=== design 1 ===
Design 1, signal wires on met4:
Supply wires on this layer in grey.
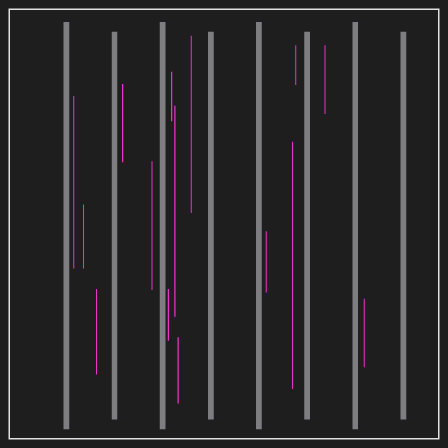

## config.mk

```make
export PLATFORM = sky130hd
export DESIGN_NAME = mips_fetch_stage_flat
export DESIGN_NICKNAME = d
export VERILOG_FILES = /design/src/rtl/mips_fetch_stage_if.sv /design/src/rtl/mips_fetch_stage.sv /design/src/flat_wrapper.sv
export SDC_FILE = /design/constraint.sdc
export NUM_CORES = 1
export LEC_CHECK = 0
export ABC_AREA = 1
export CORE_MARGIN = 2
export CORE_UTILIZATION = 48
export CTS_BUF_LIST = sky130_fd_sc_hd__clkbuf_8
export CTS_CLUSTER_DIAMETER = 30
export CTS_CLUSTER_SIZE = 20
export DETAILED_ROUTE_END_ITERATION = 8
export DONT_BUFFER_PORTS = 1
export GPL_TIMING_DRIVEN = 0
export SYNTH_ARGS = -nofsm -noshare
export SYNTH_HDL_FRONTEND = slang
export SYNTH_SLANG_ARGS = --single-unit
```

## constraint.sdc

```tcl
create_clock -name clk -period 2.35 [get_ports clk]
set_input_delay 0.47 -clock clk [delete_from_list [all_inputs] [get_ports clk]]
set_output_delay 0.47 -clock clk [all_outputs]
set_load 0.01 [all_outputs]
```

## src/rtl/mips_fetch_stage_if.sv

```systemverilog
// I-cache read bus between the fetch stage (master) and the instruction cache (slave).
interface mips_fetch_stage_if;
    logic [31:0] iCacheReadAddr;
    logic [31:0] iCacheReadData;
    logic        iCacheHit;

    modport master (
        output iCacheReadAddr,
        input  iCacheReadData,
        input  iCacheHit
    );

    modport slave (
        input  iCacheReadAddr,
        output iCacheReadData,
        output iCacheHit
    );
endinterface

```

## src/rtl/mips_fetch_stage.sv

```systemverilog
// MIPS instruction-fetch stage: PC, I-cache address and IF/ID register.
// Define FETCH_DELAY_SLOT_EN to capture the branch-delay-slot instruction on a redirect.
module mips_fetch_stage #(
    parameter logic [31:0] RESET_PC  = 32'h0000_0000,
    parameter logic [31:0] NOP_INSTR = 32'h0000_0000
) (
    input  logic                      clk,
    input  logic                      rst,
    mips_fetch_stage_if.master        icache,
    input  logic                      stall_i,
    input  logic                      redirect_valid_i,
    input  logic [31:0]               redirect_target_i,
    output logic [31:0]               fetched_instr_o,
    output logic [31:0]               fetched_pc_o,
    output logic                      fetched_valid_o,
    output logic                      misalign_o,
    output logic [31:0]               fetch_count_o
);

    localparam logic [1:0] S_BOOT = 2'd0;
    localparam logic [1:0] S_RUN  = 2'd1;
    localparam logic [1:0] S_MISS = 2'd2;

    logic [1:0]  state;
    logic [31:0] pc_q;

    assign icache.iCacheReadAddr = pc_q;

    always_ff @(posedge clk) begin
        if (rst) begin
            state           <= S_BOOT;
            pc_q            <= RESET_PC;
            fetched_instr_o <= NOP_INSTR;
            fetched_pc_o    <= RESET_PC;
            fetched_valid_o <= 1'b0;
            misalign_o      <= 1'b0;
            fetch_count_o   <= 32'd0;
        end else begin
            misalign_o <= 1'b0;
            case (state)
                S_BOOT: begin
                    state <= S_RUN;
                end
                default: begin
                    if (redirect_valid_i) begin
                        pc_q       <= {redirect_target_i[31:2], 2'b00};
                        misalign_o <= |redirect_target_i[1:0];
                        state      <= S_RUN;
`ifdef FETCH_DELAY_SLOT_EN
                        // The instruction already at pc_q is the delay slot and still executes.
                        if (!stall_i) begin
                            if (icache.iCacheHit) begin
                                fetched_instr_o <= icache.iCacheReadData;
                                fetched_pc_o    <= pc_q;
                                fetched_valid_o <= 1'b1;
                                fetch_count_o   <= fetch_count_o + 32'd1;
                            end else begin
                                fetched_instr_o <= NOP_INSTR;
                                fetched_valid_o <= 1'b0;
                            end
                        end
`else
                        fetched_instr_o <= NOP_INSTR;
                        fetched_valid_o <= 1'b0;
`endif
                    end else if (stall_i) begin
                        state <= state;
                    end else if (!icache.iCacheHit) begin
                        fetched_instr_o <= NOP_INSTR;
                        fetched_valid_o <= 1'b0;
                        state           <= S_MISS;
                    end else begin
                        fetched_instr_o <= icache.iCacheReadData;
                        fetched_pc_o    <= pc_q;
                        fetched_valid_o <= 1'b1;
                        pc_q            <= pc_q + 32'd4;
                        fetch_count_o   <= fetch_count_o + 32'd1;
                        state           <= S_RUN;
                    end
                end
            endcase
        end
    end

endmodule
```

## src/flat_wrapper.sv

```systemverilog
// flat-port wrapper written by rule: the top's interface ports become plain ports
module mips_fetch_stage_flat 
#(
    parameter logic [31:0] RESET_PC  = 32'h0000_0000,
    parameter logic [31:0] NOP_INSTR = 32'h0000_0000
)
  (clk, rst, stall_i, redirect_valid_i, redirect_target_i, fetched_instr_o, fetched_pc_o, fetched_valid_o, misalign_o, fetch_count_o, icache_iCacheReadAddr, icache_iCacheReadData, icache_iCacheHit);
  mips_fetch_stage_if icache_i ();
  input  logic clk;
  input  logic rst;
  input  logic stall_i;
  input  logic redirect_valid_i;
  input  logic [31:0] redirect_target_i;
  output logic [31:0] fetched_instr_o;
  output logic [31:0] fetched_pc_o;
  output logic fetched_valid_o;
  output logic misalign_o;
  output logic [31:0] fetch_count_o;
  output wire logic [$bits(icache_i.iCacheReadAddr)-1:0] icache_iCacheReadAddr;
  input wire logic [$bits(icache_i.iCacheReadData)-1:0] icache_iCacheReadData;
  input wire logic [$bits(icache_i.iCacheHit)-1:0] icache_iCacheHit;
  assign icache_iCacheReadAddr = icache_i.iCacheReadAddr;
  assign icache_i.iCacheReadData = icache_iCacheReadData;
  assign icache_i.iCacheHit = icache_iCacheHit;
  mips_fetch_stage #(.RESET_PC(RESET_PC), .NOP_INSTR(NOP_INSTR)) u_core (.clk(clk), .rst(rst), .icache(icache_i), .stall_i(stall_i), .redirect_valid_i(redirect_valid_i), .redirect_target_i(redirect_target_i), .fetched_instr_o(fetched_instr_o), .fetched_pc_o(fetched_pc_o), .fetched_valid_o(fetched_valid_o), .misalign_o(misalign_o), .fetch_count_o(fetch_count_o));
endmodule
```

=== design 2 ===
### src/rtl/mac_rx_pkg.sv
// Shared EtherType constants, broadcast MAC and dispatch FSM states.
package mac_rx_pkg;

  localparam logic [15:0] ETH_TYPE_IPV4 = 16'h0800;
  localparam logic [15:0] ETH_TYPE_ARP  = 16'h0806;
  localparam logic [15:0] ETH_TYPE_IPV6 = 16'h86DD;

  localparam logic [47:0] MAC_BROADCAST = 48'hFFFF_FFFF_FFFF;

  typedef enum logic [1:0] {
    ST_SOF  = 2'd0,
    ST_FWD  = 2'd1,
    ST_DROP = 2'd2
  } state_t;

endpackage

### src/rtl/mac_rx_sat_cnt.sv
// Saturating statistics counter: increments on inc, holds at all-ones, synchronous reset.
module mac_rx_sat_cnt #(
  parameter int CNT_W = 32
) (
  input  logic             clk,
  input  logic             rst,
  input  logic             inc,
  output logic [CNT_W-1:0] cnt
);

  always_ff @(posedge clk) begin
    if (rst) begin
      cnt <= '0;
    end else if (inc && (cnt != {CNT_W{1'b1}})) begin
      cnt <= cnt + 1'b1;
    end
  end

endmodule

### src/rtl/mac_rx_dispatch.sv
// EtherType demultiplexer: routes each frame on its first beat to one of NUM_CH channels, 1-cycle registered.
// Optional destination-MAC filter enabled by MAC_RX_DST_FILTER_EN.
module mac_rx_dispatch
  import mac_rx_pkg::*;
#(
  parameter int                    DATA_W   = 64,
  parameter int                    NUM_CH   = 3,
  parameter logic [NUM_CH*16-1:0]  CH_TYPES = {ETH_TYPE_IPV6, ETH_TYPE_ARP, ETH_TYPE_IPV4},
  parameter int                    CNT_W    = 32,
  localparam int                   CH_W     = (NUM_CH > 1) ? $clog2(NUM_CH) : 1
) (
  input  logic                       rx_axis_aclk,
  input  logic                       rx_axis_reset,
  input  logic [DATA_W-1:0]          frame_rx_axis_tdata,
  input  logic [DATA_W/8-1:0]        frame_rx_axis_tkeep,
  input  logic                       frame_rx_axis_tvalid,
  input  logic                       frame_rx_axis_tlast,
  input  logic                       frame_rx_axis_tuser,
  input  logic [47:0]                rcvd_dst_mac_addr,
  input  logic [47:0]                rcvd_src_mac_addr,
  input  logic [15:0]                rcvd_type,
  input  logic [47:0]                local_mac_addr,
  output logic [NUM_CH*DATA_W-1:0]   ch_axis_tdata,
  output logic [NUM_CH*DATA_W/8-1:0] ch_axis_tkeep,
  output logic [NUM_CH-1:0]          ch_axis_tvalid,
  output logic [NUM_CH-1:0]          ch_axis_tlast,
  output logic [NUM_CH-1:0]          ch_axis_tuser,
  output logic [47:0]                frame_mode_dst_mac_addr,
  output logic [47:0]                frame_mode_src_mac_addr,
  output logic [CH_W-1:0]            frame_mode_ch,
  output logic [NUM_CH*CNT_W-1:0]    ch_frame_cnt,
  output logic [CNT_W-1:0]           drop_frame_cnt
);

  state_t            state, state_nxt;
  logic              type_hit;
  logic [CH_W-1:0]   type_idx;
  logic              dst_ok;
  logic              first_acc;
  logic              drop_new;
  logic [CH_W-1:0]   fwd_ch;
  logic [NUM_CH-1:0] sel;

`ifdef MAC_RX_DST_FILTER_EN
  assign dst_ok = (rcvd_dst_mac_addr == local_mac_addr) ||
                  (rcvd_dst_mac_addr == MAC_BROADCAST);
`else
  logic unused_local_mac;
  assign unused_local_mac = ^local_mac_addr;
  assign dst_ok = 1'b1;
`endif

  // Descending scan so the lowest matching index wins on duplicate table entries.
  always_comb begin
    type_hit = 1'b0;
    type_idx = '0;
    for (int i = NUM_CH - 1; i >= 0; i--) begin
      if (rcvd_type == CH_TYPES[16*i +: 16]) begin
        type_hit = 1'b1;
        type_idx = CH_W'(i);
      end
    end
  end

  always_comb begin
    state_nxt = state;
    first_acc = 1'b0;
    drop_new  = 1'b0;
    fwd_ch    = frame_mode_ch;
    sel       = '0;
    if (frame_rx_axis_tvalid) begin
      unique case (state)
        ST_SOF: begin
          if (type_hit && dst_ok) begin
            first_acc = 1'b1;
            fwd_ch    = type_idx;
            state_nxt = frame_rx_axis_tlast ? ST_SOF : ST_FWD;
          end else begin
            drop_new  = 1'b1;
            state_nxt = frame_rx_axis_tlast ? ST_SOF : ST_DROP;
          end
        end
        ST_FWD: begin
          if (frame_rx_axis_tlast) state_nxt = ST_SOF;
        end
        ST_DROP: begin
          if (frame_rx_axis_tlast) state_nxt = ST_SOF;
        end
        default: state_nxt = ST_SOF;
      endcase
      for (int i = 0; i < NUM_CH; i++) begin
        sel[i] = (first_acc || (state == ST_FWD)) && (fwd_ch == CH_W'(i));
      end
    end
  end

  always_ff @(posedge rx_axis_aclk) begin
    if (rx_axis_reset) begin
      state                   <= ST_SOF;
      ch_axis_tdata           <= '0;
      ch_axis_tkeep           <= '0;
      ch_axis_tvalid          <= '0;
      ch_axis_tlast           <= '0;
      ch_axis_tuser           <= '0;
      frame_mode_dst_mac_addr <= '0;
      frame_mode_src_mac_addr <= '0;
      frame_mode_ch           <= '0;
    end else begin
      state <= state_nxt;
      for (int i = 0; i < NUM_CH; i++) begin
        ch_axis_tvalid[i]                         <= sel[i];
        ch_axis_tlast[i]                          <= sel[i] & frame_rx_axis_tlast;
        ch_axis_tuser[i]                          <= sel[i] & frame_rx_axis_tuser;
        ch_axis_tdata[i*DATA_W +: DATA_W]         <= sel[i] ? frame_rx_axis_tdata : '0;
        ch_axis_tkeep[i*(DATA_W/8) +: DATA_W/8]   <= sel[i] ? frame_rx_axis_tkeep : '0;
      end
      if (first_acc) begin
        frame_mode_dst_mac_addr <= rcvd_dst_mac_addr;
        frame_mode_src_mac_addr <= rcvd_src_mac_addr;
        frame_mode_ch           <= type_idx;
      end
    end
  end

  for (genvar g = 0; g < NUM_CH; g++) begin : g_ch_cnt
    mac_rx_sat_cnt #(.CNT_W(CNT_W)) u_cnt (
      .clk (rx_axis_aclk),
      .rst (rx_axis_reset),
      .inc (sel[g] & frame_rx_axis_tlast),
      .cnt (ch_frame_cnt[g*CNT_W +: CNT_W])
    );
  end

  mac_rx_sat_cnt #(.CNT_W(CNT_W)) u_drop_cnt (
    .clk (rx_axis_aclk),
    .rst (rx_axis_reset),
    .inc (drop_new),
    .cnt (drop_frame_cnt)
  );

endmodule

### config.mk
export PLATFORM = sky130hd
export DESIGN_NAME = mac_rx_dispatch
export DESIGN_NICKNAME = d
export VERILOG_FILES = /design/src/rtl/mac_rx_pkg.sv /design/src/rtl/mac_rx_sat_cnt.sv /design/src/rtl/mac_rx_dispatch.sv
export SDC_FILE = /design/constraint.sdc
export NUM_CORES = 1
export LEC_CHECK = 0
export CAP_MARGIN = 30
export CORE_AREA = 3 3 266 268
export DETAILED_ROUTE_END_ITERATION = 12
export DIE_AREA = 0 0 269 271
export PLACE_DENSITY = 0.55
export SYNTH_ARGS = -nofsm -noshare
export SYNTH_HDL_FRONTEND = slang
export SYNTH_SLANG_ARGS = --single-unit
### constraint.sdc
create_clock -name rx_axis_aclk -period 3.62 [get_ports rx_axis_aclk]
set_input_delay 0.724 -clock rx_axis_aclk [delete_from_list [all_inputs] [get_ports rx_axis_aclk]]
set_output_delay 0.724 -clock rx_axis_aclk [all_outputs]
set_load 0.005 [all_outputs]
=== design 3 ===
[config.mk]
export PLATFORM = sky130hd
export DESIGN_NAME = key_input_pio
export DESIGN_NICKNAME = d
export VERILOG_FILES = /design/src/rtl/key_pio_pkg.sv /design/src/rtl/key_debounce.sv /design/src/rtl/key_input_pio.sv
export SDC_FILE = /design/constraint.sdc
export NUM_CORES = 1
export LEC_CHECK = 0
export CORE_MARGIN = 2
export CORE_UTILIZATION = 57
export DETAILED_ROUTE_END_ITERATION = 7
export HOLD_SLACK_MARGIN = 0.05
export PLACE_DENSITY = 0.79
export RECOVER_POWER = 100
export SYNTH_ARGS = -nofsm -noshare
export SYNTH_HDL_FRONTEND = slang
export SYNTH_SLANG_ARGS = --single-unit
[constraint.sdc]
create_clock -name clk -period 2.4 [get_ports clk]
set_input_delay 0.24 -clock clk [delete_from_list [all_inputs] [get_ports clk]]
set_output_delay 0.24 -clock clk [all_outputs]
set_load 0.02 [all_outputs]
[src/rtl/key_pio_pkg.sv]
// Shared register map and elaboration helpers for the key input PIO.
package key_pio_pkg;

    localparam logic [1:0] ADDR_DATA     = 2'd0;
    localparam logic [1:0] ADDR_MASK     = 2'd1;
    localparam logic [1:0] ADDR_CAPTURE  = 2'd2;
    localparam logic [1:0] ADDR_EDGE_CFG = 2'd3;

    // Bits needed to count 0..value-1; callers guarantee value >= 2.
    function automatic int unsigned clog2(input int unsigned value);
        int unsigned bits;
        int unsigned rem;
        bits = 0;
        rem  = value - 1;
        while (rem > 0) begin
            bits = bits + 1;
            rem  = rem >> 1;
        end
        return bits;
    endfunction

endpackage

[src/rtl/key_debounce.sv]
// One input line: synchronizer chain, stability counter, debounced level and
// a single-cycle change strobe coincident with the edge that updates stable.
module key_debounce
    import key_pio_pkg::*;
#(
    parameter int unsigned SYNC_STAGES     = 2,
    parameter int unsigned DEBOUNCE_CYCLES = 50000,
    parameter logic        RESET_VALUE     = 1'b0
) (
    input  logic clk,
    input  logic reset_n,
    input  logic key_in,
    output logic stable,
    output logic chg
);

    localparam int unsigned CW = clog2(DEBOUNCE_CYCLES);
    localparam logic [CW-1:0] CNT_MAX = CW'(DEBOUNCE_CYCLES - 1);

    logic [SYNC_STAGES-1:0] sync_q;
    logic [CW-1:0]          count;
    logic                   differs;

    assign differs = sync_q[SYNC_STAGES-1] != stable;
    assign chg     = differs && (count == CNT_MAX);

    always_ff @(posedge clk or negedge reset_n) begin
        if (!reset_n) begin
            sync_q <= {SYNC_STAGES{RESET_VALUE}};
        end else begin
            sync_q <= {sync_q[SYNC_STAGES-2:0], key_in};
        end
    end

    always_ff @(posedge clk or negedge reset_n) begin
        if (!reset_n) begin
            count  <= '0;
            stable <= RESET_VALUE;
        end else if (!differs) begin
            count <= '0;
        end else if (chg) begin
            count  <= '0;
            stable <= sync_q[SYNC_STAGES-1];
        end else begin
            count <= count + 1'b1;
        end
    end

endmodule

[src/rtl/key_input_pio.sv]
// Avalon-MM push-button/switch input port: debounced DATA, MASK, W1C CAPTURE
// and per-bit EDGE_CFG registers with a registered level interrupt.
module key_input_pio
    import key_pio_pkg::*;
#(
    parameter int unsigned     WIDTH           = 8,
    parameter int unsigned     DEBOUNCE_CYCLES = 50000,
    parameter int unsigned     SYNC_STAGES     = 2,
    parameter logic [WIDTH-1:0] RESET_VALUE    = '0
) (
    input  logic             clk,
    input  logic             reset_n,
    input  logic [1:0]       avs_address,
    input  logic             avs_chipselect,
    input  logic             avs_read,
    input  logic             avs_write,
    input  logic [31:0]      avs_writedata,
    output logic [31:0]      avs_readdata,
    output logic             irq,
    input  logic [WIDTH-1:0] key_in
);

    logic [WIDTH-1:0] stable;
    logic [WIDTH-1:0] chg;
    logic [WIDTH-1:0] mask;
    logic [WIDTH-1:0] edge_cfg;
    logic [WIDTH-1:0] capture;
    logic [WIDTH-1:0] edge_hit;
    logic [WIDTH-1:0] w1c;
    logic [31:0]      rd_word;
    logic             wr_en;
    logic             rd_en;

    for (genvar i = 0; i < WIDTH; i++) begin : g_line
        key_debounce #(
            .SYNC_STAGES    (SYNC_STAGES),
            .DEBOUNCE_CYCLES(DEBOUNCE_CYCLES),
            .RESET_VALUE    (RESET_VALUE[i])
        ) u_debounce (
            .clk    (clk),
            .reset_n(reset_n),
            .key_in (key_in[i]),
            .stable (stable[i]),
            .chg    (chg[i])
        );
    end

    assign wr_en = avs_chipselect && avs_write;
    assign rd_en = avs_chipselect && avs_read;

    // chg means stable is about to flip, so the incoming level is ~stable.
    assign edge_hit = chg & (~stable ^ edge_cfg);
    assign w1c      = (wr_en && avs_address == ADDR_CAPTURE) ? avs_writedata[WIDTH-1:0] : '0;

    always_comb begin
        rd_word = '0;
        case (avs_address)
            ADDR_DATA:     rd_word[WIDTH-1:0] = stable;
            ADDR_MASK:     rd_word[WIDTH-1:0] = mask;
            ADDR_CAPTURE:  rd_word[WIDTH-1:0] = capture;
            ADDR_EDGE_CFG: rd_word[WIDTH-1:0] = edge_cfg;
            default:       rd_word = '0;
        endcase
    end

    always_ff @(posedge clk or negedge reset_n) begin
        if (!reset_n) begin
            mask     <= '0;
            edge_cfg <= '0;
        end else if (wr_en) begin
            if (avs_address == ADDR_MASK)     mask     <= avs_writedata[WIDTH-1:0];
            if (avs_address == ADDR_EDGE_CFG) edge_cfg <= avs_writedata[WIDTH-1:0];
        end
    end

    // A new edge outranks a simultaneous clear of the same bit.
    always_ff @(posedge clk or negedge reset_n) begin
        if (!reset_n) begin
            capture <= '0;
        end else begin
            capture <= (capture & ~w1c) | edge_hit;
        end
    end

    always_ff @(posedge clk or negedge reset_n) begin
        if (!reset_n) begin
            avs_readdata <= '0;
            irq          <= 1'b0;
        end else begin
            if (rd_en) avs_readdata <= rd_word;
            irq <= |(capture & mask);
        end
    end

endmodule

=== design 4 ===
File: config.mk
export PLATFORM = sky130hd
export DESIGN_NAME = dispatch_scheduler
export DESIGN_NICKNAME = d
export VERILOG_FILES = /design/src/rtl/dispatch_scheduler.sv
export SDC_FILE = /design/constraint.sdc
export NUM_CORES = 1
export LEC_CHECK = 0
export CORE_MARGIN = 4
export CORE_UTILIZATION = 55
export CTS_BUF_LIST = sky130_fd_sc_hd__clkbuf_16
export DETAILED_ROUTE_END_ITERATION = 8
export PLACE_DENSITY = 0.81
export SYNTH_ARGS = -nofsm -noshare
export SYNTH_HDL_FRONTEND = slang
export SYNTH_SLANG_ARGS = --single-unit
export TNS_END_PERCENT = 5
File: constraint.sdc
create_clock -name clk_in -period 7.9 [get_ports clk_in]
set_input_delay 2.37 -clock clk_in [delete_from_list [all_inputs] [get_ports clk_in]]
set_output_delay 2.37 -clock clk_in [all_outputs]
set_load 0.05 [all_outputs]
File: src/rtl/dispatch_scheduler.sv
// Dispatch-stage sequencer: gates decoder-to-dispatcher handoff, allocates ROB tags and
// tracks ROB/RS/LSB occupancy, with a fixed-length FLUSH window after a mispredict.
module dispatch_scheduler #(
    parameter int ROB_W     = 4,
    parameter int RS_DEPTH  = 16,
    parameter int LSB_DEPTH = 16,
    parameter int FLUSH_CYC = 2
) (
    input  logic             clk_in,
    input  logic             rst_in,
    input  logic             rdy_in,
    input  logic             dec_valid_in,
    input  logic             dec_is_mem_in,
    output logic             sched_dec_ready_out,
    output logic             sched_disp_en_out,
    output logic [ROB_W-1:0] sched_rob_tag_out,
    output logic [ROB_W-1:0] sched_rob_head_out,
    input  logic             rob_commit_en_in,
    input  logic             rs_free_en_in,
    input  logic             lsb_free_en_in,
    input  logic             rob_flush_in,
    output logic [31:0]      sched_stall_cnt_out,
    output logic             sched_err_out
);
    localparam int ROB_N  = 2**ROB_W - 1;
    localparam int RS_CW  = $clog2(RS_DEPTH + 1);
    localparam int LSB_CW = $clog2(LSB_DEPTH + 1);
    localparam int FC_W   = (FLUSH_CYC > 1) ? $clog2(FLUSH_CYC) : 1;
    localparam logic [FC_W-1:0] FC_LOAD = FC_W'(FLUSH_CYC - 1);

    typedef enum logic {S_RUN, S_FLUSH} state_t;

    state_t            r_state;
    logic [FC_W-1:0]   r_flush_cnt;
    logic [ROB_W-1:0]  r_head, r_tail, r_rob_cnt;
    logic [RS_CW-1:0]  r_rs_cnt;
    logic [LSB_CW-1:0] r_lsb_cnt;
    logic [31:0]       r_stall;
    logic              r_err;

    logic w_run, w_ready, w_fire;
    logic w_rob_dec, w_rs_inc, w_rs_dec, w_lsb_inc, w_lsb_dec, w_underflow;

    // Tag 0 means "no dependency", so pointers cycle 1..ROB_N.
    function automatic logic [ROB_W-1:0] f_next(input logic [ROB_W-1:0] p);
        return (p == ROB_W'(ROB_N)) ? ROB_W'(1) : p + ROB_W'(1);
    endfunction

    assign w_run   = (r_state == S_RUN);
    assign w_ready = !rst_in && rdy_in && w_run && !rob_flush_in
                     && (r_rob_cnt < ROB_W'(ROB_N))
                     && ((r_rs_cnt  < RS_CW'(RS_DEPTH))   || dec_is_mem_in)
                     && ((r_lsb_cnt < LSB_CW'(LSB_DEPTH)) || !dec_is_mem_in);
    assign w_fire  = w_ready && dec_valid_in;

    assign w_rob_dec   = rob_commit_en_in && (r_rob_cnt != '0);
    assign w_rs_inc    = w_fire && !dec_is_mem_in;
    assign w_rs_dec    = rs_free_en_in && (r_rs_cnt != '0);
    assign w_lsb_inc   = w_fire && dec_is_mem_in;
    assign w_lsb_dec   = lsb_free_en_in && (r_lsb_cnt != '0);
    assign w_underflow = (rob_commit_en_in && (r_rob_cnt == '0))
                      || (rs_free_en_in && (r_rs_cnt == '0))
                      || (lsb_free_en_in && (r_lsb_cnt == '0));

    always_ff @(posedge clk_in) begin
        if (rst_in) begin
            r_state     <= S_RUN;
            r_flush_cnt <= '0;
            r_head      <= ROB_W'(1);
            r_tail      <= ROB_W'(1);
            r_rob_cnt   <= '0;
            r_rs_cnt    <= '0;
            r_lsb_cnt   <= '0;
            r_stall     <= '0;
            r_err       <= 1'b0;
        end else if (rdy_in) begin
            if (w_run && dec_valid_in && !w_fire)
                r_stall <= r_stall + 32'd1;
            if (rob_flush_in) begin
                r_state     <= S_FLUSH;
                r_flush_cnt <= FC_LOAD;
                r_head      <= ROB_W'(1);
                r_tail      <= ROB_W'(1);
                r_rob_cnt   <= '0;
                r_rs_cnt    <= '0;
                r_lsb_cnt   <= '0;
            end else if (!w_run) begin
                // Releases are stale after a flush and are dropped here.
                if (r_flush_cnt == '0) r_state <= S_RUN;
                else                   r_flush_cnt <= r_flush_cnt - 1'b1;
            end else begin
                if (w_fire)    r_tail <= f_next(r_tail);
                if (w_rob_dec) r_head <= f_next(r_head);
                r_rob_cnt <= r_rob_cnt + ROB_W'(w_fire) - ROB_W'(w_rob_dec);
                r_rs_cnt  <= r_rs_cnt + RS_CW'(w_rs_inc) - RS_CW'(w_rs_dec);
                r_lsb_cnt <= r_lsb_cnt + LSB_CW'(w_lsb_inc) - LSB_CW'(w_lsb_dec);
                if (w_underflow) r_err <= 1'b1;
            end
        end
    end

    assign sched_dec_ready_out = w_ready;
    assign sched_disp_en_out   = w_fire;
    assign sched_rob_tag_out   = rst_in ? '0 : r_tail;
    assign sched_rob_head_out  = rst_in ? '0 : r_head;
    assign sched_stall_cnt_out = rst_in ? '0 : r_stall;
    assign sched_err_out       = rst_in ? 1'b0 : r_err;
endmodule

==> gallery <==
Signal wires on met4.
Supply wires on this layer in grey.
Plate I
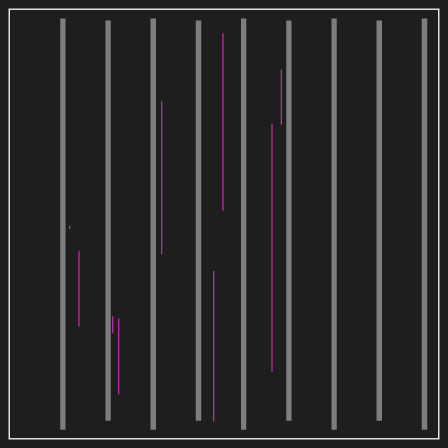
Plate II
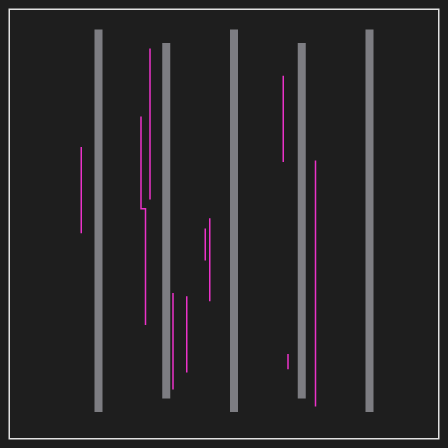
Plate III
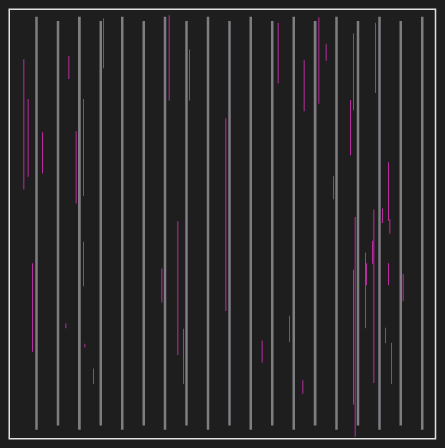
| from | picture |
|---|---|
| design 2 | Plate III |
| design 4 | Plate II |
| design 3 | Plate I |

Design 1, clock nets:
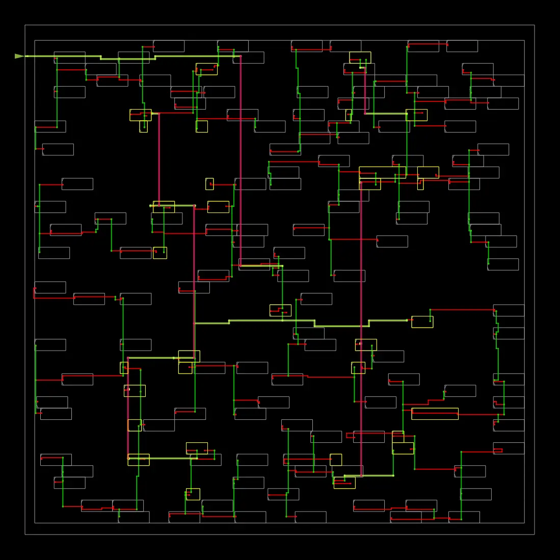
clk latency late pin: 0.46 ns
Setup Skew: 0.01437 ns
clock buffers: 17
power in the clock group: 1.87 mW

Design 1, signal wires by layer:
Only two layers are drawn.
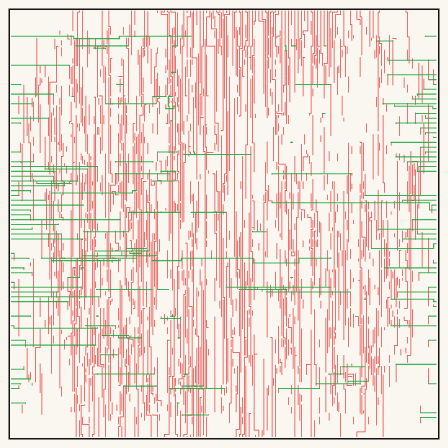
| colour | layer | wire length |
|---|---|---|
| red | M2 | 9910 µm |
| green | M3 | 1460 µm |
routed wire length: 20.00 mm
total track usage: 27.51%
Vias: 6394

## Picture notes: 'signal wires on met4' of design 1
share of all routed wire: 2.2%
main direction: vertical
nets with wire on the layer: 11
wire length on this layer: 438 µm

==> out/metrics.csv, design 1 <==
stage,metric,value,unit
run_status,status,finished clean,
worst_hold_path,Min-Delay Path Class,in -> reg,
finish,nets,1102,
finish,Non-clk invs,70,
placed_design,dpl hpwl,15.15,mm
floorplanning,Rows,42,
logic_synthesis,xor/xnor share,0.5368,%
finish,Top Layout Cells,"382 x nand2_1, 128 x dfxtp_1, 109 x a21oi_1, 108 x nor2_1, 69 x inv_1",
worst_setup_path,worst setup path end,u_core.icache.iCacheReadAddr[24],
worst_setup_path,Crit path buffers/inverters,1,
global_route,met3 GRT Util,7.358,%
placed_design,GP Congestion,0.9061,
worst_setup_path,"Arr. time, crit path",2.37,ns
worst_setup_path,WS Path Type,reg -> reg,
finish,fraction of layout instances using a drive strength above 1,8.142,%
logic_synthesis,number of cells in the yosys synthesis report,1009,
finish,FFs & Latches,128,
finish,final core area utilization,53.92,%
-- design 1: report_power, final --
group | switching (mW) | total (mW) | internal (mW)
Combinational | 0.232 | 0.341 | 0.109
Clock | 0.940 | 1.87 | 0.933
Sequential | 0.0993 | 2.33 | 2.23
-- design 1: flip-flops by register name, indices dropped and copies added, names as in the netlist --
signal                        cells
u_core.fetch_count_o             32
u_core.fetched_instr_o           32
u_core.fetched_pc_o              30
u_core.fetched_valid_o            1
u_core.icache.iCacheReadAddr     30
u_core.misalign_o                 1
u_core.state                      2
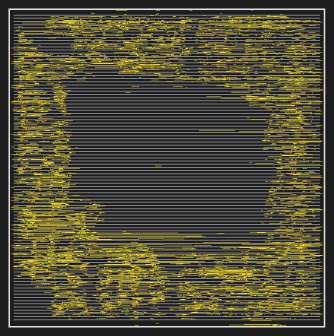
Design 2: met1 routing
Supply wires on this layer in grey.
nets with wire on the layer: 2325
wire length on this layer: 23.3 mm
routed wire length: 60.46 mm
M1 GR Usage: 17.42%
Vias: 14740

==> out/metrics.csv, design 2 <==
stage,metric,value,unit
run_status,status,finished clean,
clock_tree,CTS tree,yes,
logic_synthesis,"top cells by area, synth","dfxtp_1 56%, and2_1 8.9%, nand2_1 5.7%",
run,tool warning count,77,
clock_tree,Resized Gates After CTS,0,
worst_setup_path,startpoint types,input port,
finish,nets,2659,
finish,clk cell area share,6.159,%
worst_setup_path,Reg2Reg Depth,9,
power,Max rail drop VDD,0.3347,mV
sta,RSZ-0062 raised after global routing,no,
logic_synthesis,top cells by count,"453 x dfxtp_1, 246 x nand2_1, 229 x and2_1, 152 x a21oi_1, 100 x nor2_1",
worst_setup_path,WS Path Type,in -> reg,
logic_synthesis,"count leader, synth",dfxtp_1,
worst_setup_path,reg2reg end,g_ch_cnt[2].u_cnt.cnt[24],
finish,Comb area share,25.77,%
finish,fraction of layout instances using a drive strength above 1,8.113,%
==> design 2: critical path, stage by stage <==
cell and delay, ns:
clkdlybuf4s50_1 0.42, buf_4 0.14, nor4_1 0.34, and4_1 0.35
a21boi_0 0.13, o21ba_1 0.28, or4_1 0.67, buf_4 0.21
or3_1 0.30, a21oi_1 0.14
==> design 2: layer usage <==
metal	up-vias	track usage, %	routed length (µm)
met3	94	6.466	6291
met5	-	0	12
met2	570	27.19	29230
li1	7234	-	-
met4	2	5.395	1598
met1	6839	17.42	23330
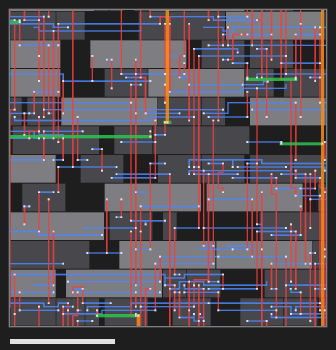
Design 3: layout detail
The bar under the picture is 10 µm long. Window x 49 to 79, y 49 to 79 µm. Cells in grey, sequential cells in the stronger grey; small squares are vias.
| colour | layer |
|---|---|
| green | M3 |
| blue | M1 |
| red | M2 |
| orange | M4 |
sequential cells in the window: 13
netlist names of flops here include: `mask` (7), `edge_cfg` (4), `avs_readdata` (2)
cells with their middle in the window: 47
most frequent: dfrtp_1 (13), mux2_2 (12), mux4_2 (6)

==> out/metrics.csv, design 3 <==
stage,metric,value,unit
logic_synthesis,Dominant cell area share,52.41,%
sta,Final Hold Viols,0,
logic_synthesis,Ys Warns,0,
worst_setup_path,Stages on worst setup path,4,
finish,final core area utilization,64.64,%
clock_tree,clk latency late pin,0.43,ns
finish,nets,922,
run,maxcap violations,0,
worst_setup_path,Crit path buffers/inverters,0,
logic_synthesis,post-synth cell types,40,
drt,DRT iter0 DRCs,420,
clock_tree,H-tree depth,4,
floorplanning,Rows,45,
sta,actual slew at the worst max-slew pin,0.8079,ns
clock_tree,CTS Root Cell,clkbuf_16,
logic_synthesis,post-synthesis sequential area ratio,52.41,%
clock_tree,Clock Sinks,185,
worst_setup_path,largest delay contributor family on the critical path,simple AND/OR/NAND/NOR gates,
worst_setup_path,flop2flop setup slack,0.31,ns
finish,# fillers,1138,
run_status,status,finished clean,
clock_tree,Post-CTS Setup Bufs,0,
finish,most frequent logic cell in the layout,dfrtp_1,
floorplanning,num ports,80,
sta,RSZ-0062 raised after global routing,no,
sta,Fmax,0.4782,GHz
logic_synthesis,asr flop ratio synth,100.0,%
-- design 3: kinds of logic after synthesis --
kind of cell | synth area share [%]
fa+ha+maj | 1.133
xor+xnor | 12.00
compound gates | 1.714
simple gates | 22.35
flops | 52.41
other cells | 0.04245
mux | 6.331
buf+inv | 4.023
-- design 3: area by class of cell --
class,count,area (µm²),share of cell area (%)
clock buffer,20,436.7,4.460
clock inverter,11,146.4,1.495
inverter,24,90.09,0.9201
multi-input combinational,601,3879,39.62
sequential,185,4629,47.28
tap,188,235.2,2.403
timing repair buffer,38,374.1,3.821
Design 4, met1 routing:
Supply wires on this layer in grey.
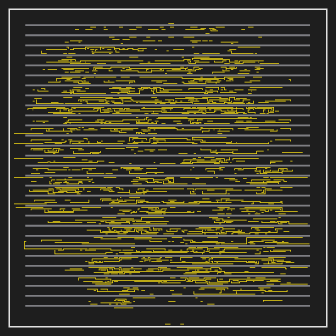
wire length on this layer: 3380 µm
longest straight run: 27.1 µm
nets with wire on the layer: 443
routed wire length: 7.572 mm
Vias: 3009
M1 GR Usage: 27.49%

Design 4, clock nets:
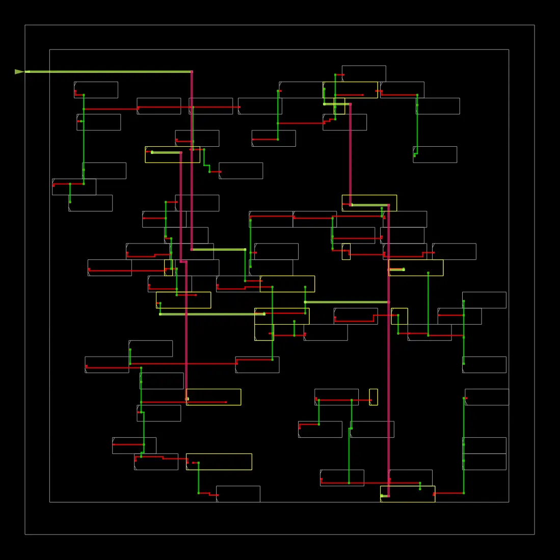
clock buffers: 9
FFs & Latches: 57
Clock Sinks: 57

==> out/metrics.csv, design 4 <==
stage,metric,value,unit
run_status,status,finished clean,
worst_setup_path,startpoint types,input port,
drt,DRT iter0 DRCs,116,
logic_synthesis,"top comb family, area",simple AND/OR/NAND/NOR gates,
logic_synthesis,mean post-synth cell area,8.371,µm²
clock_tree,H-tree depth,3,
logic_synthesis,syn nets,430,
power,Power Density,170.7,nW/µm²
logic_synthesis,Synth flops,57,
worst_setup_path,Stages on worst setup path,6,
clock_tree,CTS buffer count,9,
finish,Top Layout Cells,"57 x dfxtp_1, 50 x clkdlybuf4s50_1, 43 x nor2b_1, 29 x nand2_1, 26 x nor2_1",
placed_design,area of placed instances,3849,µm²
drt,M1 WL,3.382,mm
sta,setup TNS,0,ns
worst_setup_path,"Largest stage delay, worst path",0.84,ns
worst_setup_path,reg2reg end,r_rs_cnt[4],
clock_tree,# hold bufs at CTS,0,
finish,clk cell area share,6.957,%
drt,router iterations before antenna repair,4,
global_route,largest net degree at the start of global routing,82,
logic_synthesis,post-synth cell types,43,
worst_hold_path,Min-Delay Endpoint,r_head[3],
worst_setup_path,Reg2Reg Depth,15,
clock_tree,CTS tree,yes,
run,tool warning count,29,
drt,ANT nets after route,0,
logic_synthesis,Synth Cell Area,3323,µm²
power,Pleak,1.484,nW
worst_hold_path,Min-Delay Startpoint,r_head[3],
finish,# fillers,460,
drt,DR WL/cell,14.45,µm
finish,ANT cells,0,
finish,Finished Layout Cells,524,
worst_setup_path,"Arr. time, crit path",5.13,ns
finish,final core area utilization,70.28,%
worst_setup_path,slowest cell on the critical path,clkdlybuf4s50_1,
placed_design,Cells after DPL,508,
design 4: where the power goes:
part	switching (mW)	internal [mW]	total, mW
combinational	0.0277	0.0153	0.0430
sequential	0.00248	0.290	0.293
clock	0.130	0.240	0.370
total	0.160	0.546	0.706
design 4: state kept, by name, summed over array words and instances, names as in the netlist:
| register | flops |
|---|---|
| r_stall | 32 |
| r_lsb_cnt | 5 |
| r_rs_cnt | 5 |
| r_head | 4 |
| r_rob_cnt | 4 |
| r_tail | 4 |
| r_err | 1 |
| r_flush_cnt | 1 |
| r_state | 1 |

=== design 5 ===
Design 5, signal wires by layer:
Only two layers are drawn.
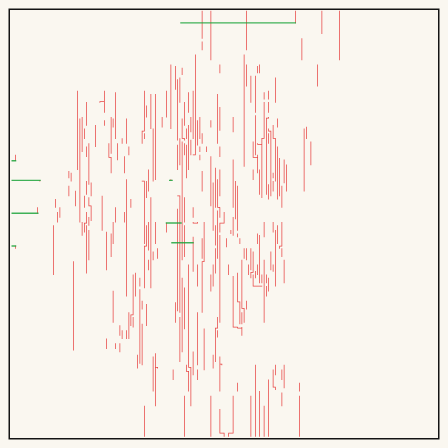

===== src/rtl/ctr_inc_arbiter_pkg.sv =====
// Shared types and the rotating-priority helper for the increment arbiter.
package ctr_inc_arbiter_pkg;

   typedef logic [1:0] state_t;

   localparam state_t ST_INIT  = 2'd0;
   localparam state_t ST_RUN   = 2'd1;
   localparam state_t ST_CLEAR = 2'd2;

   // First set bit strictly after ptr, wrapping modulo n; -1 when none.
   function automatic int rr_pick_f(
      input logic [7:0] vec,
      input int         ptr,
      input int         n
   );
      int res;
      int j;
      res = -1;
      for (int k = 8; k >= 1; k--) begin
         if (k <= n) begin
            j = (ptr + k) % n;
            if (vec[3'(j)]) res = j;
         end
      end
      return res;
   endfunction

endpackage


===== src/rtl/ctr_inc_arbiter_rr_pick.sv =====
// Combinational round-robin selector: request vector + last pointer
// give the next index to serve.
module rr_pick
   import ctr_inc_arbiter_pkg::*;
#(
   parameter int N  = 4,
   parameter int IW = $clog2(N)
) (
   input  logic [N-1:0]  vec,
   input  logic [IW-1:0] ptr,
   output logic [IW-1:0] idx,
   output logic          valid
);

   int pick;

   always_comb begin
      pick  = rr_pick_f(8'(vec), int'(ptr), N);
      valid = (pick >= 0);
      idx   = IW'(pick);
   end

endmodule


===== src/rtl/ctr_inc_arbiter.sv =====
// Round-robin scheduler sharing one up-counter's inc among NREQ sources;
// also owns the counter reset and flags wraps and dropped requests.
module ctr_inc_arbiter
   import ctr_inc_arbiter_pkg::*;
#(
   parameter  int NREQ = 4,
   parameter  int CW   = 4,
   parameter  int PW   = 2,
   localparam int IW   = $clog2(NREQ)
) (
   input  logic            clk,
   input  logic            async_reset,
   input  logic [NREQ-1:0] req,
   input  logic            clear,
   input  logic [CW-1:0]   count_in,
   output logic            inc_out,
   output logic            ctr_reset_n,
   output logic [IW-1:0]   grant_id,
   output logic            wrap,
   output logic [NREQ-1:0] ovf,
   output logic            busy
);

   state_t          state;
   logic [PW-1:0]   pend [NREQ];
   logic            ovf_q [NREQ];
   logic [NREQ-1:0] has_cred;
   logic [NREQ-1:0] granted;
   logic [IW-1:0]   ptr;
   logic [IW-1:0]   pick;
   logic            pick_ok;
   logic            run;
   logic            flush;
   logic            accept;
   logic            grant_en;

   assign run      = (state == ST_RUN);
   assign flush    = run && clear;
   assign accept   = run || (state == ST_CLEAR);
   assign grant_en = run && !clear && pick_ok;

   rr_pick #(
      .N  (NREQ),
      .IW (IW)
   ) u_pick (
      .vec   (has_cred),
      .ptr   (ptr),
      .idx   (pick),
      .valid (pick_ok)
   );

   // Per-requester saturating credit counters.
   for (genvar i = 0; i < NREQ; i++) begin : g_cred
      assign has_cred[i] = (pend[i] != '0);
      assign granted[i]  = grant_en && (pick == IW'(i));
      assign ovf[i]      = ovf_q[i];

      always_ff @(posedge clk) begin
         if (!async_reset || flush) begin
            pend[i]  <= '0;
            ovf_q[i] <= 1'b0;
         end else if (accept) begin
            if (req[i] && !granted[i]) begin
               if (pend[i] == '1) ovf_q[i] <= 1'b1;
               else               pend[i]  <= pend[i] + PW'(1);
            end else if (granted[i] && !req[i]) begin
               pend[i] <= pend[i] - PW'(1);
            end
         end
      end
   end

   always_ff @(posedge clk) begin
      if (!async_reset) begin
         state       <= ST_INIT;
         ctr_reset_n <= 1'b0;
         inc_out     <= 1'b0;
         grant_id    <= '0;
         wrap        <= 1'b0;
         ptr         <= IW'(NREQ - 1);
      end else begin
         wrap <= inc_out && (count_in == '1);
         unique case (state)
            ST_INIT: begin
               state       <= ST_RUN;
               ctr_reset_n <= 1'b1;
               inc_out     <= 1'b0;
            end
            ST_RUN: begin
               if (clear) begin
                  state       <= ST_CLEAR;
                  ctr_reset_n <= 1'b0;
                  inc_out     <= 1'b0;
               end else begin
                  inc_out <= pick_ok;
                  if (pick_ok) begin
                     grant_id <= pick;
                     ptr      <= pick;
                  end
               end
            end
            ST_CLEAR: begin
               state       <= ST_RUN;
               ctr_reset_n <= 1'b1;
               inc_out     <= 1'b0;
            end
            default: begin
               state       <= ST_INIT;
               ctr_reset_n <= 1'b0;
               inc_out     <= 1'b0;
            end
         endcase
      end
   end

   assign busy = (state != ST_RUN) || (|has_cred);

endmodule


===== config.mk =====
export PLATFORM = sky130hd
export DESIGN_NAME = ctr_inc_arbiter
export DESIGN_NICKNAME = d
export VERILOG_FILES = /design/src/rtl/ctr_inc_arbiter_pkg.sv /design/src/rtl/ctr_inc_arbiter_rr_pick.sv /design/src/rtl/ctr_inc_arbiter.sv
export SDC_FILE = /design/constraint.sdc
export NUM_CORES = 1
export LEC_CHECK = 0
export ABC_AREA = 1
export CAP_MARGIN = 10
export CORE_MARGIN = 4
export CORE_UTILIZATION = 25
export CTS_BUF_LIST = sky130_fd_sc_hd__clkbuf_16
export DETAILED_ROUTE_END_ITERATION = 8
export GPL_TIMING_DRIVEN = 0
export PLACE_DENSITY_LB_ADDON = 0.3
export REMOVE_ABC_BUFFERS = 1
export SLEW_MARGIN = 20
export SYNTH_ARGS = -nofsm -noshare
export SYNTH_HDL_FRONTEND = slang
export SYNTH_HIERARCHICAL = 1
export SYNTH_SLANG_ARGS = --single-unit

===== constraint.sdc =====
create_clock -name clk -period 4.1 [get_ports clk]
set_clock_uncertainty 0.15 [all_clocks]
set_input_delay 1.23 -clock clk [delete_from_list [all_inputs] [get_ports clk]]
set_output_delay 1.23 -clock clk [all_outputs]
set_load 0.02 [all_outputs]

=== design 6 ===
--- config.mk ---
export PLATFORM = sky130hd
export DESIGN_NAME = ula_multiciclo
export DESIGN_NICKNAME = d
export VERILOG_FILES = /design/src/rtl/ula_pkg.sv /design/src/rtl/ula_core.sv /design/src/rtl/ula_multiciclo.sv
export SDC_FILE = /design/constraint.sdc
export NUM_CORES = 1
export LEC_CHECK = 0
export CORE_MARGIN = 4
export CORE_UTILIZATION = 55
export CTS_CLUSTER_DIAMETER = 60
export CTS_CLUSTER_SIZE = 14
export DETAILED_ROUTE_END_ITERATION = 10
export DONT_BUFFER_PORTS = 1
export PLACE_DENSITY = 0.67
export SYNTH_ARGS = -nofsm -noshare
export SYNTH_HDL_FRONTEND = slang
export SYNTH_SLANG_ARGS = --single-unit
--- constraint.sdc ---
create_clock -name clk -period 2.7 [get_ports clk]
set_input_delay 0.54 -clock clk [delete_from_list [all_inputs] [get_ports clk]]
set_output_delay 0.54 -clock clk [all_outputs]
set_load 0.03 [all_outputs]
--- src/rtl/ula_pkg.sv ---
// Shared types for the multi-cycle ALU: opcode map, FSM states and flag bit positions.
package ula_pkg;

  typedef enum logic [2:0] {
    OP_NOT = 3'd0,
    OP_AND = 3'd1,
    OP_OR  = 3'd2,
    OP_XOR = 3'd3,
    OP_ADD = 3'd4,
    OP_SUB = 3'd5,
    OP_SLL = 3'd6,
    OP_SRL = 3'd7
  } op_e;

  typedef enum logic [1:0] {
    ST_IDLE  = 2'd0,
    ST_EXEC  = 2'd1,
    ST_SHIFT = 2'd2
  } state_e;

  localparam int FLAG_Z = 3;
  localparam int FLAG_N = 2;
  localparam int FLAG_C = 1;
  localparam int FLAG_V = 0;

  function automatic logic is_shift(input op_e op);
    return (op == OP_SLL) || (op == OP_SRL);
  endfunction

endpackage

--- src/rtl/ula_core.sv ---
// Combinational single-cycle ALU datapath with {Z,N,C,V} flag generation.
// With ULA_MULTICICLO_BARREL_EN the shifts are done here in one cycle; otherwise only the rb boundary cases.
module ula_core
  import ula_pkg::*;
#(
  parameter int WIDTH = 8
) (
  input  logic [WIDTH-1:0] a,
  input  logic [WIDTH-1:0] b,
  input  op_e              op,
  output logic [WIDTH-1:0] result,
  output logic [3:0]       flags
);

  logic [WIDTH:0] sum;
  logic [WIDTH:0] diff;
  logic           c;
  logic           v;

  assign sum  = {1'b0, a} + {1'b0, b};
  // diff[WIDTH] is the borrow, i.e. a < b unsigned
  assign diff = {1'b0, a} - {1'b0, b};

`ifdef ULA_MULTICICLO_BARREL_EN
  localparam logic [WIDTH-1:0] W_VAL = WIDTH[WIDTH-1:0];
  logic [WIDTH:0] sll_ext;
  logic [WIDTH:0] srl_ext;

  // One guard bit on the outgoing side captures the last bit shifted out
  assign sll_ext = {1'b0, a} << b;
  assign srl_ext = {a, 1'b0} >> b;
`endif

  always_comb begin
    result = '0;
    c      = 1'b0;
    v      = 1'b0;
    unique case (op)
      OP_NOT: result = ~a;
      OP_AND: result = a & b;
      OP_OR:  result = a | b;
      OP_XOR: result = a ^ b;
      OP_ADD: begin
        result = sum[WIDTH-1:0];
        c      = sum[WIDTH];
        v      = (a[WIDTH-1] == b[WIDTH-1]) && (sum[WIDTH-1] != a[WIDTH-1]);
      end
      OP_SUB: begin
        result = diff[WIDTH-1:0];
        c      = diff[WIDTH];
        v      = (a[WIDTH-1] != b[WIDTH-1]) && (diff[WIDTH-1] != a[WIDTH-1]);
      end
`ifdef ULA_MULTICICLO_BARREL_EN
      OP_SLL: begin
        if (b < W_VAL) begin
          result = sll_ext[WIDTH-1:0];
          c      = sll_ext[WIDTH];
        end
      end
      OP_SRL: begin
        if (b < W_VAL) begin
          result = srl_ext[WIDTH:1];
          c      = srl_ext[0];
        end
      end
`else
      // Only rb==0 and rb>=WIDTH reach here; in-range shifts run in the FSM
      OP_SLL, OP_SRL: begin
        if (b == '0) result = a;
      end
`endif
      default: result = '0;
    endcase
  end

  always_comb begin
    flags         = '0;
    flags[FLAG_Z] = (result == '0);
    flags[FLAG_N] = result[WIDTH-1];
    flags[FLAG_C] = c;
    flags[FLAG_V] = v;
  end

endmodule

--- src/rtl/ula_multiciclo.sv ---
// Registered multi-cycle ALU with start/busy/done handshake; shifts iterate one bit per cycle.
// ULA_MULTICICLO_BARREL_EN routes shifts through EXEC using a single-cycle barrel shifter.
//   state    | meaning
//   ST_IDLE  | waiting for start; latches operands
//   ST_EXEC  | registers the combinational result, pulses done
//   ST_SHIFT | shifts acc one bit per cycle until cnt reaches 0
module ula_multiciclo
  import ula_pkg::*;
#(
  parameter int WIDTH = 8
) (
  input  logic             clk,
  input  logic             rst_n,
  input  logic             start,
  input  logic [WIDTH-1:0] ra,
  input  logic [WIDTH-1:0] rb,
  input  logic [2:0]       opcode,
  output logic             busy,
  output logic             done,
  output logic [WIDTH-1:0] result,
  output logic [3:0]       flags
);

  state_e           state;
  logic [WIDTH-1:0] op_a;
  logic [WIDTH-1:0] op_b;
  op_e              op_q;
  logic [WIDTH-1:0] core_result;
  logic [3:0]       core_flags;

`ifndef ULA_MULTICICLO_BARREL_EN
  localparam logic [WIDTH-1:0] W_VAL = WIDTH[WIDTH-1:0];
  localparam logic [WIDTH-1:0] ONE   = {{(WIDTH-1){1'b0}}, 1'b1};

  logic [WIDTH-1:0] acc;
  logic [WIDTH-1:0] cnt;
  logic             shift_c;
  logic             go_shift;

  assign go_shift = is_shift(op_e'(opcode)) && (rb != '0) && (rb < W_VAL);
`endif

  ula_core #(.WIDTH(WIDTH)) u_core (
    .a      (op_a),
    .b      (op_b),
    .op     (op_q),
    .result (core_result),
    .flags  (core_flags)
  );

  always_ff @(posedge clk or negedge rst_n) begin
    if (!rst_n) begin
      state   <= ST_IDLE;
      op_a    <= '0;
      op_b    <= '0;
      op_q    <= OP_NOT;
      busy    <= 1'b0;
      done    <= 1'b0;
      result  <= '0;
      flags   <= '0;
`ifndef ULA_MULTICICLO_BARREL_EN
      acc     <= '0;
      cnt     <= '0;
      shift_c <= 1'b0;
`endif
    end else begin
      done <= 1'b0;
      unique case (state)
        ST_IDLE: begin
          if (start) begin
            op_a <= ra;
            op_b <= rb;
            op_q <= op_e'(opcode);
            busy <= 1'b1;
`ifndef ULA_MULTICICLO_BARREL_EN
            if (go_shift) begin
              acc     <= ra;
              cnt     <= rb;
              shift_c <= 1'b0;
              state   <= ST_SHIFT;
            end else begin
              state <= ST_EXEC;
            end
`else
            state <= ST_EXEC;
`endif
          end
        end
        ST_EXEC: begin
          result <= core_result;
          flags  <= core_flags;
          done   <= 1'b1;
          busy   <= 1'b0;
          state  <= ST_IDLE;
        end
`ifndef ULA_MULTICICLO_BARREL_EN
        ST_SHIFT: begin
          if (cnt != '0) begin
            if (op_q == OP_SLL) begin
              shift_c <= acc[WIDTH-1];
              acc     <= {acc[WIDTH-2:0], 1'b0};
            end else begin
              shift_c <= acc[0];
              acc     <= {1'b0, acc[WIDTH-1:1]};
            end
            cnt <= cnt - ONE;
          end else begin
            result        <= acc;
            flags[FLAG_Z] <= (acc == '0);
            flags[FLAG_N] <= acc[WIDTH-1];
            flags[FLAG_C] <= shift_c;
            flags[FLAG_V] <= 1'b0;
            done          <= 1'b1;
            busy          <= 1'b0;
            state         <= ST_IDLE;
          end
        end
`endif
        default: begin
          busy  <= 1'b0;
          state <= ST_IDLE;
        end
      endcase
    end
  end

endmodule

=== design 7 ===
[config.mk]
export PLATFORM = sky130hd
export DESIGN_NAME = traffic_light_ctrl
export DESIGN_NICKNAME = d
export VERILOG_FILES = /design/src/rtl/traffic_light_ctrl.sv
export SDC_FILE = /design/constraint.sdc
export NUM_CORES = 1
export LEC_CHECK = 0
export CORE_MARGIN = 1
export CORE_UTILIZATION = 55
export DETAILED_ROUTE_END_ITERATION = 10
export GPL_TIMING_DRIVEN = 1
export PLACE_DENSITY = 0.78
export REMOVE_ABC_BUFFERS = 1
export SLEW_MARGIN = 5
export SYNTH_ARGS = -nofsm -noshare
export SYNTH_HDL_FRONTEND = slang
export SYNTH_SLANG_ARGS = --single-unit
[constraint.sdc]
create_clock -name clk -period 3.7 [get_ports clk]
set_clock_uncertainty 0.15 [all_clocks]
set_input_delay 0.74 -clock clk [delete_from_list [all_inputs] [get_ports clk]]
set_output_delay 0.74 -clock clk [all_outputs]
set_load 0.01 [all_outputs]
[src/rtl/traffic_light_ctrl.sv]
// N-direction traffic-light sequencer with tick prescaler and override.
// Optional TL_FLASH_EN: flashing yellow on all channels while En=0.
module traffic_light_ctrl #(
  parameter int N_DIR    = 2,
  parameter int TICK_DIV = 50000000,
  parameter int T_GREEN  = 5,
  parameter int T_YELLOW = 2,
  parameter int T_ALLRED = 1,
  parameter int CNT_W    = 8,
  localparam int DW      = $clog2(N_DIR),
  localparam int PW      = (TICK_DIV > 1) ? $clog2(TICK_DIV) : 1
) (
  input  logic               clk,
  input  logic               rst_n,
  input  logic               En,
  input  logic               enSet,
  input  logic [2*N_DIR-1:0] inset,
  output logic [2*N_DIR-1:0] code,
  output logic [N_DIR-1:0]   LEDR_R,
  output logic [N_DIR-1:0]   LEDR_Y,
  output logic [N_DIR-1:0]   LEDR_G,
  output logic [1:0]         phase,
  output logic [DW-1:0]      dir,
  output logic               cycle_done
);

  typedef enum logic [1:0] {
    ALLRED = 2'd0,
    GREEN  = 2'd1,
    YELLOW = 2'd2
  } phase_e;

  localparam logic [PW-1:0]    P_MAX  = PW'(TICK_DIV - 1);
  localparam logic [CNT_W-1:0] LD_AR  = CNT_W'(T_ALLRED - 1);
  localparam logic [CNT_W-1:0] LD_GR  = CNT_W'(T_GREEN - 1);
  localparam logic [CNT_W-1:0] LD_YE  = CNT_W'(T_YELLOW - 1);
  localparam logic [DW-1:0]    D_LAST = DW'(N_DIR - 1);

  phase_e             phase_q, phase_d;
  logic [DW-1:0]      dir_q, dir_d;
  logic [CNT_W-1:0]   timer_q, timer_d;
  logic [PW-1:0]      presc_q, presc_d;
  logic               enset_q;
  logic               cd_q, cd_d;
  logic [2*N_DIR-1:0] code_q, code_d;
  logic [N_DIR-1:0]   r_q, r_d, y_q, y_d, g_q, g_d;
  logic               run, tick, rel;
`ifdef TL_FLASH_EN
  logic               flash_q, flash_d;
`endif

  // Prescaler, phase timer and sequencer next state.
  always_comb begin
    phase_d = phase_q;
    dir_d   = dir_q;
    timer_d = timer_q;
    presc_d = presc_q;
    cd_d    = 1'b0;
    run     = En && !enSet;
    tick    = run && (presc_q == P_MAX);
    rel     = enset_q && !enSet;
`ifdef TL_FLASH_EN
    flash_d = 1'b0;
`endif
    if (rel) begin
      phase_d = ALLRED;
      timer_d = LD_AR;
      presc_d = '0;
    end else if (run) begin
      presc_d = tick ? '0 : presc_q + 1'b1;
      if (tick) begin
        if (timer_q != '0) begin
          timer_d = timer_q - 1'b1;
        end else begin
          unique case (phase_q)
            ALLRED: begin
              phase_d = GREEN;
              timer_d = LD_GR;
            end
            GREEN: begin
              phase_d = YELLOW;
              timer_d = LD_YE;
            end
            YELLOW: begin
              phase_d = ALLRED;
              timer_d = LD_AR;
              if (dir_q == D_LAST) begin
                dir_d = '0;
                cd_d  = 1'b1;
              end else begin
                dir_d = dir_q + 1'b1;
              end
            end
            default: begin
              phase_d = ALLRED;
              timer_d = LD_AR;
            end
          endcase
        end
      end
    end
`ifdef TL_FLASH_EN
    else if (!En) begin
      presc_d = (presc_q == P_MAX) ? '0 : presc_q + 1'b1;
      flash_d = (presc_q == P_MAX) ? !flash_q : flash_q;
    end
`endif
  end

  // Light code and LED decode from the next-state value.
  always_comb begin
    code_d = '0;
    r_d    = '0;
    y_d    = '0;
    g_d    = '0;
    if (!En) begin
`ifdef TL_FLASH_EN
      if (flash_d) code_d = {N_DIR{2'b01}};
`endif
    end else if (enSet) begin
      code_d = inset;
    end else begin
      for (int i = 0; i < N_DIR; i++) begin
        if (DW'(i) == dir_d) begin
          unique case (1'b1)
            phase_d == GREEN:  code_d[2*i +: 2] = 2'b11;
            phase_d == YELLOW: code_d[2*i +: 2] = 2'b01;
            default:           code_d[2*i +: 2] = 2'b00;
          endcase
        end
      end
    end
    for (int i = 0; i < N_DIR; i++) begin
      r_d[i] = code_d[2*i +: 2] == 2'b00;
      y_d[i] = code_d[2*i +: 2] == 2'b01;
      g_d[i] = code_d[2*i +: 2] == 2'b11;
    end
    if (!En) r_d = '0;
  end

  // State and registered outputs.
  always_ff @(posedge clk or negedge rst_n) begin
    if (!rst_n) begin
      phase_q <= ALLRED;
      dir_q   <= '0;
      timer_q <= LD_AR;
      presc_q <= '0;
      enset_q <= 1'b0;
      cd_q    <= 1'b0;
      code_q  <= '0;
      r_q     <= '0;
      y_q     <= '0;
      g_q     <= '0;
`ifdef TL_FLASH_EN
      flash_q <= 1'b0;
`endif
    end else begin
      phase_q <= phase_d;
      dir_q   <= dir_d;
      timer_q <= timer_d;
      presc_q <= presc_d;
      enset_q <= enSet;
      cd_q    <= cd_d;
      code_q  <= code_d;
      r_q     <= r_d;
      y_q     <= y_d;
      g_q     <= g_d;
`ifdef TL_FLASH_EN
      flash_q <= flash_d;
`endif
    end
  end

  assign code       = code_q;
  assign LEDR_R     = r_q;
  assign LEDR_Y     = y_q;
  assign LEDR_G     = g_q;
  assign phase      = phase_q;
  assign dir        = dir_q;
  assign cycle_done = cd_q;

endmodule

Design 6, layout detail:
The bar under the picture is 10 µm long. Window x 31 to 61, y 31 to 61 µm. Cells in grey, sequential cells in the stronger grey; small squares are vias.
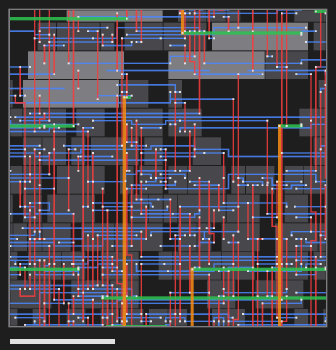
| colour | layer |
|---|---|
| blue | M1 |
| red | M2 |
| orange | M4 |
| green | M3 |
netlist names of flops here include: `op_a` (3), `acc` (1)
most frequent: inv_1 (7), ha_1 (6)
cells with their middle in the window: 74
sequential cells in the window: 4

Design 6, signal wires on met4:
Supply wires on this layer in grey.
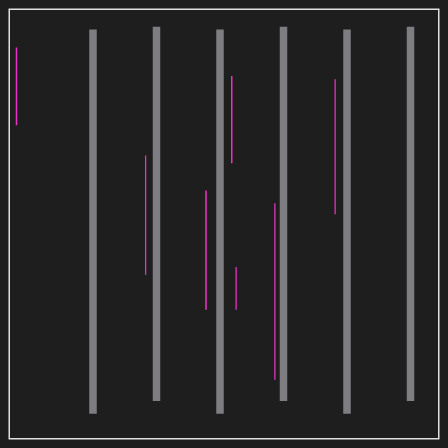
longest straight run: 37.4 µm
share of all routed wire: 1.7%
wire length on this layer: 160 µm
main direction: vertical
nets with wire on the layer: 6
routed wire length: 9.323 mm
Vias: 3142

==> out/metrics.csv, design 6 <==
stage,metric,value,unit
power,Sequential Power Share,37.0,%
finish,final core area utilization,61.25,%
sta,final period utilization,94.23,%
finish,Finished Layout Cells,532,
power,Pleak,1.917,nW
logic_synthesis,Ys Warns,0,
power,Max rail drop VDD,0.4397,mV
finish,Non-CTS buffers,21,
drt,DRT iter0 DRCs,213,
clock_tree,CTS Root Cell,clkbuf_8,
placed_design,area of placed instances,3970,µm²
sta,post-layout minimum cycle time,2.544,ns
power,power in the clock group,0.624,mW
floorplanning,die height,91.44,µm
finish,register area,1276,µm²
power,sw power,1.468,mW
worst_setup_path,startpoint types,register,
worst_setup_path,"Largest stage delay, worst path",0.40,ns
power,combinational power,1.56,mW
power,clock power share,18.0,%
logic_synthesis,Dominant Register Cell,dfrtp_1,
floorplanning,num ports,36,
global_route,initial antenna violation count,0,
logic_synthesis,post-synth cell types,64,
drt,routed length on met3,481,µm
logic_synthesis,mean post-synth cell area,8.945,µm²
logic_synthesis,"top cells by area, synth","dfrtp_1 33%, ha_1 9.5%, mux2_2 6.5%",
placed_design,IO Port Bufs,0,
floorplanning,chip area,8360,µm²
global_route,first-pass GRT wire length,14.93,mm
worst_setup_path,worst setup path end,result[6],
power,internal power,1.991,mW
run_status,status,finished clean,
floorplanning,Die W,91.44,µm
clock_tree,Resized Gates After CTS,0,
sta,"Setup violations, final",0,
finish,Top Layout Cells,"51 x dfrtp_1, 47 x nand2_1, 33 x inv_1, 29 x ha_1, 28 x a21oi_1",
logic_synthesis,Synth flops,51,
logic_synthesis,cell count after synthesis,428,
finish,Comb area,2327,µm²
logic_synthesis,top cells by count,"51 x dfrtp_1, 47 x nand2_1, 33 x inv_1, 29 x a21oi_1, 29 x ha_1",
finish,Non-clk invs,34,
floorplanning,Core Density at Floorplan,56.35,%
## design 6: flip-flops by register name, summed over array words and instances, names as in the netlist
signal and cells:
shift_c 1, state 2, acc 8, op_b 8
op_q 3, flags 4, result 7, busy 1
done 1, op_a 8, cnt 8
## design 6: critical path, delay by kind of cell, from the launching register on
family	cells	cell delay, ns
AOI/OAI and AO/OA	5	0.97
adders and majority gates	2	0.58
muxes	2	0.41
DFF	1	0.40
buffers and inverters	1	0.08
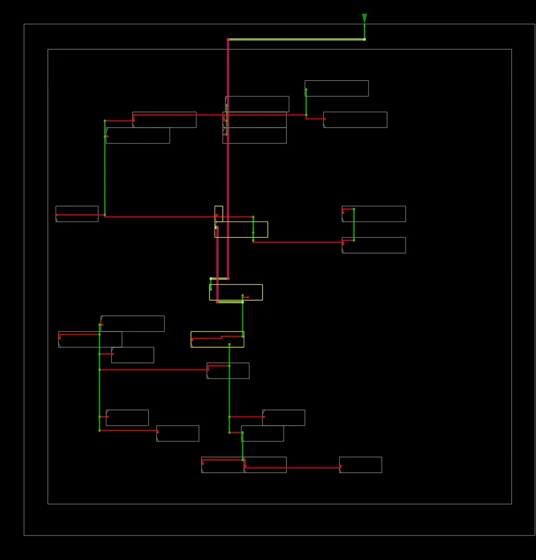
Design 5: clock nets
clock buffers: 3
clk latency late pin: 0.26 ns

About 'signal wires by layer' of design 5:
| colour | layer | wire length |
|---|---|---|
| green | M3 | 43.7 µm |
| red | M2 | 1520 µm |
total track usage: 8.632%
DR WL/cell: 10.10 µm

==> out/metrics.csv, design 5 <==
stage,metric,value,unit
worst_setup_path,startpoint types,register,
worst_setup_path,CP Launch Point,pend[1][0],
power,switching part of the total,45.90,%
worst_setup_path,flop2flop setup slack,1.63,ns
run,tool warning count,32,
sta,Slew HR,66.29,%
power,Pwr top,combinational cells,
worst_hold_path,hold path depth,2,
finish,register area,530.5,µm²
power,Max rail drop VDD,0.2443,mV
clock_tree,Post-CTS Setup Bufs,0,
global_route,"Most Used Layer, Global Route",met2,
drt,Vias,1320,
logic_synthesis,xor/xnor share,0,%
worst_setup_path,Critical Path Fanout Max,3,
drt,M1 WL,1.548,mm
logic_synthesis,post-synthesis sequential area ratio,32.59,%
worst_setup_path,largest delay contributor family on the critical path,buffers and inverters,
run_status,status,finished clean,
clock_tree,CTS buffer count,3,
power,Seq group,0.320,mW
logic_synthesis,Mux area share,0,%
drt,DRC viols,0,
==> design 5: cell usage after synthesis <==
library cell  number
inv_2              5
buf_6              1
buf_4              4
nand3_2            3
o21a_1             1
dfxtp_1           10
nor2_4             7
nand2_2           10
a21oi_2            1
ha_1              11
nor3_1             1
and2_4             1
clkinv_1           1
buf_2              2
a21oi_1            4
nor3_2             1
clkbuf_8           1
nor2_1            15
nand2_1           55
o21ai_0            1
o21ai_1            1
inv_6              1
inv_1             35
nor2_2             2
o21ai_2            2
nand3_4            1
nand3_1           16
edfxtp_1          11
or2_2              1
nand4_1           15
Design 7, met1 routing:
Supply wires on this layer in grey.
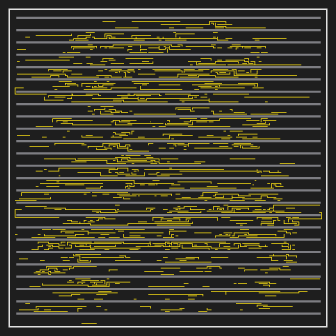
longest straight run: 23.9 µm
share of all routed wire: 48%
wire length on this layer: 2420 µm
nets with wire on the layer: 284
routed wire length: 5.095 mm
Vias: 1995
M1 GR Usage: 33.20%

Design 7, port wiring:
The bar under the picture is 20 µm long.
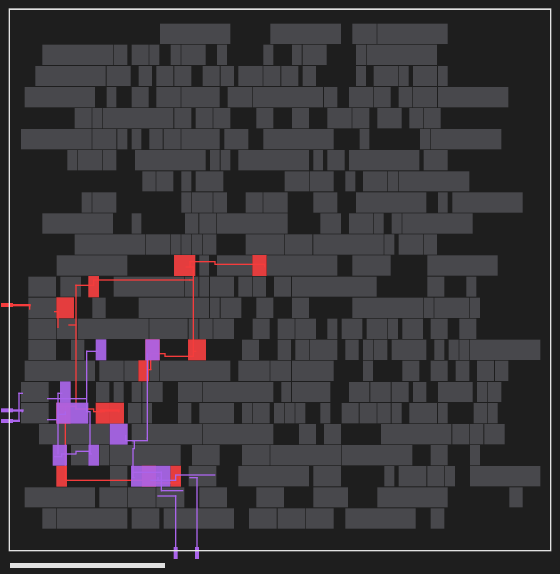
| colour | port | direction | edge | end cells | wire |
|---|---|---|---|---|---|
| purple | `inset` | input | 2 left, 2 bottom | 11 | 101 µm |
| red | `En` | input | left | 13 | 105 µm |
num ports: 22
IO Port Bufs: 21

==> out/metrics.csv, design 7 <==
stage,metric,value,unit
sta,setup TNS,0,ns
drt,router iterations before antenna repair,5,
power,Power Density,344.7,nW/µm²
drt,routed length on met3,206,µm
finish,Comb area,1225,µm²
clock_tree,CTS tree,yes,
finish,Seq area share,41.99,%
worst_setup_path,Crit. End Element,register,
logic_synthesis,cell taking the most area after synthesis,dfrtp_1,
finish,Area Growth Syn to Fin,15.77,%
worst_hold_path,Min-Delay Path Class,reg -> reg,
power,Max rail drop VDD,0.1832,mV
sta,"Slew Viols, Final",0,
run_status,status,finished clean,
placed_design,area of placed instances,2804,µm²
clock_tree,H-tree depth,2,
finish,Non-clk invs,10,
clock_tree,Post-CTS Setup Bufs,0,
floorplanning,core area,4384,µm²
finish,max reg flops,26,
clock_tree,CTS buffer count,5,
worst_hold_path,Min-Delay Endpoint,timer_q[7],
clock_tree,CTS Root Cell,clkbuf_8,
sta,Fmax,0.3149,GHz
worst_setup_path,worst path cell trace,ha_1 -> nand3_1 -> or4b_1 -> nor3_1 -> mux2i_1 -> or2_1 -> ha_1 -> nor2_1 -> nand3_1 -> o22ai_1,
worst_setup_path,flop2flop setup slack,0.52,ns
finish,top cell category,sequential cells,
logic_synthesis,"count leader, synth",dfrtp_1,
power,total design power,1.007,mW
worst_setup_path,slowest cell on the critical path,or4b_1,
finish,fraction of layout instances using a drive strength above 1,6.689,%
floorplanning,Core Density at Floorplan,57.53,%
worst_setup_path,reg2reg end,LEDR_Y[0],
worst_setup_path,Reg2Reg Depth,10,
logic_synthesis,post-synth cell types,45,
drt,DR WL/cell,14.52,µm
drt,M1 WL,2.420,mm
floorplanning,Tapcells,52,
worst_setup_path,RR Startpoint,presc_q[0],
finish,Reg with most FFs,presc_q,
sta,RSZ-0062 raised after global routing,no,
placed_design,Cells after DPL,343,
sta,Slew HR,28.37,%
[design 7: cell families after synthesis]
| group | Yosys count | synth area share, % |
|---|---|---|
| adder cells (fa/ha/maj) | 5 | 2.480 |
| buffers and inverters | 18 | 2.827 |
| AND-OR/OR-AND | 43 | 10.37 |
| multiplexers | 2 | 0.7937 |
| AND/OR/NAND/NOR | 134 | 27.63 |
| flip-flops | 49 | 48.61 |
| XOR/XNOR | 21 | 7.291 |
[design 7: where the power goes]
part           leakage (nW)  internal (mW)  switching [mW]
sequential            0.670          0.543         0.00636
combinational         0.587         0.0239          0.0365
clock                0.0585          0.221           0.176

=== design 8 ===
===== src/rtl/loadable_down_counter_pkg.sv =====
`default_nettype none
// ============================================================================
//  Module  : loadable_down_counter_pkg
//  Purpose : Shared state encoding and default sizing for the counter family.
//  Revision: 1.0  initial release
// ============================================================================
package loadable_down_counter_pkg;

    typedef enum logic [1:0] {
        IDLE = 2'd0,
        RUN  = 2'd1,
        DONE = 2'd2
    } state_t;

    localparam int c_DEF_WIDTH    = 3;
    localparam int c_DEF_PRESCALE = 4;

endpackage : loadable_down_counter_pkg
`default_nettype wire


===== src/rtl/downcnt_prescaler.sv =====
`default_nettype none
// ============================================================================
//  Module  : downcnt_prescaler
//  Purpose : Emits one tick every PRESCALE enabled cycles; cleared by clr.
//  Revision: 1.0  initial release
// ============================================================================
module downcnt_prescaler #(
    parameter int PRESCALE = 4
) (
    input  logic clk,
    input  logic reset,
    input  logic clr,
    input  logic en,
    output logic tick
);

    localparam int                c_PW   = (PRESCALE > 1) ? $clog2(PRESCALE) : 1;
    localparam logic [c_PW-1:0]   c_LAST = c_PW'(PRESCALE - 1);

    logic [c_PW-1:0] r_cnt;

    always_ff @(posedge clk) begin
        if (reset || clr) begin
            r_cnt <= '0;
        end else if (en) begin
            r_cnt <= (r_cnt == c_LAST) ? '0 : r_cnt + 1'b1;
        end
    end

    assign tick = en && (r_cnt == c_LAST);

endmodule : downcnt_prescaler
`default_nettype wire


===== src/rtl/loadable_down_counter.sv =====
`default_nettype none
// ============================================================================
//  Module  : loadable_down_counter
//  Purpose : Loadable down-counter/timer, one-shot or auto-reload, with
//            terminal-count strobe. Define DOWNCNT_PRESCALE_EN to insert a
//            PRESCALE-cycle tick prescaler ahead of the decrement.
//  Revision: 1.0  initial release
// ============================================================================
module loadable_down_counter
    import loadable_down_counter_pkg::*;
#(
    parameter int WIDTH    = c_DEF_WIDTH,
    parameter int PRESCALE = c_DEF_PRESCALE
) (
    input  logic             clk,
    input  logic             reset,
    input  logic             load,
    input  logic [WIDTH-1:0] load_val,
    input  logic             en,
    input  logic             auto_reload,
    output logic [WIDTH-1:0] count,
    output logic             zero,
    output logic             tc_pulse,
    output logic             busy
);

    state_t           r_state,  w_state_nxt;
    logic [WIDTH-1:0] r_count,  w_count_nxt;
    logic [WIDTH-1:0] r_reload, w_reload_nxt;
    logic             r_tc,     w_tc_nxt;
    logic             w_run_en;
    logic             w_tick;

    assign w_run_en = en && (r_state == RUN);

`ifdef DOWNCNT_PRESCALE_EN
    downcnt_prescaler #(
        .PRESCALE (PRESCALE)
    ) u_prescaler (
        .clk   (clk),
        .reset (reset),
        .clr   (load),
        .en    (w_run_en),
        .tick  (w_tick)
    );
`else
    // Without the prescaler every enabled RUN cycle is a tick; PRESCALE only
    // gates the tick through its own legality so the parameter stays live.
    localparam bit c_PRESCALE_OK = (PRESCALE >= 1);
    assign w_tick = w_run_en && c_PRESCALE_OK;
`endif

    always_ff @(posedge clk) begin
        if (reset) begin
            r_state  <= IDLE;
            r_count  <= '0;
            r_reload <= '0;
            r_tc     <= 1'b0;
        end else begin
            r_state  <= w_state_nxt;
            r_count  <= w_count_nxt;
            r_reload <= w_reload_nxt;
            r_tc     <= w_tc_nxt;
        end
    end

    always_comb begin
        w_state_nxt  = r_state;
        w_count_nxt  = r_count;
        w_reload_nxt = r_reload;
        w_tc_nxt     = 1'b0;
        if (load) begin
            w_count_nxt  = load_val;
            w_reload_nxt = load_val;
            w_state_nxt  = (load_val != '0) ? RUN : IDLE;
        end else if (w_tick) begin
            if (r_count > WIDTH'(1)) begin
                w_count_nxt = r_count - 1'b1;
            end else begin
                // Terminal decrement: auto_reload is only looked at here.
                w_tc_nxt = 1'b1;
                if (auto_reload) begin
                    w_count_nxt = r_reload;
                end else begin
                    w_count_nxt = '0;
                    w_state_nxt = DONE;
                end
            end
        end
    end

    assign count    = r_count;
    assign zero     = (r_count == '0);
    assign tc_pulse = r_tc;
    assign busy     = (r_state == RUN);

endmodule : loadable_down_counter
`default_nettype wire


===== config.mk =====
export PLATFORM = sky130hd
export DESIGN_NAME = loadable_down_counter
export DESIGN_NICKNAME = d
export VERILOG_FILES = /design/src/rtl/loadable_down_counter_pkg.sv /design/src/rtl/downcnt_prescaler.sv /design/src/rtl/loadable_down_counter.sv
export SDC_FILE = /design/constraint.sdc
export NUM_CORES = 1
export LEC_CHECK = 0
export CAP_MARGIN = 10
export CORE_AREA = 2 2 43 45
export DETAILED_ROUTE_END_ITERATION = 16
export DIE_AREA = 0 0 45 47
export GPL_TIMING_DRIVEN = 0
export PLACE_DENSITY = 0.52
export REMOVE_ABC_BUFFERS = 1
export SLEW_MARGIN = 20
export SYNTH_ARGS = -nofsm -noshare
export SYNTH_HDL_FRONTEND = slang
export SYNTH_SLANG_ARGS = --single-unit

===== constraint.sdc =====
create_clock -name clk -period 2.4 [get_ports clk]
set_input_delay 0.36 -clock clk [delete_from_list [all_inputs] [get_ports clk]]
set_output_delay 0.36 -clock clk [all_outputs]
set_load 0.02 [all_outputs]

=== design 9 ===
[config.mk]
export PLATFORM = sky130hd
export DESIGN_NAME = exec_unit
export DESIGN_NICKNAME = d
export VERILOG_FILES = /design/src/rtl/exec_unit.sv
export SDC_FILE = /design/constraint.sdc
export NUM_CORES = 1
export LEC_CHECK = 0
export CAP_MARGIN = 30
export CORE_MARGIN = 5
export CORE_UTILIZATION = 55
export CTS_BUF_LIST = sky130_fd_sc_hd__clkbuf_8
export DETAILED_ROUTE_END_ITERATION = 8
export GPL_TIMING_DRIVEN = 0
export PLACE_DENSITY = 0.83
export SETUP_SLACK_MARGIN = 0.1
export SLEW_MARGIN = 20
export SYNTH_ARGS = -nofsm -noshare
export SYNTH_HDL_FRONTEND = slang
export SYNTH_SLANG_ARGS = --single-unit
[constraint.sdc]
create_clock -name clk -period 5.66 [get_ports clk]
set_input_delay 1.132 -clock clk [delete_from_list [all_inputs] [get_ports clk]]
set_output_delay 1.132 -clock clk [all_outputs]
set_load 0.01 [all_outputs]
[src/rtl/exec_unit.sv]
// rtl/exec_unit.sv - accumulator execute stage downstream of the CPU control unit
//
// Performs memory-reference (add, load, store, branch, isz) and register-reference
// (clr_ac, clr_e, comp_ac, load_ac, cir_r, cir_l, inc_ac) operations on AC/E,
// issues the data-memory transactions they need, and returns a one-cycle
// o_ex_done pulse plus PC redirect/skip indications to fetch.
//
// Optional feature: define EXEC_TIMEOUT_EN to abort a read that sees no
// i_mem_rvalid within RD_TIMEOUT cycles (sets the sticky o_err flag).
//
// Ports:
//   clk, reset_n                 clock (rising edge), async active-low reset
//   i_add .. i_isz               memory-reference strobes, level, held until done
//   i_clr_ac .. i_inc_ac         register-reference strobes, level
//   i_addr, i_imm                operand address, load_ac immediate
//   o_mem_addr/ce/we/wdata       data-memory request, ce is a one-cycle pulse
//   i_mem_rdata, i_mem_rvalid    read return
//   o_ac, o_e                    accumulator and extend flag
//   o_ex_done                    one-cycle completion pulse
//   o_pc_load, o_pc_target       branch redirect, valid with o_ex_done
//   o_pc_skip                    ISZ result was zero, valid with o_ex_done
//   o_err                        sticky read-timeout abort flag

module exec_unit #(
    parameter int DWIDTH     = 16,
    parameter int AWIDTH     = 12,
    parameter int RD_TIMEOUT = 15
) (
    input  logic              clk,
    input  logic              reset_n,
    input  logic              i_add,
    input  logic              i_load,
    input  logic              i_store,
    input  logic              i_branch,
    input  logic              i_isz,
    input  logic              i_clr_ac,
    input  logic              i_clr_e,
    input  logic              i_comp_ac,
    input  logic              i_load_ac,
    input  logic              i_cir_r,
    input  logic              i_cir_l,
    input  logic              i_inc_ac,
    input  logic [AWIDTH-1:0] i_addr,
    input  logic [7:0]        i_imm,
    output logic [AWIDTH-1:0] o_mem_addr,
    output logic              o_mem_ce,
    output logic              o_mem_we,
    output logic [DWIDTH-1:0] o_mem_wdata,
    input  logic [DWIDTH-1:0] i_mem_rdata,
    input  logic              i_mem_rvalid,
    output logic [DWIDTH-1:0] o_ac,
    output logic              o_e,
    output logic              o_ex_done,
    output logic              o_pc_load,
    output logic [AWIDTH-1:0] o_pc_target,
    output logic              o_pc_skip,
    output logic              o_err
);

    typedef enum logic [2:0] {
        S_IDLE,
        S_RD_REQ,
        S_RD_WAIT,
        S_WR,
        S_DONE,
        S_HOLD
    } state_t;

    // Which read-based operation is in flight.
    typedef enum logic [1:0] {
        K_ADD,
        K_LOAD,
        K_ISZ
    } rd_kind_t;

    localparam int              CNT_W    = $clog2(RD_TIMEOUT + 1);
    localparam logic [CNT_W-1:0] CNT_LAST = CNT_W'(RD_TIMEOUT - 1);

    state_t             state;
    rd_kind_t           rd_kind;
    logic               zero_flag;
    logic [CNT_W-1:0]   rd_cnt;

    logic               any_strobe;
    logic               any_reg_op;
    logic [DWIDTH:0]    add_sum;
    logic [DWIDTH-1:0]  rd_inc;

    assign any_reg_op = i_clr_ac | i_clr_e | i_comp_ac | i_load_ac
                      | i_cir_r  | i_cir_l | i_inc_ac;
    assign any_strobe = i_add | i_load | i_store | i_branch | i_isz | any_reg_op;

    // 17-bit sum so the carry out lands in E.
    assign add_sum = {1'b0, o_ac} + {1'b0, i_mem_rdata};
    assign rd_inc  = i_mem_rdata + {{(DWIDTH-1){1'b0}}, 1'b1};

`ifndef EXEC_TIMEOUT_EN
    assign o_err = 1'b0;
`endif

    always_ff @(posedge clk or negedge reset_n) begin
        if (!reset_n) begin
            state       <= S_IDLE;
            rd_kind     <= K_ADD;
            zero_flag   <= 1'b0;
            rd_cnt      <= '0;
            o_mem_addr  <= '0;
            o_mem_ce    <= 1'b0;
            o_mem_we    <= 1'b0;
            o_mem_wdata <= '0;
            o_ac        <= '0;
            o_e         <= 1'b0;
            o_ex_done   <= 1'b0;
            o_pc_load   <= 1'b0;
            o_pc_target <= '0;
            o_pc_skip   <= 1'b0;
`ifdef EXEC_TIMEOUT_EN
            o_err       <= 1'b0;
`endif
        end else begin
            case (state)
                S_IDLE: begin
                    // Priority chain: only the highest-priority strobe is taken.
                    if (i_add) begin
                        rd_kind    <= K_ADD;
                        o_mem_addr <= i_addr;
                        o_mem_ce   <= 1'b1;
                        o_mem_we   <= 1'b0;
                        state      <= S_RD_REQ;
                    end else if (i_load) begin
                        rd_kind    <= K_LOAD;
                        o_mem_addr <= i_addr;
                        o_mem_ce   <= 1'b1;
                        o_mem_we   <= 1'b0;
                        state      <= S_RD_REQ;
                    end else if (i_store) begin
                        o_mem_addr  <= i_addr;
                        o_mem_ce    <= 1'b1;
                        o_mem_we    <= 1'b1;
                        o_mem_wdata <= o_ac;
                        zero_flag   <= 1'b0;
                        state       <= S_WR;
                    end else if (i_branch) begin
                        o_pc_target <= i_addr;
                        o_pc_load   <= 1'b1;
                        o_ex_done   <= 1'b1;
                        state       <= S_DONE;
                    end else if (i_isz) begin
                        rd_kind    <= K_ISZ;
                        o_mem_addr <= i_addr;
                        o_mem_ce   <= 1'b1;
                        o_mem_we   <= 1'b0;
                        state      <= S_RD_REQ;
                    end else if (any_reg_op) begin
                        o_ex_done <= 1'b1;
                        state     <= S_DONE;
                        if (i_clr_ac) begin
                            o_ac <= '0;
                        end else if (i_clr_e) begin
                            o_e <= 1'b0;
                        end else if (i_comp_ac) begin
                            o_ac <= ~o_ac;
                        end else if (i_load_ac) begin
                            o_ac <= {{(DWIDTH-8){1'b0}}, i_imm};
                        end else if (i_cir_r) begin
                            o_ac <= {o_e, o_ac[DWIDTH-1:1]};
                            o_e  <= o_ac[0];
                        end else if (i_cir_l) begin
                            o_ac <= {o_ac[DWIDTH-2:0], o_e};
                            o_e  <= o_ac[DWIDTH-1];
                        end else begin
                            o_ac <= o_ac + {{(DWIDTH-1){1'b0}}, 1'b1};
                        end
                    end
                end

                S_RD_REQ: begin
                    o_mem_ce <= 1'b0;
                    rd_cnt   <= '0;
                    state    <= S_RD_WAIT;
                end

                S_RD_WAIT: begin
                    if (i_mem_rvalid) begin
                        case (rd_kind)
                            K_ADD: begin
                                {o_e, o_ac} <= add_sum;
                                o_ex_done   <= 1'b1;
                                state       <= S_DONE;
                            end
                            K_LOAD: begin
                                o_ac      <= i_mem_rdata;
                                o_ex_done <= 1'b1;
                                state     <= S_DONE;
                            end
                            default: begin
                                // ISZ write-back of the incremented word.
                                o_mem_wdata <= rd_inc;
                                zero_flag   <= (rd_inc == '0);
                                o_mem_ce    <= 1'b1;
                                o_mem_we    <= 1'b1;
                                state       <= S_WR;
                            end
                        endcase
                    end else begin
`ifdef EXEC_TIMEOUT_EN
                        if (rd_cnt == CNT_LAST) begin
                            o_err     <= 1'b1;
                            o_ex_done <= 1'b1;
                            state     <= S_DONE;
                        end else begin
                            rd_cnt <= rd_cnt + 1'b1;
                        end
`else
                        // Counter saturates; it only triggers an abort when
                        // the timeout feature is compiled in.
                        if (rd_cnt != CNT_LAST) begin
                            rd_cnt <= rd_cnt + 1'b1;
                        end
`endif
                    end
                end

                S_WR: begin
                    o_mem_ce  <= 1'b0;
                    o_mem_we  <= 1'b0;
                    o_pc_skip <= zero_flag;
                    o_ex_done <= 1'b1;
                    state     <= S_DONE;
                end

                S_DONE: begin
                    o_ex_done <= 1'b0;
                    o_pc_load <= 1'b0;
                    o_pc_skip <= 1'b0;
                    // Strobes are level and still high if decode has not yet
                    // moved on; park in HOLD so they are not re-executed.
                    state     <= any_strobe ? S_HOLD : S_IDLE;
                end

                S_HOLD: begin
                    if (!any_strobe) begin
                        state <= S_IDLE;
                    end
                end

                default: begin
                    state <= S_IDLE;
                end
            endcase
        end
    end

endmodule


==> gallery <==
Layout detail.
shot_01.png
The bar under the picture is 10 µm long. Window x 39 to 69, y 39 to 69 µm. Cells in grey, sequential cells in the stronger grey; small squares are vias.
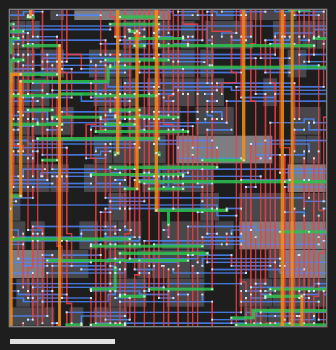
shot_02.png
The bar under the picture is 10 µm long. Window x 8 to 38, y 8 to 38 µm. Cells in grey, sequential cells in the stronger grey; small squares are vias.
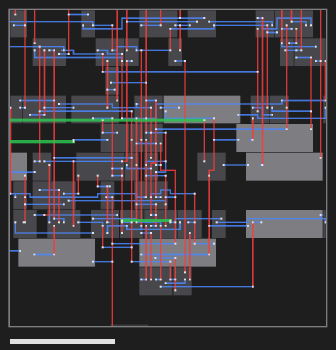
design 9: shot_01.png
design 8: shot_02.png

Design 8, met1 routing:
Supply wires on this layer in grey.
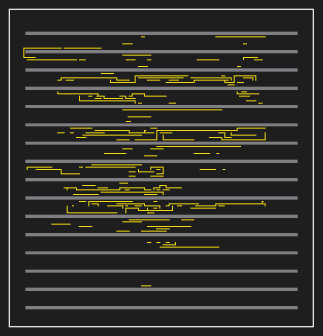
main direction: horizontal
nets with wire on the layer: 67
Vias: 415
M1 GR Usage: 13.46%
routed wire length: 1.029 mm

Design 8, signal wires by layer:
Only two layers are drawn.
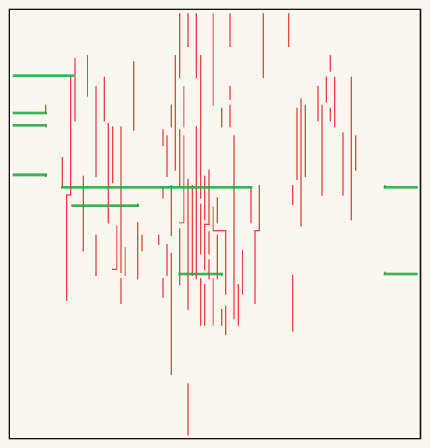
| colour | layer | wire length |
|---|---|---|
| red | M2 | 510 µm |
| green | M3 | 56.1 µm |
DR WL/cell: 12.40 µm
total track usage: 11.75%

==> out/metrics.csv, design 8 <==
stage,metric,value,unit
run_status,status,finished clean,
floorplanning,die height,47,µm
logic_synthesis,cell count after synthesis,52,
worst_setup_path,largest delay contributor family on the critical path,buffers and inverters,
placed_design,area of placed instances,584.3,µm²
worst_hold_path,Min-Delay Endpoint,r_reload[1],
finish,multi-input gates,35,
sta,Final Hold Viols,0,
sta,Hold Worst Slack,0.4784,ns
sta,"Setup violations, final",0,
logic_synthesis,Dominant cell area share,39.89,%
clock_tree,Clock Sinks,9,
floorplanning,core area,1652,µm²
finish,Comb area,234.0,µm²
worst_setup_path,flop2flop setup slack,0.99,ns
worst_setup_path,worst path cell trace,inv_1 -> ha_1 -> ha_1 -> clkdlybuf4s50_1,
floorplanning,num ports,14,
logic_synthesis,Simple-Gate Area Share,22.16,%
global_route,largest net degree at the start of global routing,14,
logic_synthesis,Mux area share,4.986,%
finish,Finished Layout Cells,83,
finish,Area Growth Syn to Fin,35.18,%
global_route,gr ovfl total,0,
clock_tree,CTS tree,yes,
sta,Slew HR,73.15,%
power,Pwr top,registers,
finish,clock buffers,4,
worst_setup_path,startpoint types,register,
logic_synthesis,Synth Area in Adders,5.540,%
[design 8: synthesized netlist by cell type]
| library cell | instances |
|---|---|
| mux2_2 | 2 |
| nand2_1 | 6 |
| and3b_1 | 1 |
| or4_1 | 2 |
| o2111ai_1 | 1 |
| dfxtp_1 | 9 |
| ha_1 | 2 |
| buf_6 | 1 |
| a311o_1 | 1 |
| nor2_1 | 3 |
| o221ai_1 | 3 |
| nor3_1 | 2 |
| or3_1 | 1 |
| clkbuf_1 | 2 |
| nand2b_1 | 3 |
| a211o_1 | 1 |
| a21oi_1 | 5 |
| and3_2 | 1 |
| inv_1 | 5 |
| o31ai_1 | 1 |
Design 9, signal wires by layer:
Only two layers are drawn.
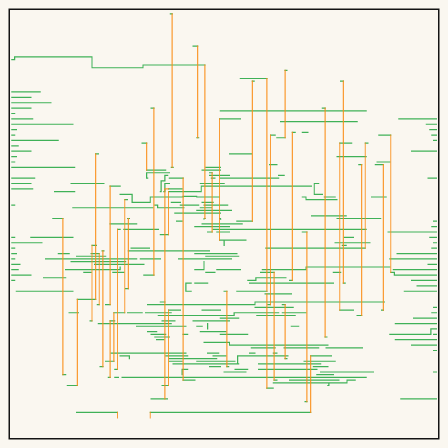
| colour | layer | wire length |
|---|---|---|
| orange | M4 | 1240 µm |
| green | M3 | 1750 µm |
total track usage: 33.88%
Vias: 5939
routed wire length: 19.82 mm

==> out/metrics.csv, design 9 <==
stage,metric,value,unit
run_status,status,finished clean,
logic_synthesis,Ys Warns,0,
global_route,largest net degree at the start of global routing,38,
worst_setup_path,worst setup path end,o_ac[11],
logic_synthesis,cell count after synthesis,658,
power,total design power,3.510,mW
finish,multi-input gates,528,
clock_tree,Clock Sinks,68,
placed_design,dpl hpwl,15.28,mm
worst_hold_path,Min-Delay Path Class,reg -> reg,
global_route,gr ovfl total,0,
sta,setup TNS,0,ns
sta,Fmax,0.2875,GHz
placed_design,dpl ws,1.891,ns
placed_design,Cells after DPL,897,
logic_synthesis,post-synth cell types,70,
power,switching part of the total,45.26,%
logic_synthesis,top cells by count,"90 x nand2_1, 68 x dfrtp_1, 56 x a21oi_1, 49 x o21ai_0, 47 x nor2_1",
sta,post-layout minimum cycle time,3.479,ns
clock_tree,CTS Root Cell,clkbuf_8,
logic_synthesis,Dominant cell area share,32.17,%
finish,# fillers,727,
logic_synthesis,mean post-synth cell area,8.040,µm²
worst_setup_path,WS Path Type,in -> reg,
drt,routed length on met3,1.750,mm
finish,Seq area share,25.09,%
finish,Non-clock buffering overhead,19.50,%
finish,Comb area,3322,µm²
global_route,vias in the first global route,5638,
finish,nets,849,
design 9: cells by family after synthesis:
group | synth area share, %
buffers and inverters | 5.038
DFF | 32.17
other | 0.07089
AOI/OAI and AO/OA | 22.64
xor gates and xnor gates | 4.305
muxes | 7.971
and+or+nand+nor | 23.18
adders and majority gates | 4.636
design 9: critical path: stages:
cell and delay (ns):
clkdlybuf4s50_1 0.57, ha_1 0.45, a21oi_1 0.08, o21ai_0 0.44, nor3_1 0.08, a21oi_1 0.33, xor2_1 0.21, nand2_1 0.07
a41oi_1 0.33

=== design 10 ===
==> src/rtl/timer_mmss_down_pkg.sv <==
// Shared definitions for the MM:SS timekeeping counters: FSM encodings, BCD digit limits
// and load-value clamping helpers.
package timer_mmss_down_pkg;

    localparam logic [1:0] StIdle    = 2'd0;
    localparam logic [1:0] StRun     = 2'd1;
    localparam logic [1:0] StPause   = 2'd2;
    localparam logic [1:0] StExpired = 2'd3;

    localparam logic [3:0] DigMaxUnits = 4'd9;
    localparam logic [2:0] DigMaxTens  = 3'd5;

    function automatic logic [3:0] clamp_units(logic [3:0] v);
        return (v > DigMaxUnits) ? DigMaxUnits : v;
    endfunction

    function automatic logic [2:0] clamp_tens(logic [2:0] v, logic [2:0] maxv);
        return (v > maxv) ? maxv : v;
    endfunction

endpackage

==> src/rtl/timer_mmss_down_digit.sv <==
// One BCD down-counting digit: loads a pre-clamped value, or steps down and wraps to MaxV
// with a borrow out when it is decremented at zero.
module bcd_down_digit #(
    parameter int unsigned     Width = 4,
    parameter logic [Width-1:0] MaxV = Width'(9)
) (
    input  logic             clk_i,
    input  logic             rst_ni,
    input  logic             dec_i,
    input  logic             load_i,
    input  logic [Width-1:0] ld_i,
    output logic [Width-1:0] q_o,
    output logic             borrow_o
);

    logic [Width-1:0] q_d, q_q;

    always_comb begin
        q_d = q_q;
        if (load_i) begin
            q_d = ld_i;
        end else if (dec_i) begin
            q_d = (q_q == '0) ? MaxV : q_q - Width'(1);
        end
    end

    always_ff @(posedge clk_i or negedge rst_ni) begin
        if (!rst_ni) begin
            q_q <= '0;
        end else begin
            q_q <= q_d;
        end
    end

    assign q_o      = q_q;
    assign borrow_o = dec_i & (q_q == '0);

endmodule

==> src/rtl/timer_mmss_down.sv <==
// MM:SS BCD countdown timer: loads a clamped start value, decrements on 1 Hz ticks while
// running, and raises a one-cycle DONE plus a sticky ALARM when it reaches 00:00.
module timer_mmss_down
    import timer_mmss_down_pkg::*;
#(
    parameter int unsigned MinTensMax  = 5,
    parameter int unsigned TickOnStart = 0
) (
    input  logic       clk_i,
    input  logic       rst_ni,
    input  logic       clr_i,
    input  logic       en_i,
    input  logic       load_i,
    input  logic [2:0] ldmh_i,
    input  logic [3:0] ldml_i,
    input  logic [2:0] ldsh_i,
    input  logic [3:0] ldsl_i,
    input  logic       start_i,
    input  logic       stop_i,
    output logic [2:0] mh_o,
    output logic [3:0] ml_o,
    output logic [2:0] sh_o,
    output logic [3:0] sl_o,
    output logic       running_o,
    output logic       done_o,
    output logic       alarm_o
);

    localparam logic [2:0] MhMax = 3'(MinTensMax);
    // Both TickOnStart settings decrement on the first EN after START.
    localparam bit FirstEnDecrements = (TickOnStart == 0) || (TickOnStart != 0);

    logic [1:0] state_d, state_q;
    logic       done_d, done_q;
    logic       alarm_d, alarm_q;
    logic       running_d, running_q;

    logic       dig_load;
    logic [2:0] ld_mh, ld_sh;
    logic [3:0] ld_ml, ld_sl;
    logic       dec, sl_borrow, sh_borrow, ml_borrow, mh_borrow;
    logic       count_nonzero, count_is_one;

    // CLR reuses the digit load path with a zero value.
    assign dig_load = clr_i | load_i;
    assign ld_mh    = clr_i ? 3'd0 : clamp_tens(ldmh_i, MhMax);
    assign ld_ml    = clr_i ? 4'd0 : clamp_units(ldml_i);
    assign ld_sh    = clr_i ? 3'd0 : clamp_tens(ldsh_i, DigMaxTens);
    assign ld_sl    = clr_i ? 4'd0 : clamp_units(ldsl_i);

    assign dec = FirstEnDecrements && (state_q == StRun) && en_i &&
                 !clr_i && !load_i && !stop_i && !start_i;

    assign count_nonzero = |{mh_o, ml_o, sh_o, sl_o};
    assign count_is_one  = ({mh_o, ml_o, sh_o} == '0) && (sl_o == 4'd1);

    bcd_down_digit #(.Width(4), .MaxV(DigMaxUnits)) u_sl (
        .clk_i(clk_i), .rst_ni(rst_ni), .dec_i(dec), .load_i(dig_load),
        .ld_i(ld_sl), .q_o(sl_o), .borrow_o(sl_borrow)
    );
    bcd_down_digit #(.Width(3), .MaxV(DigMaxTens)) u_sh (
        .clk_i(clk_i), .rst_ni(rst_ni), .dec_i(sl_borrow), .load_i(dig_load),
        .ld_i(ld_sh), .q_o(sh_o), .borrow_o(sh_borrow)
    );
    bcd_down_digit #(.Width(4), .MaxV(DigMaxUnits)) u_ml (
        .clk_i(clk_i), .rst_ni(rst_ni), .dec_i(sh_borrow), .load_i(dig_load),
        .ld_i(ld_ml), .q_o(ml_o), .borrow_o(ml_borrow)
    );
    bcd_down_digit #(.Width(3), .MaxV(MhMax)) u_mh (
        .clk_i(clk_i), .rst_ni(rst_ni), .dec_i(ml_borrow), .load_i(dig_load),
        .ld_i(ld_mh), .q_o(mh_o), .borrow_o(mh_borrow)
    );

    always_comb begin
        state_d = state_q;
        done_d  = 1'b0;
        alarm_d = alarm_q;
        if (clr_i || load_i) begin
            state_d = StIdle;
            alarm_d = 1'b0;
        end else if (stop_i) begin
            if (state_q == StRun) state_d = StPause;
        end else if (start_i) begin
            if ((state_q == StIdle || state_q == StPause) && count_nonzero) state_d = StRun;
        end else if (dec && (count_is_one || mh_borrow)) begin
            // An MH underflow cannot happen from a legal count; park in EXPIRED if it does.
            state_d = StExpired;
            done_d  = 1'b1;
            alarm_d = 1'b1;
        end
    end

    assign running_d = (state_d == StRun);

    always_ff @(posedge clk_i or negedge rst_ni) begin
        if (!rst_ni) begin
            state_q   <= StIdle;
            done_q    <= 1'b0;
            alarm_q   <= 1'b0;
            running_q <= 1'b0;
        end else begin
            state_q   <= state_d;
            done_q    <= done_d;
            alarm_q   <= alarm_d;
            running_q <= running_d;
        end
    end

    assign running_o = running_q;
    assign done_o    = done_q;
    assign alarm_o   = alarm_q;

endmodule

==> config.mk <==
export PLATFORM = sky130hd
export DESIGN_NAME = timer_mmss_down
export DESIGN_NICKNAME = d
export VERILOG_FILES = /design/src/rtl/timer_mmss_down_pkg.sv /design/src/rtl/timer_mmss_down_digit.sv /design/src/rtl/timer_mmss_down.sv
export SDC_FILE = /design/constraint.sdc
export NUM_CORES = 1
export LEC_CHECK = 0
export CAP_MARGIN = 20
export CORE_MARGIN = 10
export CORE_UTILIZATION = 46
export CTS_CLUSTER_DIAMETER = 150
export DETAILED_ROUTE_END_ITERATION = 10
export PLACE_DENSITY = 0.89
export SLEW_MARGIN = 10
export SYNTH_ARGS = -nofsm -noshare
export SYNTH_HDL_FRONTEND = slang
export SYNTH_SLANG_ARGS = --single-unit
==> constraint.sdc <==
create_clock -name clk_i -period 2.8 [get_ports clk_i]
set_input_delay 0.56 -clock clk_i [delete_from_list [all_inputs] [get_ports clk_i]]
set_output_delay 0.56 -clock clk_i [all_outputs]
set_load 0.05 [all_outputs]
=== design 11 ===
`src/rtl/fp32_pkg.sv`:
```
// Shared field widths, constants, operand record and unpack helper for the fp32 multiplier.
// Honours DENORM_EN: when defined, subnormal operands are unpacked with a hidden 0 and exponent 1.
package fp32_pkg;

    localparam int EXP_W  = 8;
    localparam int FRAC_W = 23;
    localparam int MANT_W = FRAC_W + 1;
    localparam int BIAS   = 127;

    localparam logic [31:0] QNAN    = 32'h7FC00000;
    localparam logic [31:0] POS_INF = 32'h7F800000;

    typedef struct packed {
        logic              sign;
        logic [EXP_W-1:0]  exp;
        logic [MANT_W-1:0] mant;
        logic              is_zero;
        logic              is_inf;
        logic              is_nan;
    } fp_unpacked_t;

    typedef enum logic [1:0] {
        SP_NONE,
        SP_NAN,
        SP_INF,
        SP_ZERO
    } special_t;

    function automatic fp_unpacked_t fp_unpack(input logic [31:0] x);
        fp_unpacked_t u;
        u.sign    = x[31];
        u.exp     = x[30:23];
        u.mant    = {1'b1, x[22:0]};
        u.is_nan  = (x[30:23] == 8'hFF) && (x[22:0] != '0);
        u.is_inf  = (x[30:23] == 8'hFF) && (x[22:0] == '0);
        u.is_zero = 1'b0;
        if (x[30:23] == '0) begin
`ifdef DENORM_EN
            u.exp     = 8'd1;
            u.mant    = {1'b0, x[22:0]};
            u.is_zero = (x[22:0] == '0);
`else
            u.is_zero = 1'b1;
`endif
        end
        return u;
    endfunction

endpackage

```
`src/rtl/fp_mant_mul.sv`:
```
// Registered 24x24 unsigned mantissa multiplier; acts as the first-stage product register.
module fp_mant_mul
    import fp32_pkg::*;
(
    input  logic                clk,
    input  logic                rst_n,
    input  logic                en,
    input  logic [MANT_W-1:0]   a,
    input  logic [MANT_W-1:0]   b,
    output logic [2*MANT_W-1:0] prod
);

    // NOTE: sequential state is always written with non-blocking assignments.
    always_ff @(posedge clk) begin
        if (!rst_n)
            prod <= '0;
        else if (en)
            prod <= (2*MANT_W)'(a) * (2*MANT_W)'(b);
    end

endmodule

```
`src/rtl/fp32_mul_pipe.sv`:
```
// Two-stage IEEE-754 binary32 multiplier with round-to-nearest-even.
// Build option DENORM_EN: gradual underflow instead of flush-to-zero.
module fp32_mul_pipe
    import fp32_pkg::*;
(
    input  logic        clk,
    input  logic        rst_n,
    input  logic        in_valid,
    input  logic [31:0] FP_A,
    input  logic [31:0] FP_B,
    output logic        out_valid,
    output logic [31:0] FP_out
);

    fp_unpacked_t a_u, b_u;
    special_t     sp_next, s1_special;
    logic                s1_valid, s1_sign;
    logic signed [9:0]   s1_exp;
    logic [47:0]         prod;

    assign a_u = fp_unpack(FP_A);
    assign b_u = fp_unpack(FP_B);

    // NOTE: every always_comb output gets a default first so no latch is inferred.
    always_comb begin
        sp_next = SP_NONE;
        if (a_u.is_nan || b_u.is_nan)
            sp_next = SP_NAN;
        else if ((a_u.is_inf && b_u.is_zero) || (a_u.is_zero && b_u.is_inf))
            sp_next = SP_NAN;
        else if (a_u.is_inf || b_u.is_inf)
            sp_next = SP_INF;
        else if (a_u.is_zero || b_u.is_zero)
            sp_next = SP_ZERO;
    end

    // NOTE: all pipeline registers are reset so a reset drops in-flight products.
    always_ff @(posedge clk) begin
        if (!rst_n) begin
            s1_valid   <= 1'b0;
            s1_sign    <= 1'b0;
            s1_exp     <= '0;
            s1_special <= SP_NONE;
        end else begin
            s1_valid <= in_valid;
            if (in_valid) begin
                s1_sign    <= a_u.sign ^ b_u.sign;
                s1_exp     <= $signed({2'b00, a_u.exp}) + $signed({2'b00, b_u.exp}) - 10'(BIAS);
                s1_special <= sp_next;
            end
        end
    end

    fp_mant_mul u_mant_mul (
        .clk   (clk),
        .rst_n (rst_n),
        .en    (in_valid),
        .a     (a_u.mant),
        .b     (b_u.mant),
        .prod  (prod)
    );

    logic [47:0]       norm_m, sub_m;
    logic signed [9:0] norm_e, final_e;
    logic [5:0]        lsh;
    logic              is_sub, sub_sticky, guard, sticky, round_up;
    logic [24:0]       rounded;
    logic [22:0]       frac;
    logic [31:0]       result;
`ifdef DENORM_EN
    logic [5:0]        lz, rsh_u;
    logic signed [9:0] rsh;

    always_comb begin
        lz = 6'd47;
        for (int i = 0; i <= 46; i++)
            if (prod[i]) lz = 6'(46 - i);
    end
`endif

    always_comb begin
        lsh        = '0;
        is_sub     = 1'b0;
        sub_sticky = 1'b0;
`ifdef DENORM_EN
        rsh   = '0;
        rsh_u = '0;
        // Lift products of subnormal operands, but never below exponent 1.
        if (!prod[47] && s1_exp > 10'sd1) begin
            if (s1_exp - 10'sd1 > $signed({4'b0000, lz}))
                lsh = lz;
            else
                lsh = s1_exp[5:0] - 6'd1;
        end
`endif
        if (prod[47]) begin
            norm_m = prod;
            norm_e = s1_exp + 10'sd1;
        end else begin
            norm_m = prod << (lsh + 6'd1);
            norm_e = s1_exp - $signed({4'b0000, lsh});
        end

        sub_m = norm_m;
`ifdef DENORM_EN
        if (norm_e < 10'sd1) begin
            is_sub = 1'b1;
            rsh    = 10'sd1 - norm_e;
            if (rsh > 10'sd48) begin
                sub_m      = '0;
                sub_sticky = |norm_m;
            end else begin
                rsh_u      = rsh[5:0];
                sub_m      = norm_m >> rsh_u;
                sub_sticky = |(norm_m & ~({48{1'b1}} << rsh_u));
            end
        end
`endif

        guard    = sub_m[23];
        sticky   = (|sub_m[22:0]) | sub_sticky;
        round_up = guard & (sticky | sub_m[24]);
        rounded  = {1'b0, sub_m[47:24]} + 25'(round_up);

        // A subnormal that rounds up to 1.0 lands exactly on the smallest normal.
        if (is_sub)
            final_e = rounded[23] ? 10'sd1 : 10'sd0;
        else
            final_e = norm_e + (rounded[24] ? 10'sd1 : 10'sd0);
        frac = rounded[24] ? rounded[23:1] : rounded[22:0];

        unique case (s1_special)
            SP_NAN:  result = QNAN;
            SP_INF:  result = {s1_sign, POS_INF[30:0]};
            SP_ZERO: result = {s1_sign, 31'h0};
            default: begin
                if (final_e >= 10'sd255)
                    result = {s1_sign, POS_INF[30:0]};
                else if (!is_sub && final_e <= 10'sd0)
                    result = {s1_sign, 31'h0};
                else
                    result = {s1_sign, final_e[7:0], frac};
            end
        endcase
    end

    always_ff @(posedge clk) begin
        if (!rst_n) begin
            out_valid <= 1'b0;
            FP_out    <= '0;
        end else begin
            out_valid <= s1_valid;
            if (s1_valid)
                FP_out <= result;
        end
    end

endmodule

```
`config.mk`:
```
export PLATFORM = sky130hd
export DESIGN_NAME = fp32_mul_pipe
export DESIGN_NICKNAME = d
export VERILOG_FILES = /design/src/rtl/fp32_pkg.sv /design/src/rtl/fp_mant_mul.sv /design/src/rtl/fp32_mul_pipe.sv
export SDC_FILE = /design/constraint.sdc
export NUM_CORES = 2
export LEC_CHECK = 0
export ABC_AREA = 1
export ABC_CLOCK_PERIOD_IN_PS = 7700
export CORE_ASPECT_RATIO = 0.7
export CORE_MARGIN = 4
export CORE_UTILIZATION = 50
export DETAILED_ROUTE_END_ITERATION = 8
export GPL_ROUTABILITY_DRIVEN = 0
export PLACE_DENSITY = 0.67
export SYNTH_ARGS = -nofsm -noshare
export SYNTH_HDL_FRONTEND = slang
export SYNTH_SLANG_ARGS = --single-unit
```
`constraint.sdc`:
```
create_clock -name clk -period 7.7 [get_ports clk]
set_clock_uncertainty 0.1 [all_clocks]
set_input_delay 0.77 -clock clk [delete_from_list [all_inputs] [get_ports clk]]
set_output_delay 0.77 -clock clk [all_outputs]
set_load 0.05 [all_outputs]
```
=== design 12 ===
==> src/rtl/timer_alarm_pkg.sv <==
// rtl/timer_alarm_pkg.sv - shared types and defaults for the timer alarm
// Purpose: state encoding and default counter width shared by the top level
//          and the down-counter.
// Ports:   none (package).
package timer_alarm_pkg;

  localparam int DEFAULT_WIDTH = 32;

  typedef enum logic [1:0] {
    IDLE  = 2'd0,
    ARMED = 2'd1,
    FIRED = 2'd2
  } state_e;

endpackage

==> src/rtl/timer_alarm_counter.sv <==
// rtl/timer_alarm_counter.sv - loadable saturating down-counter with is-one detect
// Purpose: holds the remaining tick count; load wins over decrement, and the
//          count never goes below zero.
// Ports:   clock, reset (async active-low)
//          load, load_val  - load a new count
//          dec             - decrement by one (held at zero)
//          count           - current count
//          is_one          - count equals one (next decrement expires)
module timer_alarm_counter
  import timer_alarm_pkg::*;
#(
  parameter int WIDTH = DEFAULT_WIDTH
) (
  input  logic             clock,
  input  logic             reset,
  input  logic             load,
  input  logic [WIDTH-1:0] load_val,
  input  logic             dec,
  output logic [WIDTH-1:0] count,
  output logic             is_one
);

  localparam logic [WIDTH-1:0] ONE = {{(WIDTH-1){1'b0}}, 1'b1};

  logic [WIDTH-1:0] count_q;
  logic [WIDTH-1:0] count_d;

  always_comb begin
    count_d = count_q;
    if (load) begin
      count_d = load_val;
    end else if (dec && (count_q != '0)) begin
      count_d = count_q - ONE;
    end
  end

  always_ff @(posedge clock or negedge reset) begin
    if (!reset) begin
      count_q <= '0;
    end else begin
      count_q <= count_d;
    end
  end

  assign count  = count_q;
  assign is_one = (count_q == ONE);

endmodule

==> src/rtl/timer_alarm.sv <==
// rtl/timer_alarm.sv - tick-driven countdown alarm with held interrupt
// Purpose: processor loads a delay in timer ticks; the block counts tick_in
//          pulses down and raises irq on expiry, held until irq_ack.
// Ports:   clock, reset (async active-low)
//          tick_in             - one-cycle timer pulse
//          wr_en, wr_data      - delay load strobe and value
//          irq_ack             - interrupt acknowledge pulse
//          irq, busy           - alarm expired / counting
//          remaining           - current remaining tick count
//          overrun             - only with TIMER_ALARM_AUTORELOAD_EN
// Options: TIMER_ALARM_AUTORELOAD_EN - periodic reload from the last written
//          delay, with overrun flag when an expiry hits an unacknowledged irq.
module timer_alarm
  import timer_alarm_pkg::*;
#(
  parameter int WIDTH = DEFAULT_WIDTH
) (
  input  logic             clock,
  input  logic             reset,
  input  logic             tick_in,
  input  logic             wr_en,
  input  logic [WIDTH-1:0] wr_data,
  input  logic             irq_ack,
  output logic             irq,
  output logic             busy,
`ifdef TIMER_ALARM_AUTORELOAD_EN
  output logic             overrun,
`endif
  output logic [WIDTH-1:0] remaining
);

  state_e           state_q, state_d;
  logic             irq_q, irq_d;
  logic             load;
  logic [WIDTH-1:0] load_val;
  logic             dec;
  logic             accept;
  logic             is_one;
  logic [WIDTH-1:0] count;

`ifdef TIMER_ALARM_AUTORELOAD_EN
  logic [WIDTH-1:0] period_q, period_d;
  logic             overrun_q, overrun_d;
  logic             reload;
`endif

  timer_alarm_counter #(.WIDTH(WIDTH)) u_counter (
    .clock    (clock),
    .reset    (reset),
    .load     (load),
    .load_val (load_val),
    .dec      (dec),
    .count    (count),
    .is_one   (is_one)
  );

  always_comb begin
    state_d  = state_q;
    load     = 1'b0;
    load_val = wr_data;
    dec      = 1'b0;
    accept   = 1'b0;
`ifdef TIMER_ALARM_AUTORELOAD_EN
    reload   = 1'b0;
`endif

    case (state_q)
      IDLE: begin
        if (wr_en) accept = 1'b1;
      end
      ARMED: begin
        // A write restarts the count and swallows any same-cycle tick.
        if (wr_en) begin
          accept = 1'b1;
        end else if (tick_in) begin
          if (is_one) begin
`ifdef TIMER_ALARM_AUTORELOAD_EN
            // ARMED is only reached with a non-zero period, so reload is safe.
            reload   = 1'b1;
            load     = 1'b1;
            load_val = period_q;
`else
            dec      = 1'b1;
            state_d  = FIRED;
`endif
          end else begin
            dec = 1'b1;
          end
        end
      end
      FIRED: begin
        // Writes are only honoured together with the acknowledge.
        if (irq_ack) begin
          state_d = IDLE;
          if (wr_en) accept = 1'b1;
        end
      end
      default: state_d = IDLE;
    endcase

    if (accept) begin
      load     = 1'b1;
      load_val = wr_data;
      state_d  = (wr_data == '0) ? FIRED : ARMED;
    end

    irq_d = (state_d == FIRED);

`ifdef TIMER_ALARM_AUTORELOAD_EN
    period_d  = accept ? wr_data : period_q;
    overrun_d = overrun_q && !irq_ack;
    if (irq_q && !irq_ack) irq_d = 1'b1;
    if (reload) begin
      irq_d = 1'b1;
      if (irq_q && !irq_ack) overrun_d = 1'b1;
    end
`endif
  end

  always_ff @(posedge clock or negedge reset) begin
    if (!reset) begin
      state_q <= IDLE;
      irq_q   <= 1'b0;
    end else begin
      state_q <= state_d;
      irq_q   <= irq_d;
    end
  end

`ifdef TIMER_ALARM_AUTORELOAD_EN
  always_ff @(posedge clock or negedge reset) begin
    if (!reset) begin
      period_q  <= '0;
      overrun_q <= 1'b0;
    end else begin
      period_q  <= period_d;
      overrun_q <= overrun_d;
    end
  end

  assign overrun = overrun_q;
`endif

  assign irq       = irq_q;
  assign busy      = (state_q == ARMED);
  assign remaining = count;

endmodule

==> config.mk <==
export PLATFORM = sky130hd
export DESIGN_NAME = timer_alarm
export DESIGN_NICKNAME = d
export VERILOG_FILES = /design/src/rtl/timer_alarm_pkg.sv /design/src/rtl/timer_alarm_counter.sv /design/src/rtl/timer_alarm.sv
export SDC_FILE = /design/constraint.sdc
export NUM_CORES = 1
export LEC_CHECK = 0
export CAP_MARGIN = 20
export CORE_MARGIN = 2
export CORE_UTILIZATION = 30
export CTS_CLUSTER_DIAMETER = 30
export DETAILED_ROUTE_END_ITERATION = 16
export GPL_TIMING_DRIVEN = 0
export PLACE_DENSITY = 0.58
export RECOVER_POWER = 100
export REMOVE_ABC_BUFFERS = 1
export SYNTH_ARGS = -nofsm -noshare
export SYNTH_HDL_FRONTEND = slang
export SYNTH_SLANG_ARGS = --single-unit
export TNS_END_PERCENT = 20
==> constraint.sdc <==
create_clock -name clock -period 3.7 [get_ports clock]
set_input_delay 0.74 -clock clock [delete_from_list [all_inputs] [get_ports clock]]
set_output_delay 0.74 -clock clock [all_outputs]
set_load 0.02 [all_outputs]

==> screenshots <==
Clock nets.
picture 1
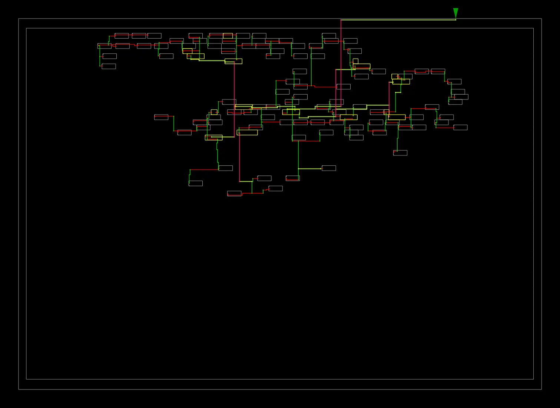
picture 2
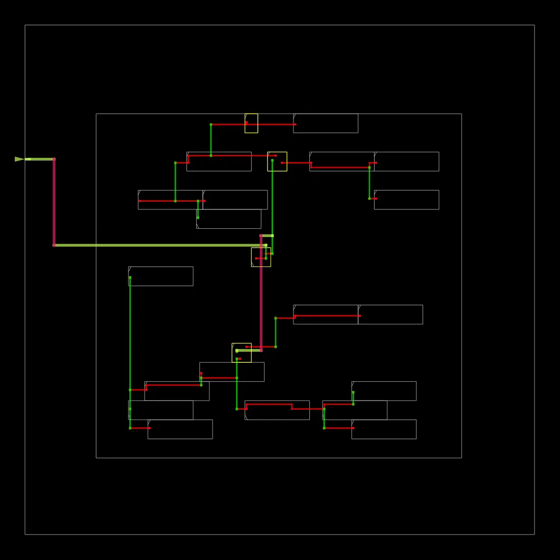
picture 3
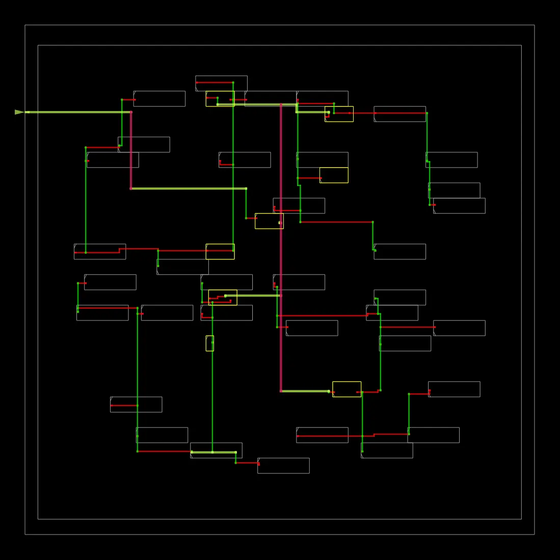
picture 1 -> design 11
picture 2 -> design 10
picture 3 -> design 12
- fewest sequential cells: picture 2
- fewest clock buffers: picture 2

Design 12, met1 routing:
Supply wires on this layer in grey.
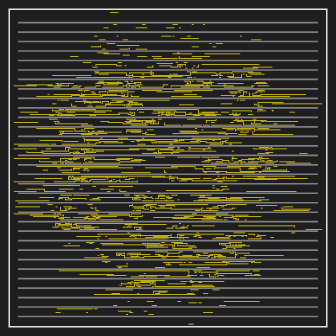
nets with wire on the layer: 333
wire length on this layer: 3400 µm
longest straight run: 37.3 µm
Vias: 2417
M1 GR Usage: 24.06%
routed wire length: 7.284 mm

Design 12, layout detail:
The bar under the picture is 10 µm long. Window x 30 to 60, y 30 to 60 µm. Cells in grey, sequential cells in the stronger grey; small squares are vias.
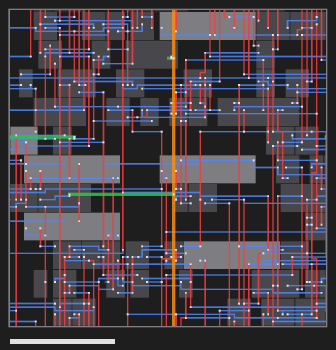
| colour | layer |
|---|---|
| green | M3 |
| orange | M4 |
| blue | M1 |
| red | M2 |
netlist names of flops here include: `u_counter.count` (5)
sequential cells in the window: 5
cells with their middle in the window: 56
most frequent: nor3_1 (5), dfrtp_1 (5), o21ai_0 (4)

==> out/metrics.csv, design 12 <==
stage,metric,value,unit
worst_hold_path,Min-Delay Endpoint,u_counter.count[15],
drt,DR WL/cell,16.90,µm
run_status,violated checks,"capacitance limit, slew limit",
logic_synthesis,number of cells in the yosys synthesis report,266,
clock_tree,CTS buffer count,5,
finish,Comb area,1264,µm²
finish,Top Layout Cells,"35 x clkdlybuf4s50_1, 35 x dfrtp_1, 34 x dlygate4sd3_1, 26 x nand2_1, 20 x nor2_1",
worst_setup_path,largest delay contributor family on the critical path,simple AND/OR/NAND/NOR gates,
finish,Finished Layout Cells,431,
finish,# fillers,732,
drt,ANT nets after route,0,
clock_tree,# hold bufs at CTS,0,
worst_setup_path,reg2reg end,u_counter.count[23],
drt,met2 wire len,3.497,mm
sta,Hold Worst Slack,0.5365,ns
run,maxcap violations,1,
global_route,"Most Used Layer, Global Route",met2,
clock_tree,Post-CTS Setup Bufs,0,
worst_setup_path,Crit. End Element,register,
clock_tree,clock-pin transition on the worst setup and hold timing paths,0.07,ns
finish,Area Growth Syn to Fin,39.56,%
run_status,status,"finished, violations left",
placed_design,area of placed instances,3017,µm²
drt,M1 WL,3.404,mm
worst_setup_path,RR Startpoint,u_counter.count[27],
worst_setup_path,Crit path buffers/inverters,0,
finish,register area,875.8,µm²
floorplanning,Core Density at Floorplan,31.05,%
placed_design,GP Congestion,0.7935,
floorplanning,die height,90.65,µm
sta,Setup Skew,0.004555,ns
sta,"Slew Viols, Final",36,
[design 12: cell type report]
type / count / area share, %
Inverter: 10 / 1.194
Timing Repair Buffer: 73 / 23.61
Sequential cell: 35 / 27.87
Clock buffer: 8 / 3.185
Tap cell: 99 / 3.941
Multi-Input combinational cell: 206 / 40.21
Design 11, layout detail:
The bar under the picture is 10 µm long. Window x 125 to 155, y 84 to 114 µm. Cells in grey, sequential cells in the stronger grey; small squares are vias.
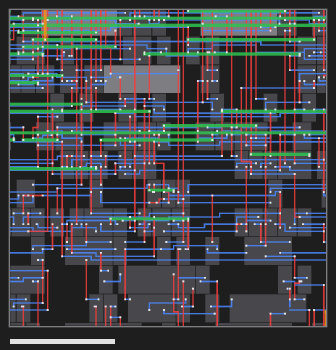
| colour | layer |
|---|---|
| blue | M1 |
| red | M2 |
| orange | M4 |
| green | M3 |
most frequent: inv_1 (20), nand2_1 (17), nor2_1 (15)
sequential cells in the window: 3
cells with their middle in the window: 90
netlist names of flops here include: `u_mant_mul.prod` (3)

Design 11, signal wires on met4:
Supply wires on this layer in grey.
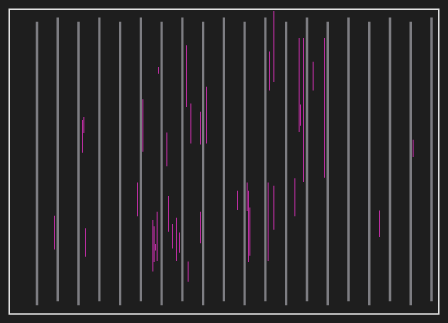
share of all routed wire: 1.5%
nets with wire on the layer: 34
longest straight run: 93.8 µm
wire length on this layer: 1070 µm
main direction: vertical
routed wire length: 70.25 mm
Vias: 22220

==> out/metrics.csv, design 11 <==
stage,metric,value,unit
drt,met2 wire len,29.71,mm
floorplanning,Die W,279.8,µm
finish,FFs & Latches,95,
logic_synthesis,"AND-OR/OR-AND Cells, Area Fraction",6.468,%
drt,max layer used,met4,
finish,final core area utilization,55.97,%
clock_tree,Clock Sinks,95,
drt,M1 WL,32.84,mm
worst_setup_path,WS Path Type,in -> reg,
global_route,met3 GRT Util,5.481,%
clock_tree,clock-pin transition on the worst setup and hold timing paths,0.07,ns
logic_synthesis,cell count after synthesis,3600,
finish,Non-clk invs,1094,
clock_tree,Post-CTS Setup Bufs,0,
worst_setup_path,CP Launch Point,FP_A[13],
finish,most frequent logic cell in the layout,inv_1,
finish,# fillers,4889,
run_status,status,finished clean,
floorplanning,die height,198.3,µm
finish,nets,4404,
floorplanning,num ports,100,
finish,Non-CTS buffers,174,
worst_setup_path,"Top cell by count, worst path",inv_1,
worst_hold_path,Min-Delay Startpoint,u_mant_mul.prod[1],
finish,Non-clock buffering overhead,7.088,%
logic_synthesis,number of enable flip-flop cells,0,
global_route,largest net degree at the start of global routing,49,
worst_setup_path,reg2reg end,FP_out[22],
logic_synthesis,Synth Area in Adders,46.87,%
global_route,first-pass GRT wire length,117.7,mm
logic_synthesis,Simple-Gate Area Share,20.25,%
floorplanning,Core Density at Floorplan,50.77,%
finish,register area,1902,µm²
logic_synthesis,asr flop ratio synth,0,%
logic_synthesis,"top comb family, area",adder cells,
finish,top cell category,combinational gates,
worst_setup_path,worst setup path end,u_mant_mul.prod[29],
clock_tree,clk latency late pin,0.36,ns
placed_design,IO Port Bufs,99,
sta,RSZ-0062 raised after global routing,no,
worst_setup_path,flop2flop setup slack,1.87,ns
global_route,"Most Used Layer, Global Route",met2,
global_route,gr ovfl total,0,
clock_tree,Resized Gates After CTS,0,
logic_synthesis,"count leader, synth",inv_1,
drt,routed length on met3,6.630,mm
logic_synthesis,post-synth cell types,51,
sta,"Setup violations, final",0,
-- design 11: through the flow --
step	instances	instance area [µm²]	setup WS (ns)
6_report	4337	28510	0.2858
5_1_grt	4337	28510	0.03769
4_1_cts	4337	28500	0.3661
3_5_place_dp	4321	28180	-0.004258
3_3_place_gp	4321	28180	-0.05084
2_1_floorplan	3600	25860	1.069
-- design 11: cells by family (layout without fill, tap and decap cells) --
family | count (synthesis) | in the layout
buffers and inverters | 1221 | 1284
DFF | 95 | 95
adders and majority gates | 679 | 679
and+or+nand+nor | 1269 | 1269
AOI/OAI and AO/OA | 304 | 304
xor gates and xnor gates | 32 | 32
Design 10, signal wires by layer:
Only two layers are drawn.
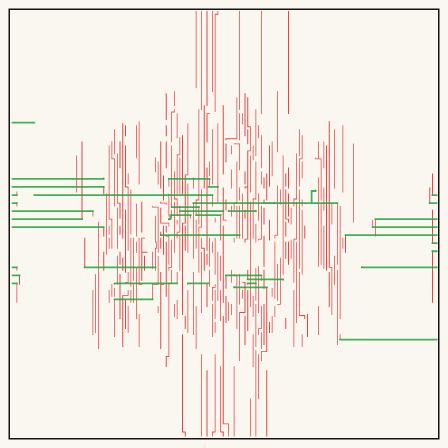
| colour | layer | wire length |
|---|---|---|
| green | M3 | 303 µm |
| red | M2 | 1880 µm |
Vias: 1258
routed wire length: 3.673 mm
DR WL/cell: 18.18 µm

Design 10, port wiring:
The bar under the picture is 20 µm long.
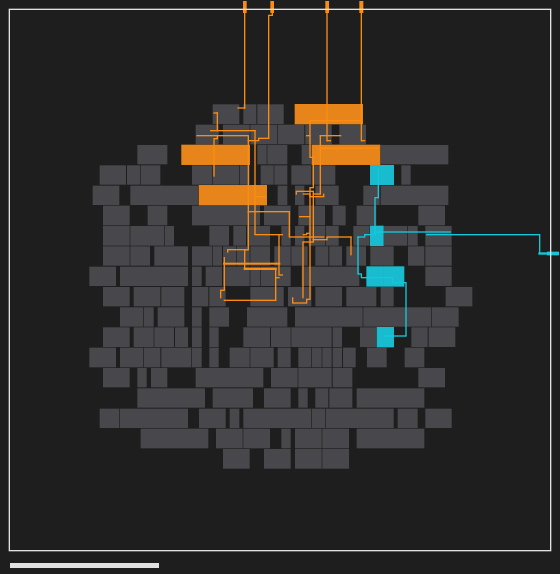
| colour | port | direction | edge | end cells | wire |
|---|---|---|---|---|---|
| cyan | `start_i` | input | right | 5 | 63.4 µm |
| orange | `sl_o` | output | top | 4 | 267 µm |
num ports: 38
IO Port Bufs: 37

==> out/metrics.csv, design 10 <==
stage,metric,value,unit
run,maxcap violations,0,
placed_design,GP Congestion,0.9139,
clock_tree,clock-pin transition on the worst setup and hold timing paths,0.12,ns
logic_synthesis,mean post-synth cell area,9.449,µm²
global_route,largest net degree at the start of global routing,20,
logic_synthesis,Synth flops,19,
logic_synthesis,asr flop ratio synth,100.0,%
worst_setup_path,flop2flop setup slack,0.51,ns
worst_setup_path,"Largest stage delay, worst path",0.46,ns
logic_synthesis,Simple-Gate Area Share,25.30,%
worst_setup_path,slowest cell on the critical path,dfrtp_1,
clock_tree,CTS buffer count,3,
finish,register area,475.5,µm²
logic_synthesis,cell taking the most area after synthesis,dfrtp_1,
clock_tree,Resized Gates After CTS,0,
logic_synthesis,cell count after synthesis,134,
finish,Comb area share,42.25,%
run_status,status,finished clean,
logic_synthesis,xor/xnor share,1.383,%
drt,max layer used,met4,
finish,Area Growth Syn to Fin,33.79,%
global_route,gr ovfl total,0,
finish,Non-clk invs,12,
sta,Hold Worst Slack,0.5261,ns
clock_tree,H-tree depth,1,
finish,final core area utilization,66.57,%
global_route,initial antenna violation count,0,
sta,RSZ-0062 raised after global routing,no,
finish,ANT cells,0,
logic_synthesis,chip area in the Yosys report,1266,µm²
global_route,vias in the first global route,1301,
worst_setup_path,Crit path buffers/inverters,1,
sta,post-layout minimum cycle time,2.290,ns
sta,Setup Skew,0.01146,ns
logic_synthesis,"top comb family, area",simple AND/OR/NAND/NOR gates,
global_route,total track usage,14.33,%
floorplanning,Tapcells,30,
finish,top cell category,combinational gates,
logic_synthesis,top cells by count,"19 x dfrtp_1, 12 x inv_1, 11 x nor2_1, 9 x a21oi_1",
sta,"Setup violations, final",0,
drt,ANT nets after route,0,
worst_setup_path,Crit. End Element,register,
sta,Fmax,0.4367,GHz
floorplanning,Die W,72.47,µm
logic_synthesis,number of cells in the yosys synthesis report,134,
worst_hold_path,Min-Delay Path Class,reg -> reg,
finish,clk cell area share,1.625,%
placed_design,Cells after DPL,198,
finish,Non-CTS buffers,40,
drt,DRC viols,0,
logic_synthesis,post-synth cell types,52,
finish,Finished Layout Cells,202,
sta,Final Hold Viols,0,
sta,"Slew Viols, Final",0,
-- design 10: path summary, 6_finish.rpt --
kind | depth (start not counted) | from | to
max | 7 | u_sh.q_o[0] | u_mh.q_o[2]
min | 1 | alarm_o | alarm_o
max reg2reg | 7 | u_sh.q_o[0] | u_mh.q_o[2]
min reg2reg | 1 | alarm_o | alarm_o
max in group asynchronous | 1 | rst_ni | u_sl.q_o[2]
min in group asynchronous | 1 | rst_ni | alarm_o
-- design 10: per-layer routing --
layer  vias to the layer above  track usage [%]
met4                         0            4.430
li1                        587                -
met2                        55            23.91
met3                         4            4.762
met1                       612            16.94
met5                         -                0


==> layout pictures side by side <==
Met1 routing.
Supply wires on this layer in grey.
(a)
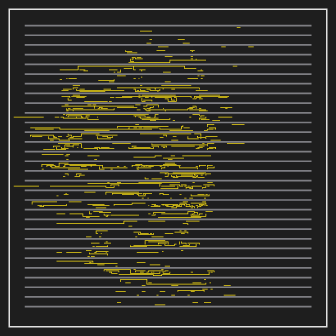
(b)
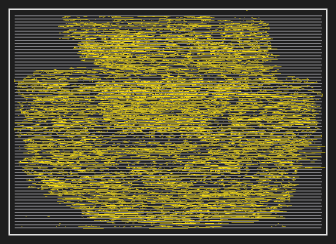
(c)
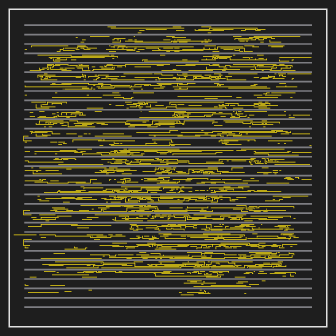
(d)
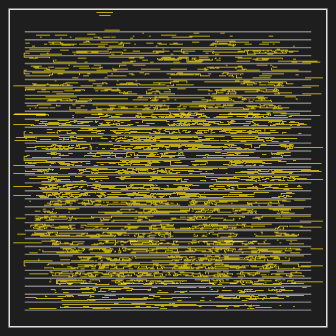
(e)
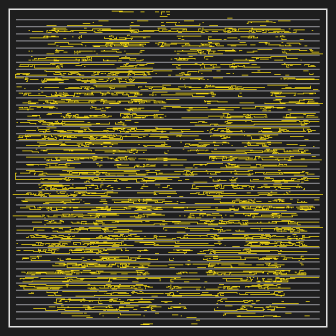
(f)
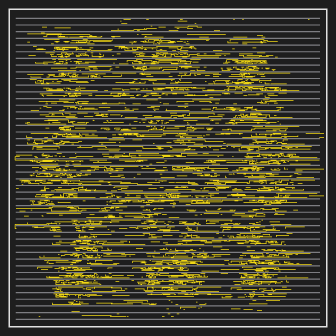
- (e) = design 1
- (d) = design 9
- (a) = design 5
- (c) = design 6
- (f) = design 3
- (b) = design 11

Key to (b):
wire length on this layer: 32.8 mm
main direction: horizontal
longest straight run: 91.5 µm
nets with wire on the layer: 4150
share of all routed wire: 47%


==> notes/layouts.md <==
Pictures saved along the way, in no particular order.

Signal wires by layer.
Only two layers are drawn.
panel A
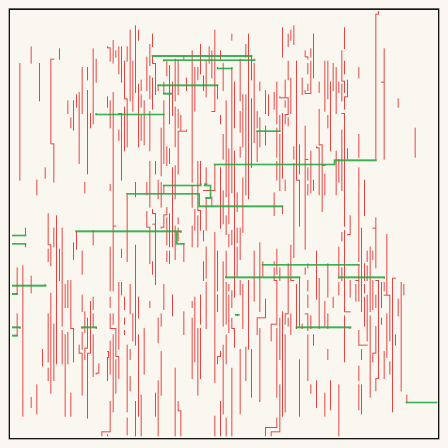
panel B
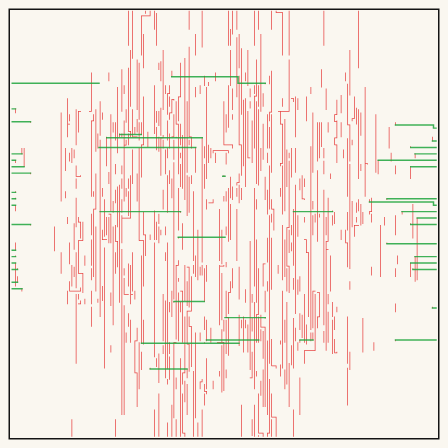
panel C
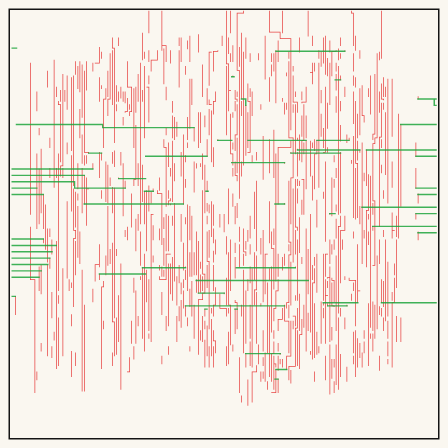
panel D
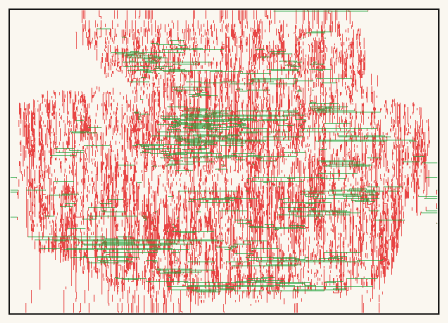
panel E
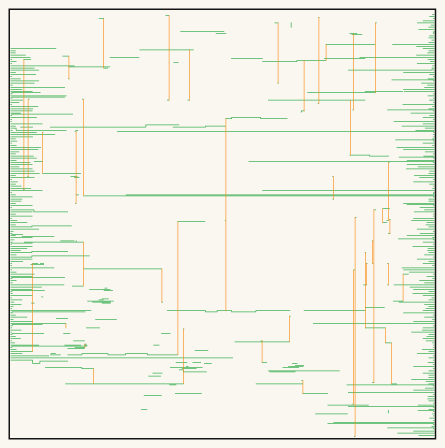
panel F
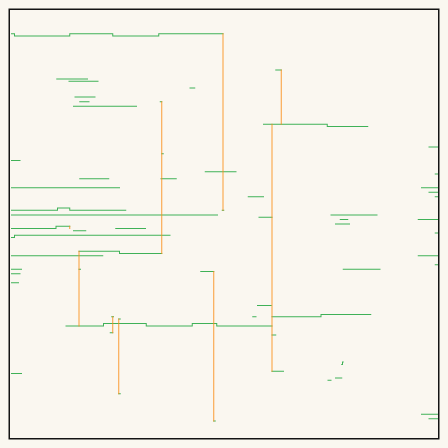
design 11 -> panel D
design 7 -> panel A
design 12 -> panel B
design 3 -> panel F
design 6 -> panel C
design 2 -> panel E
The one with the least wire is panel A.

Key to panel B:
| colour | layer | wire length |
|---|---|---|
| green | M3 | 318 µm |
| red | M2 | 3500 µm |

Power figures rest on the tool's default switching activity, not on a simulated workload.
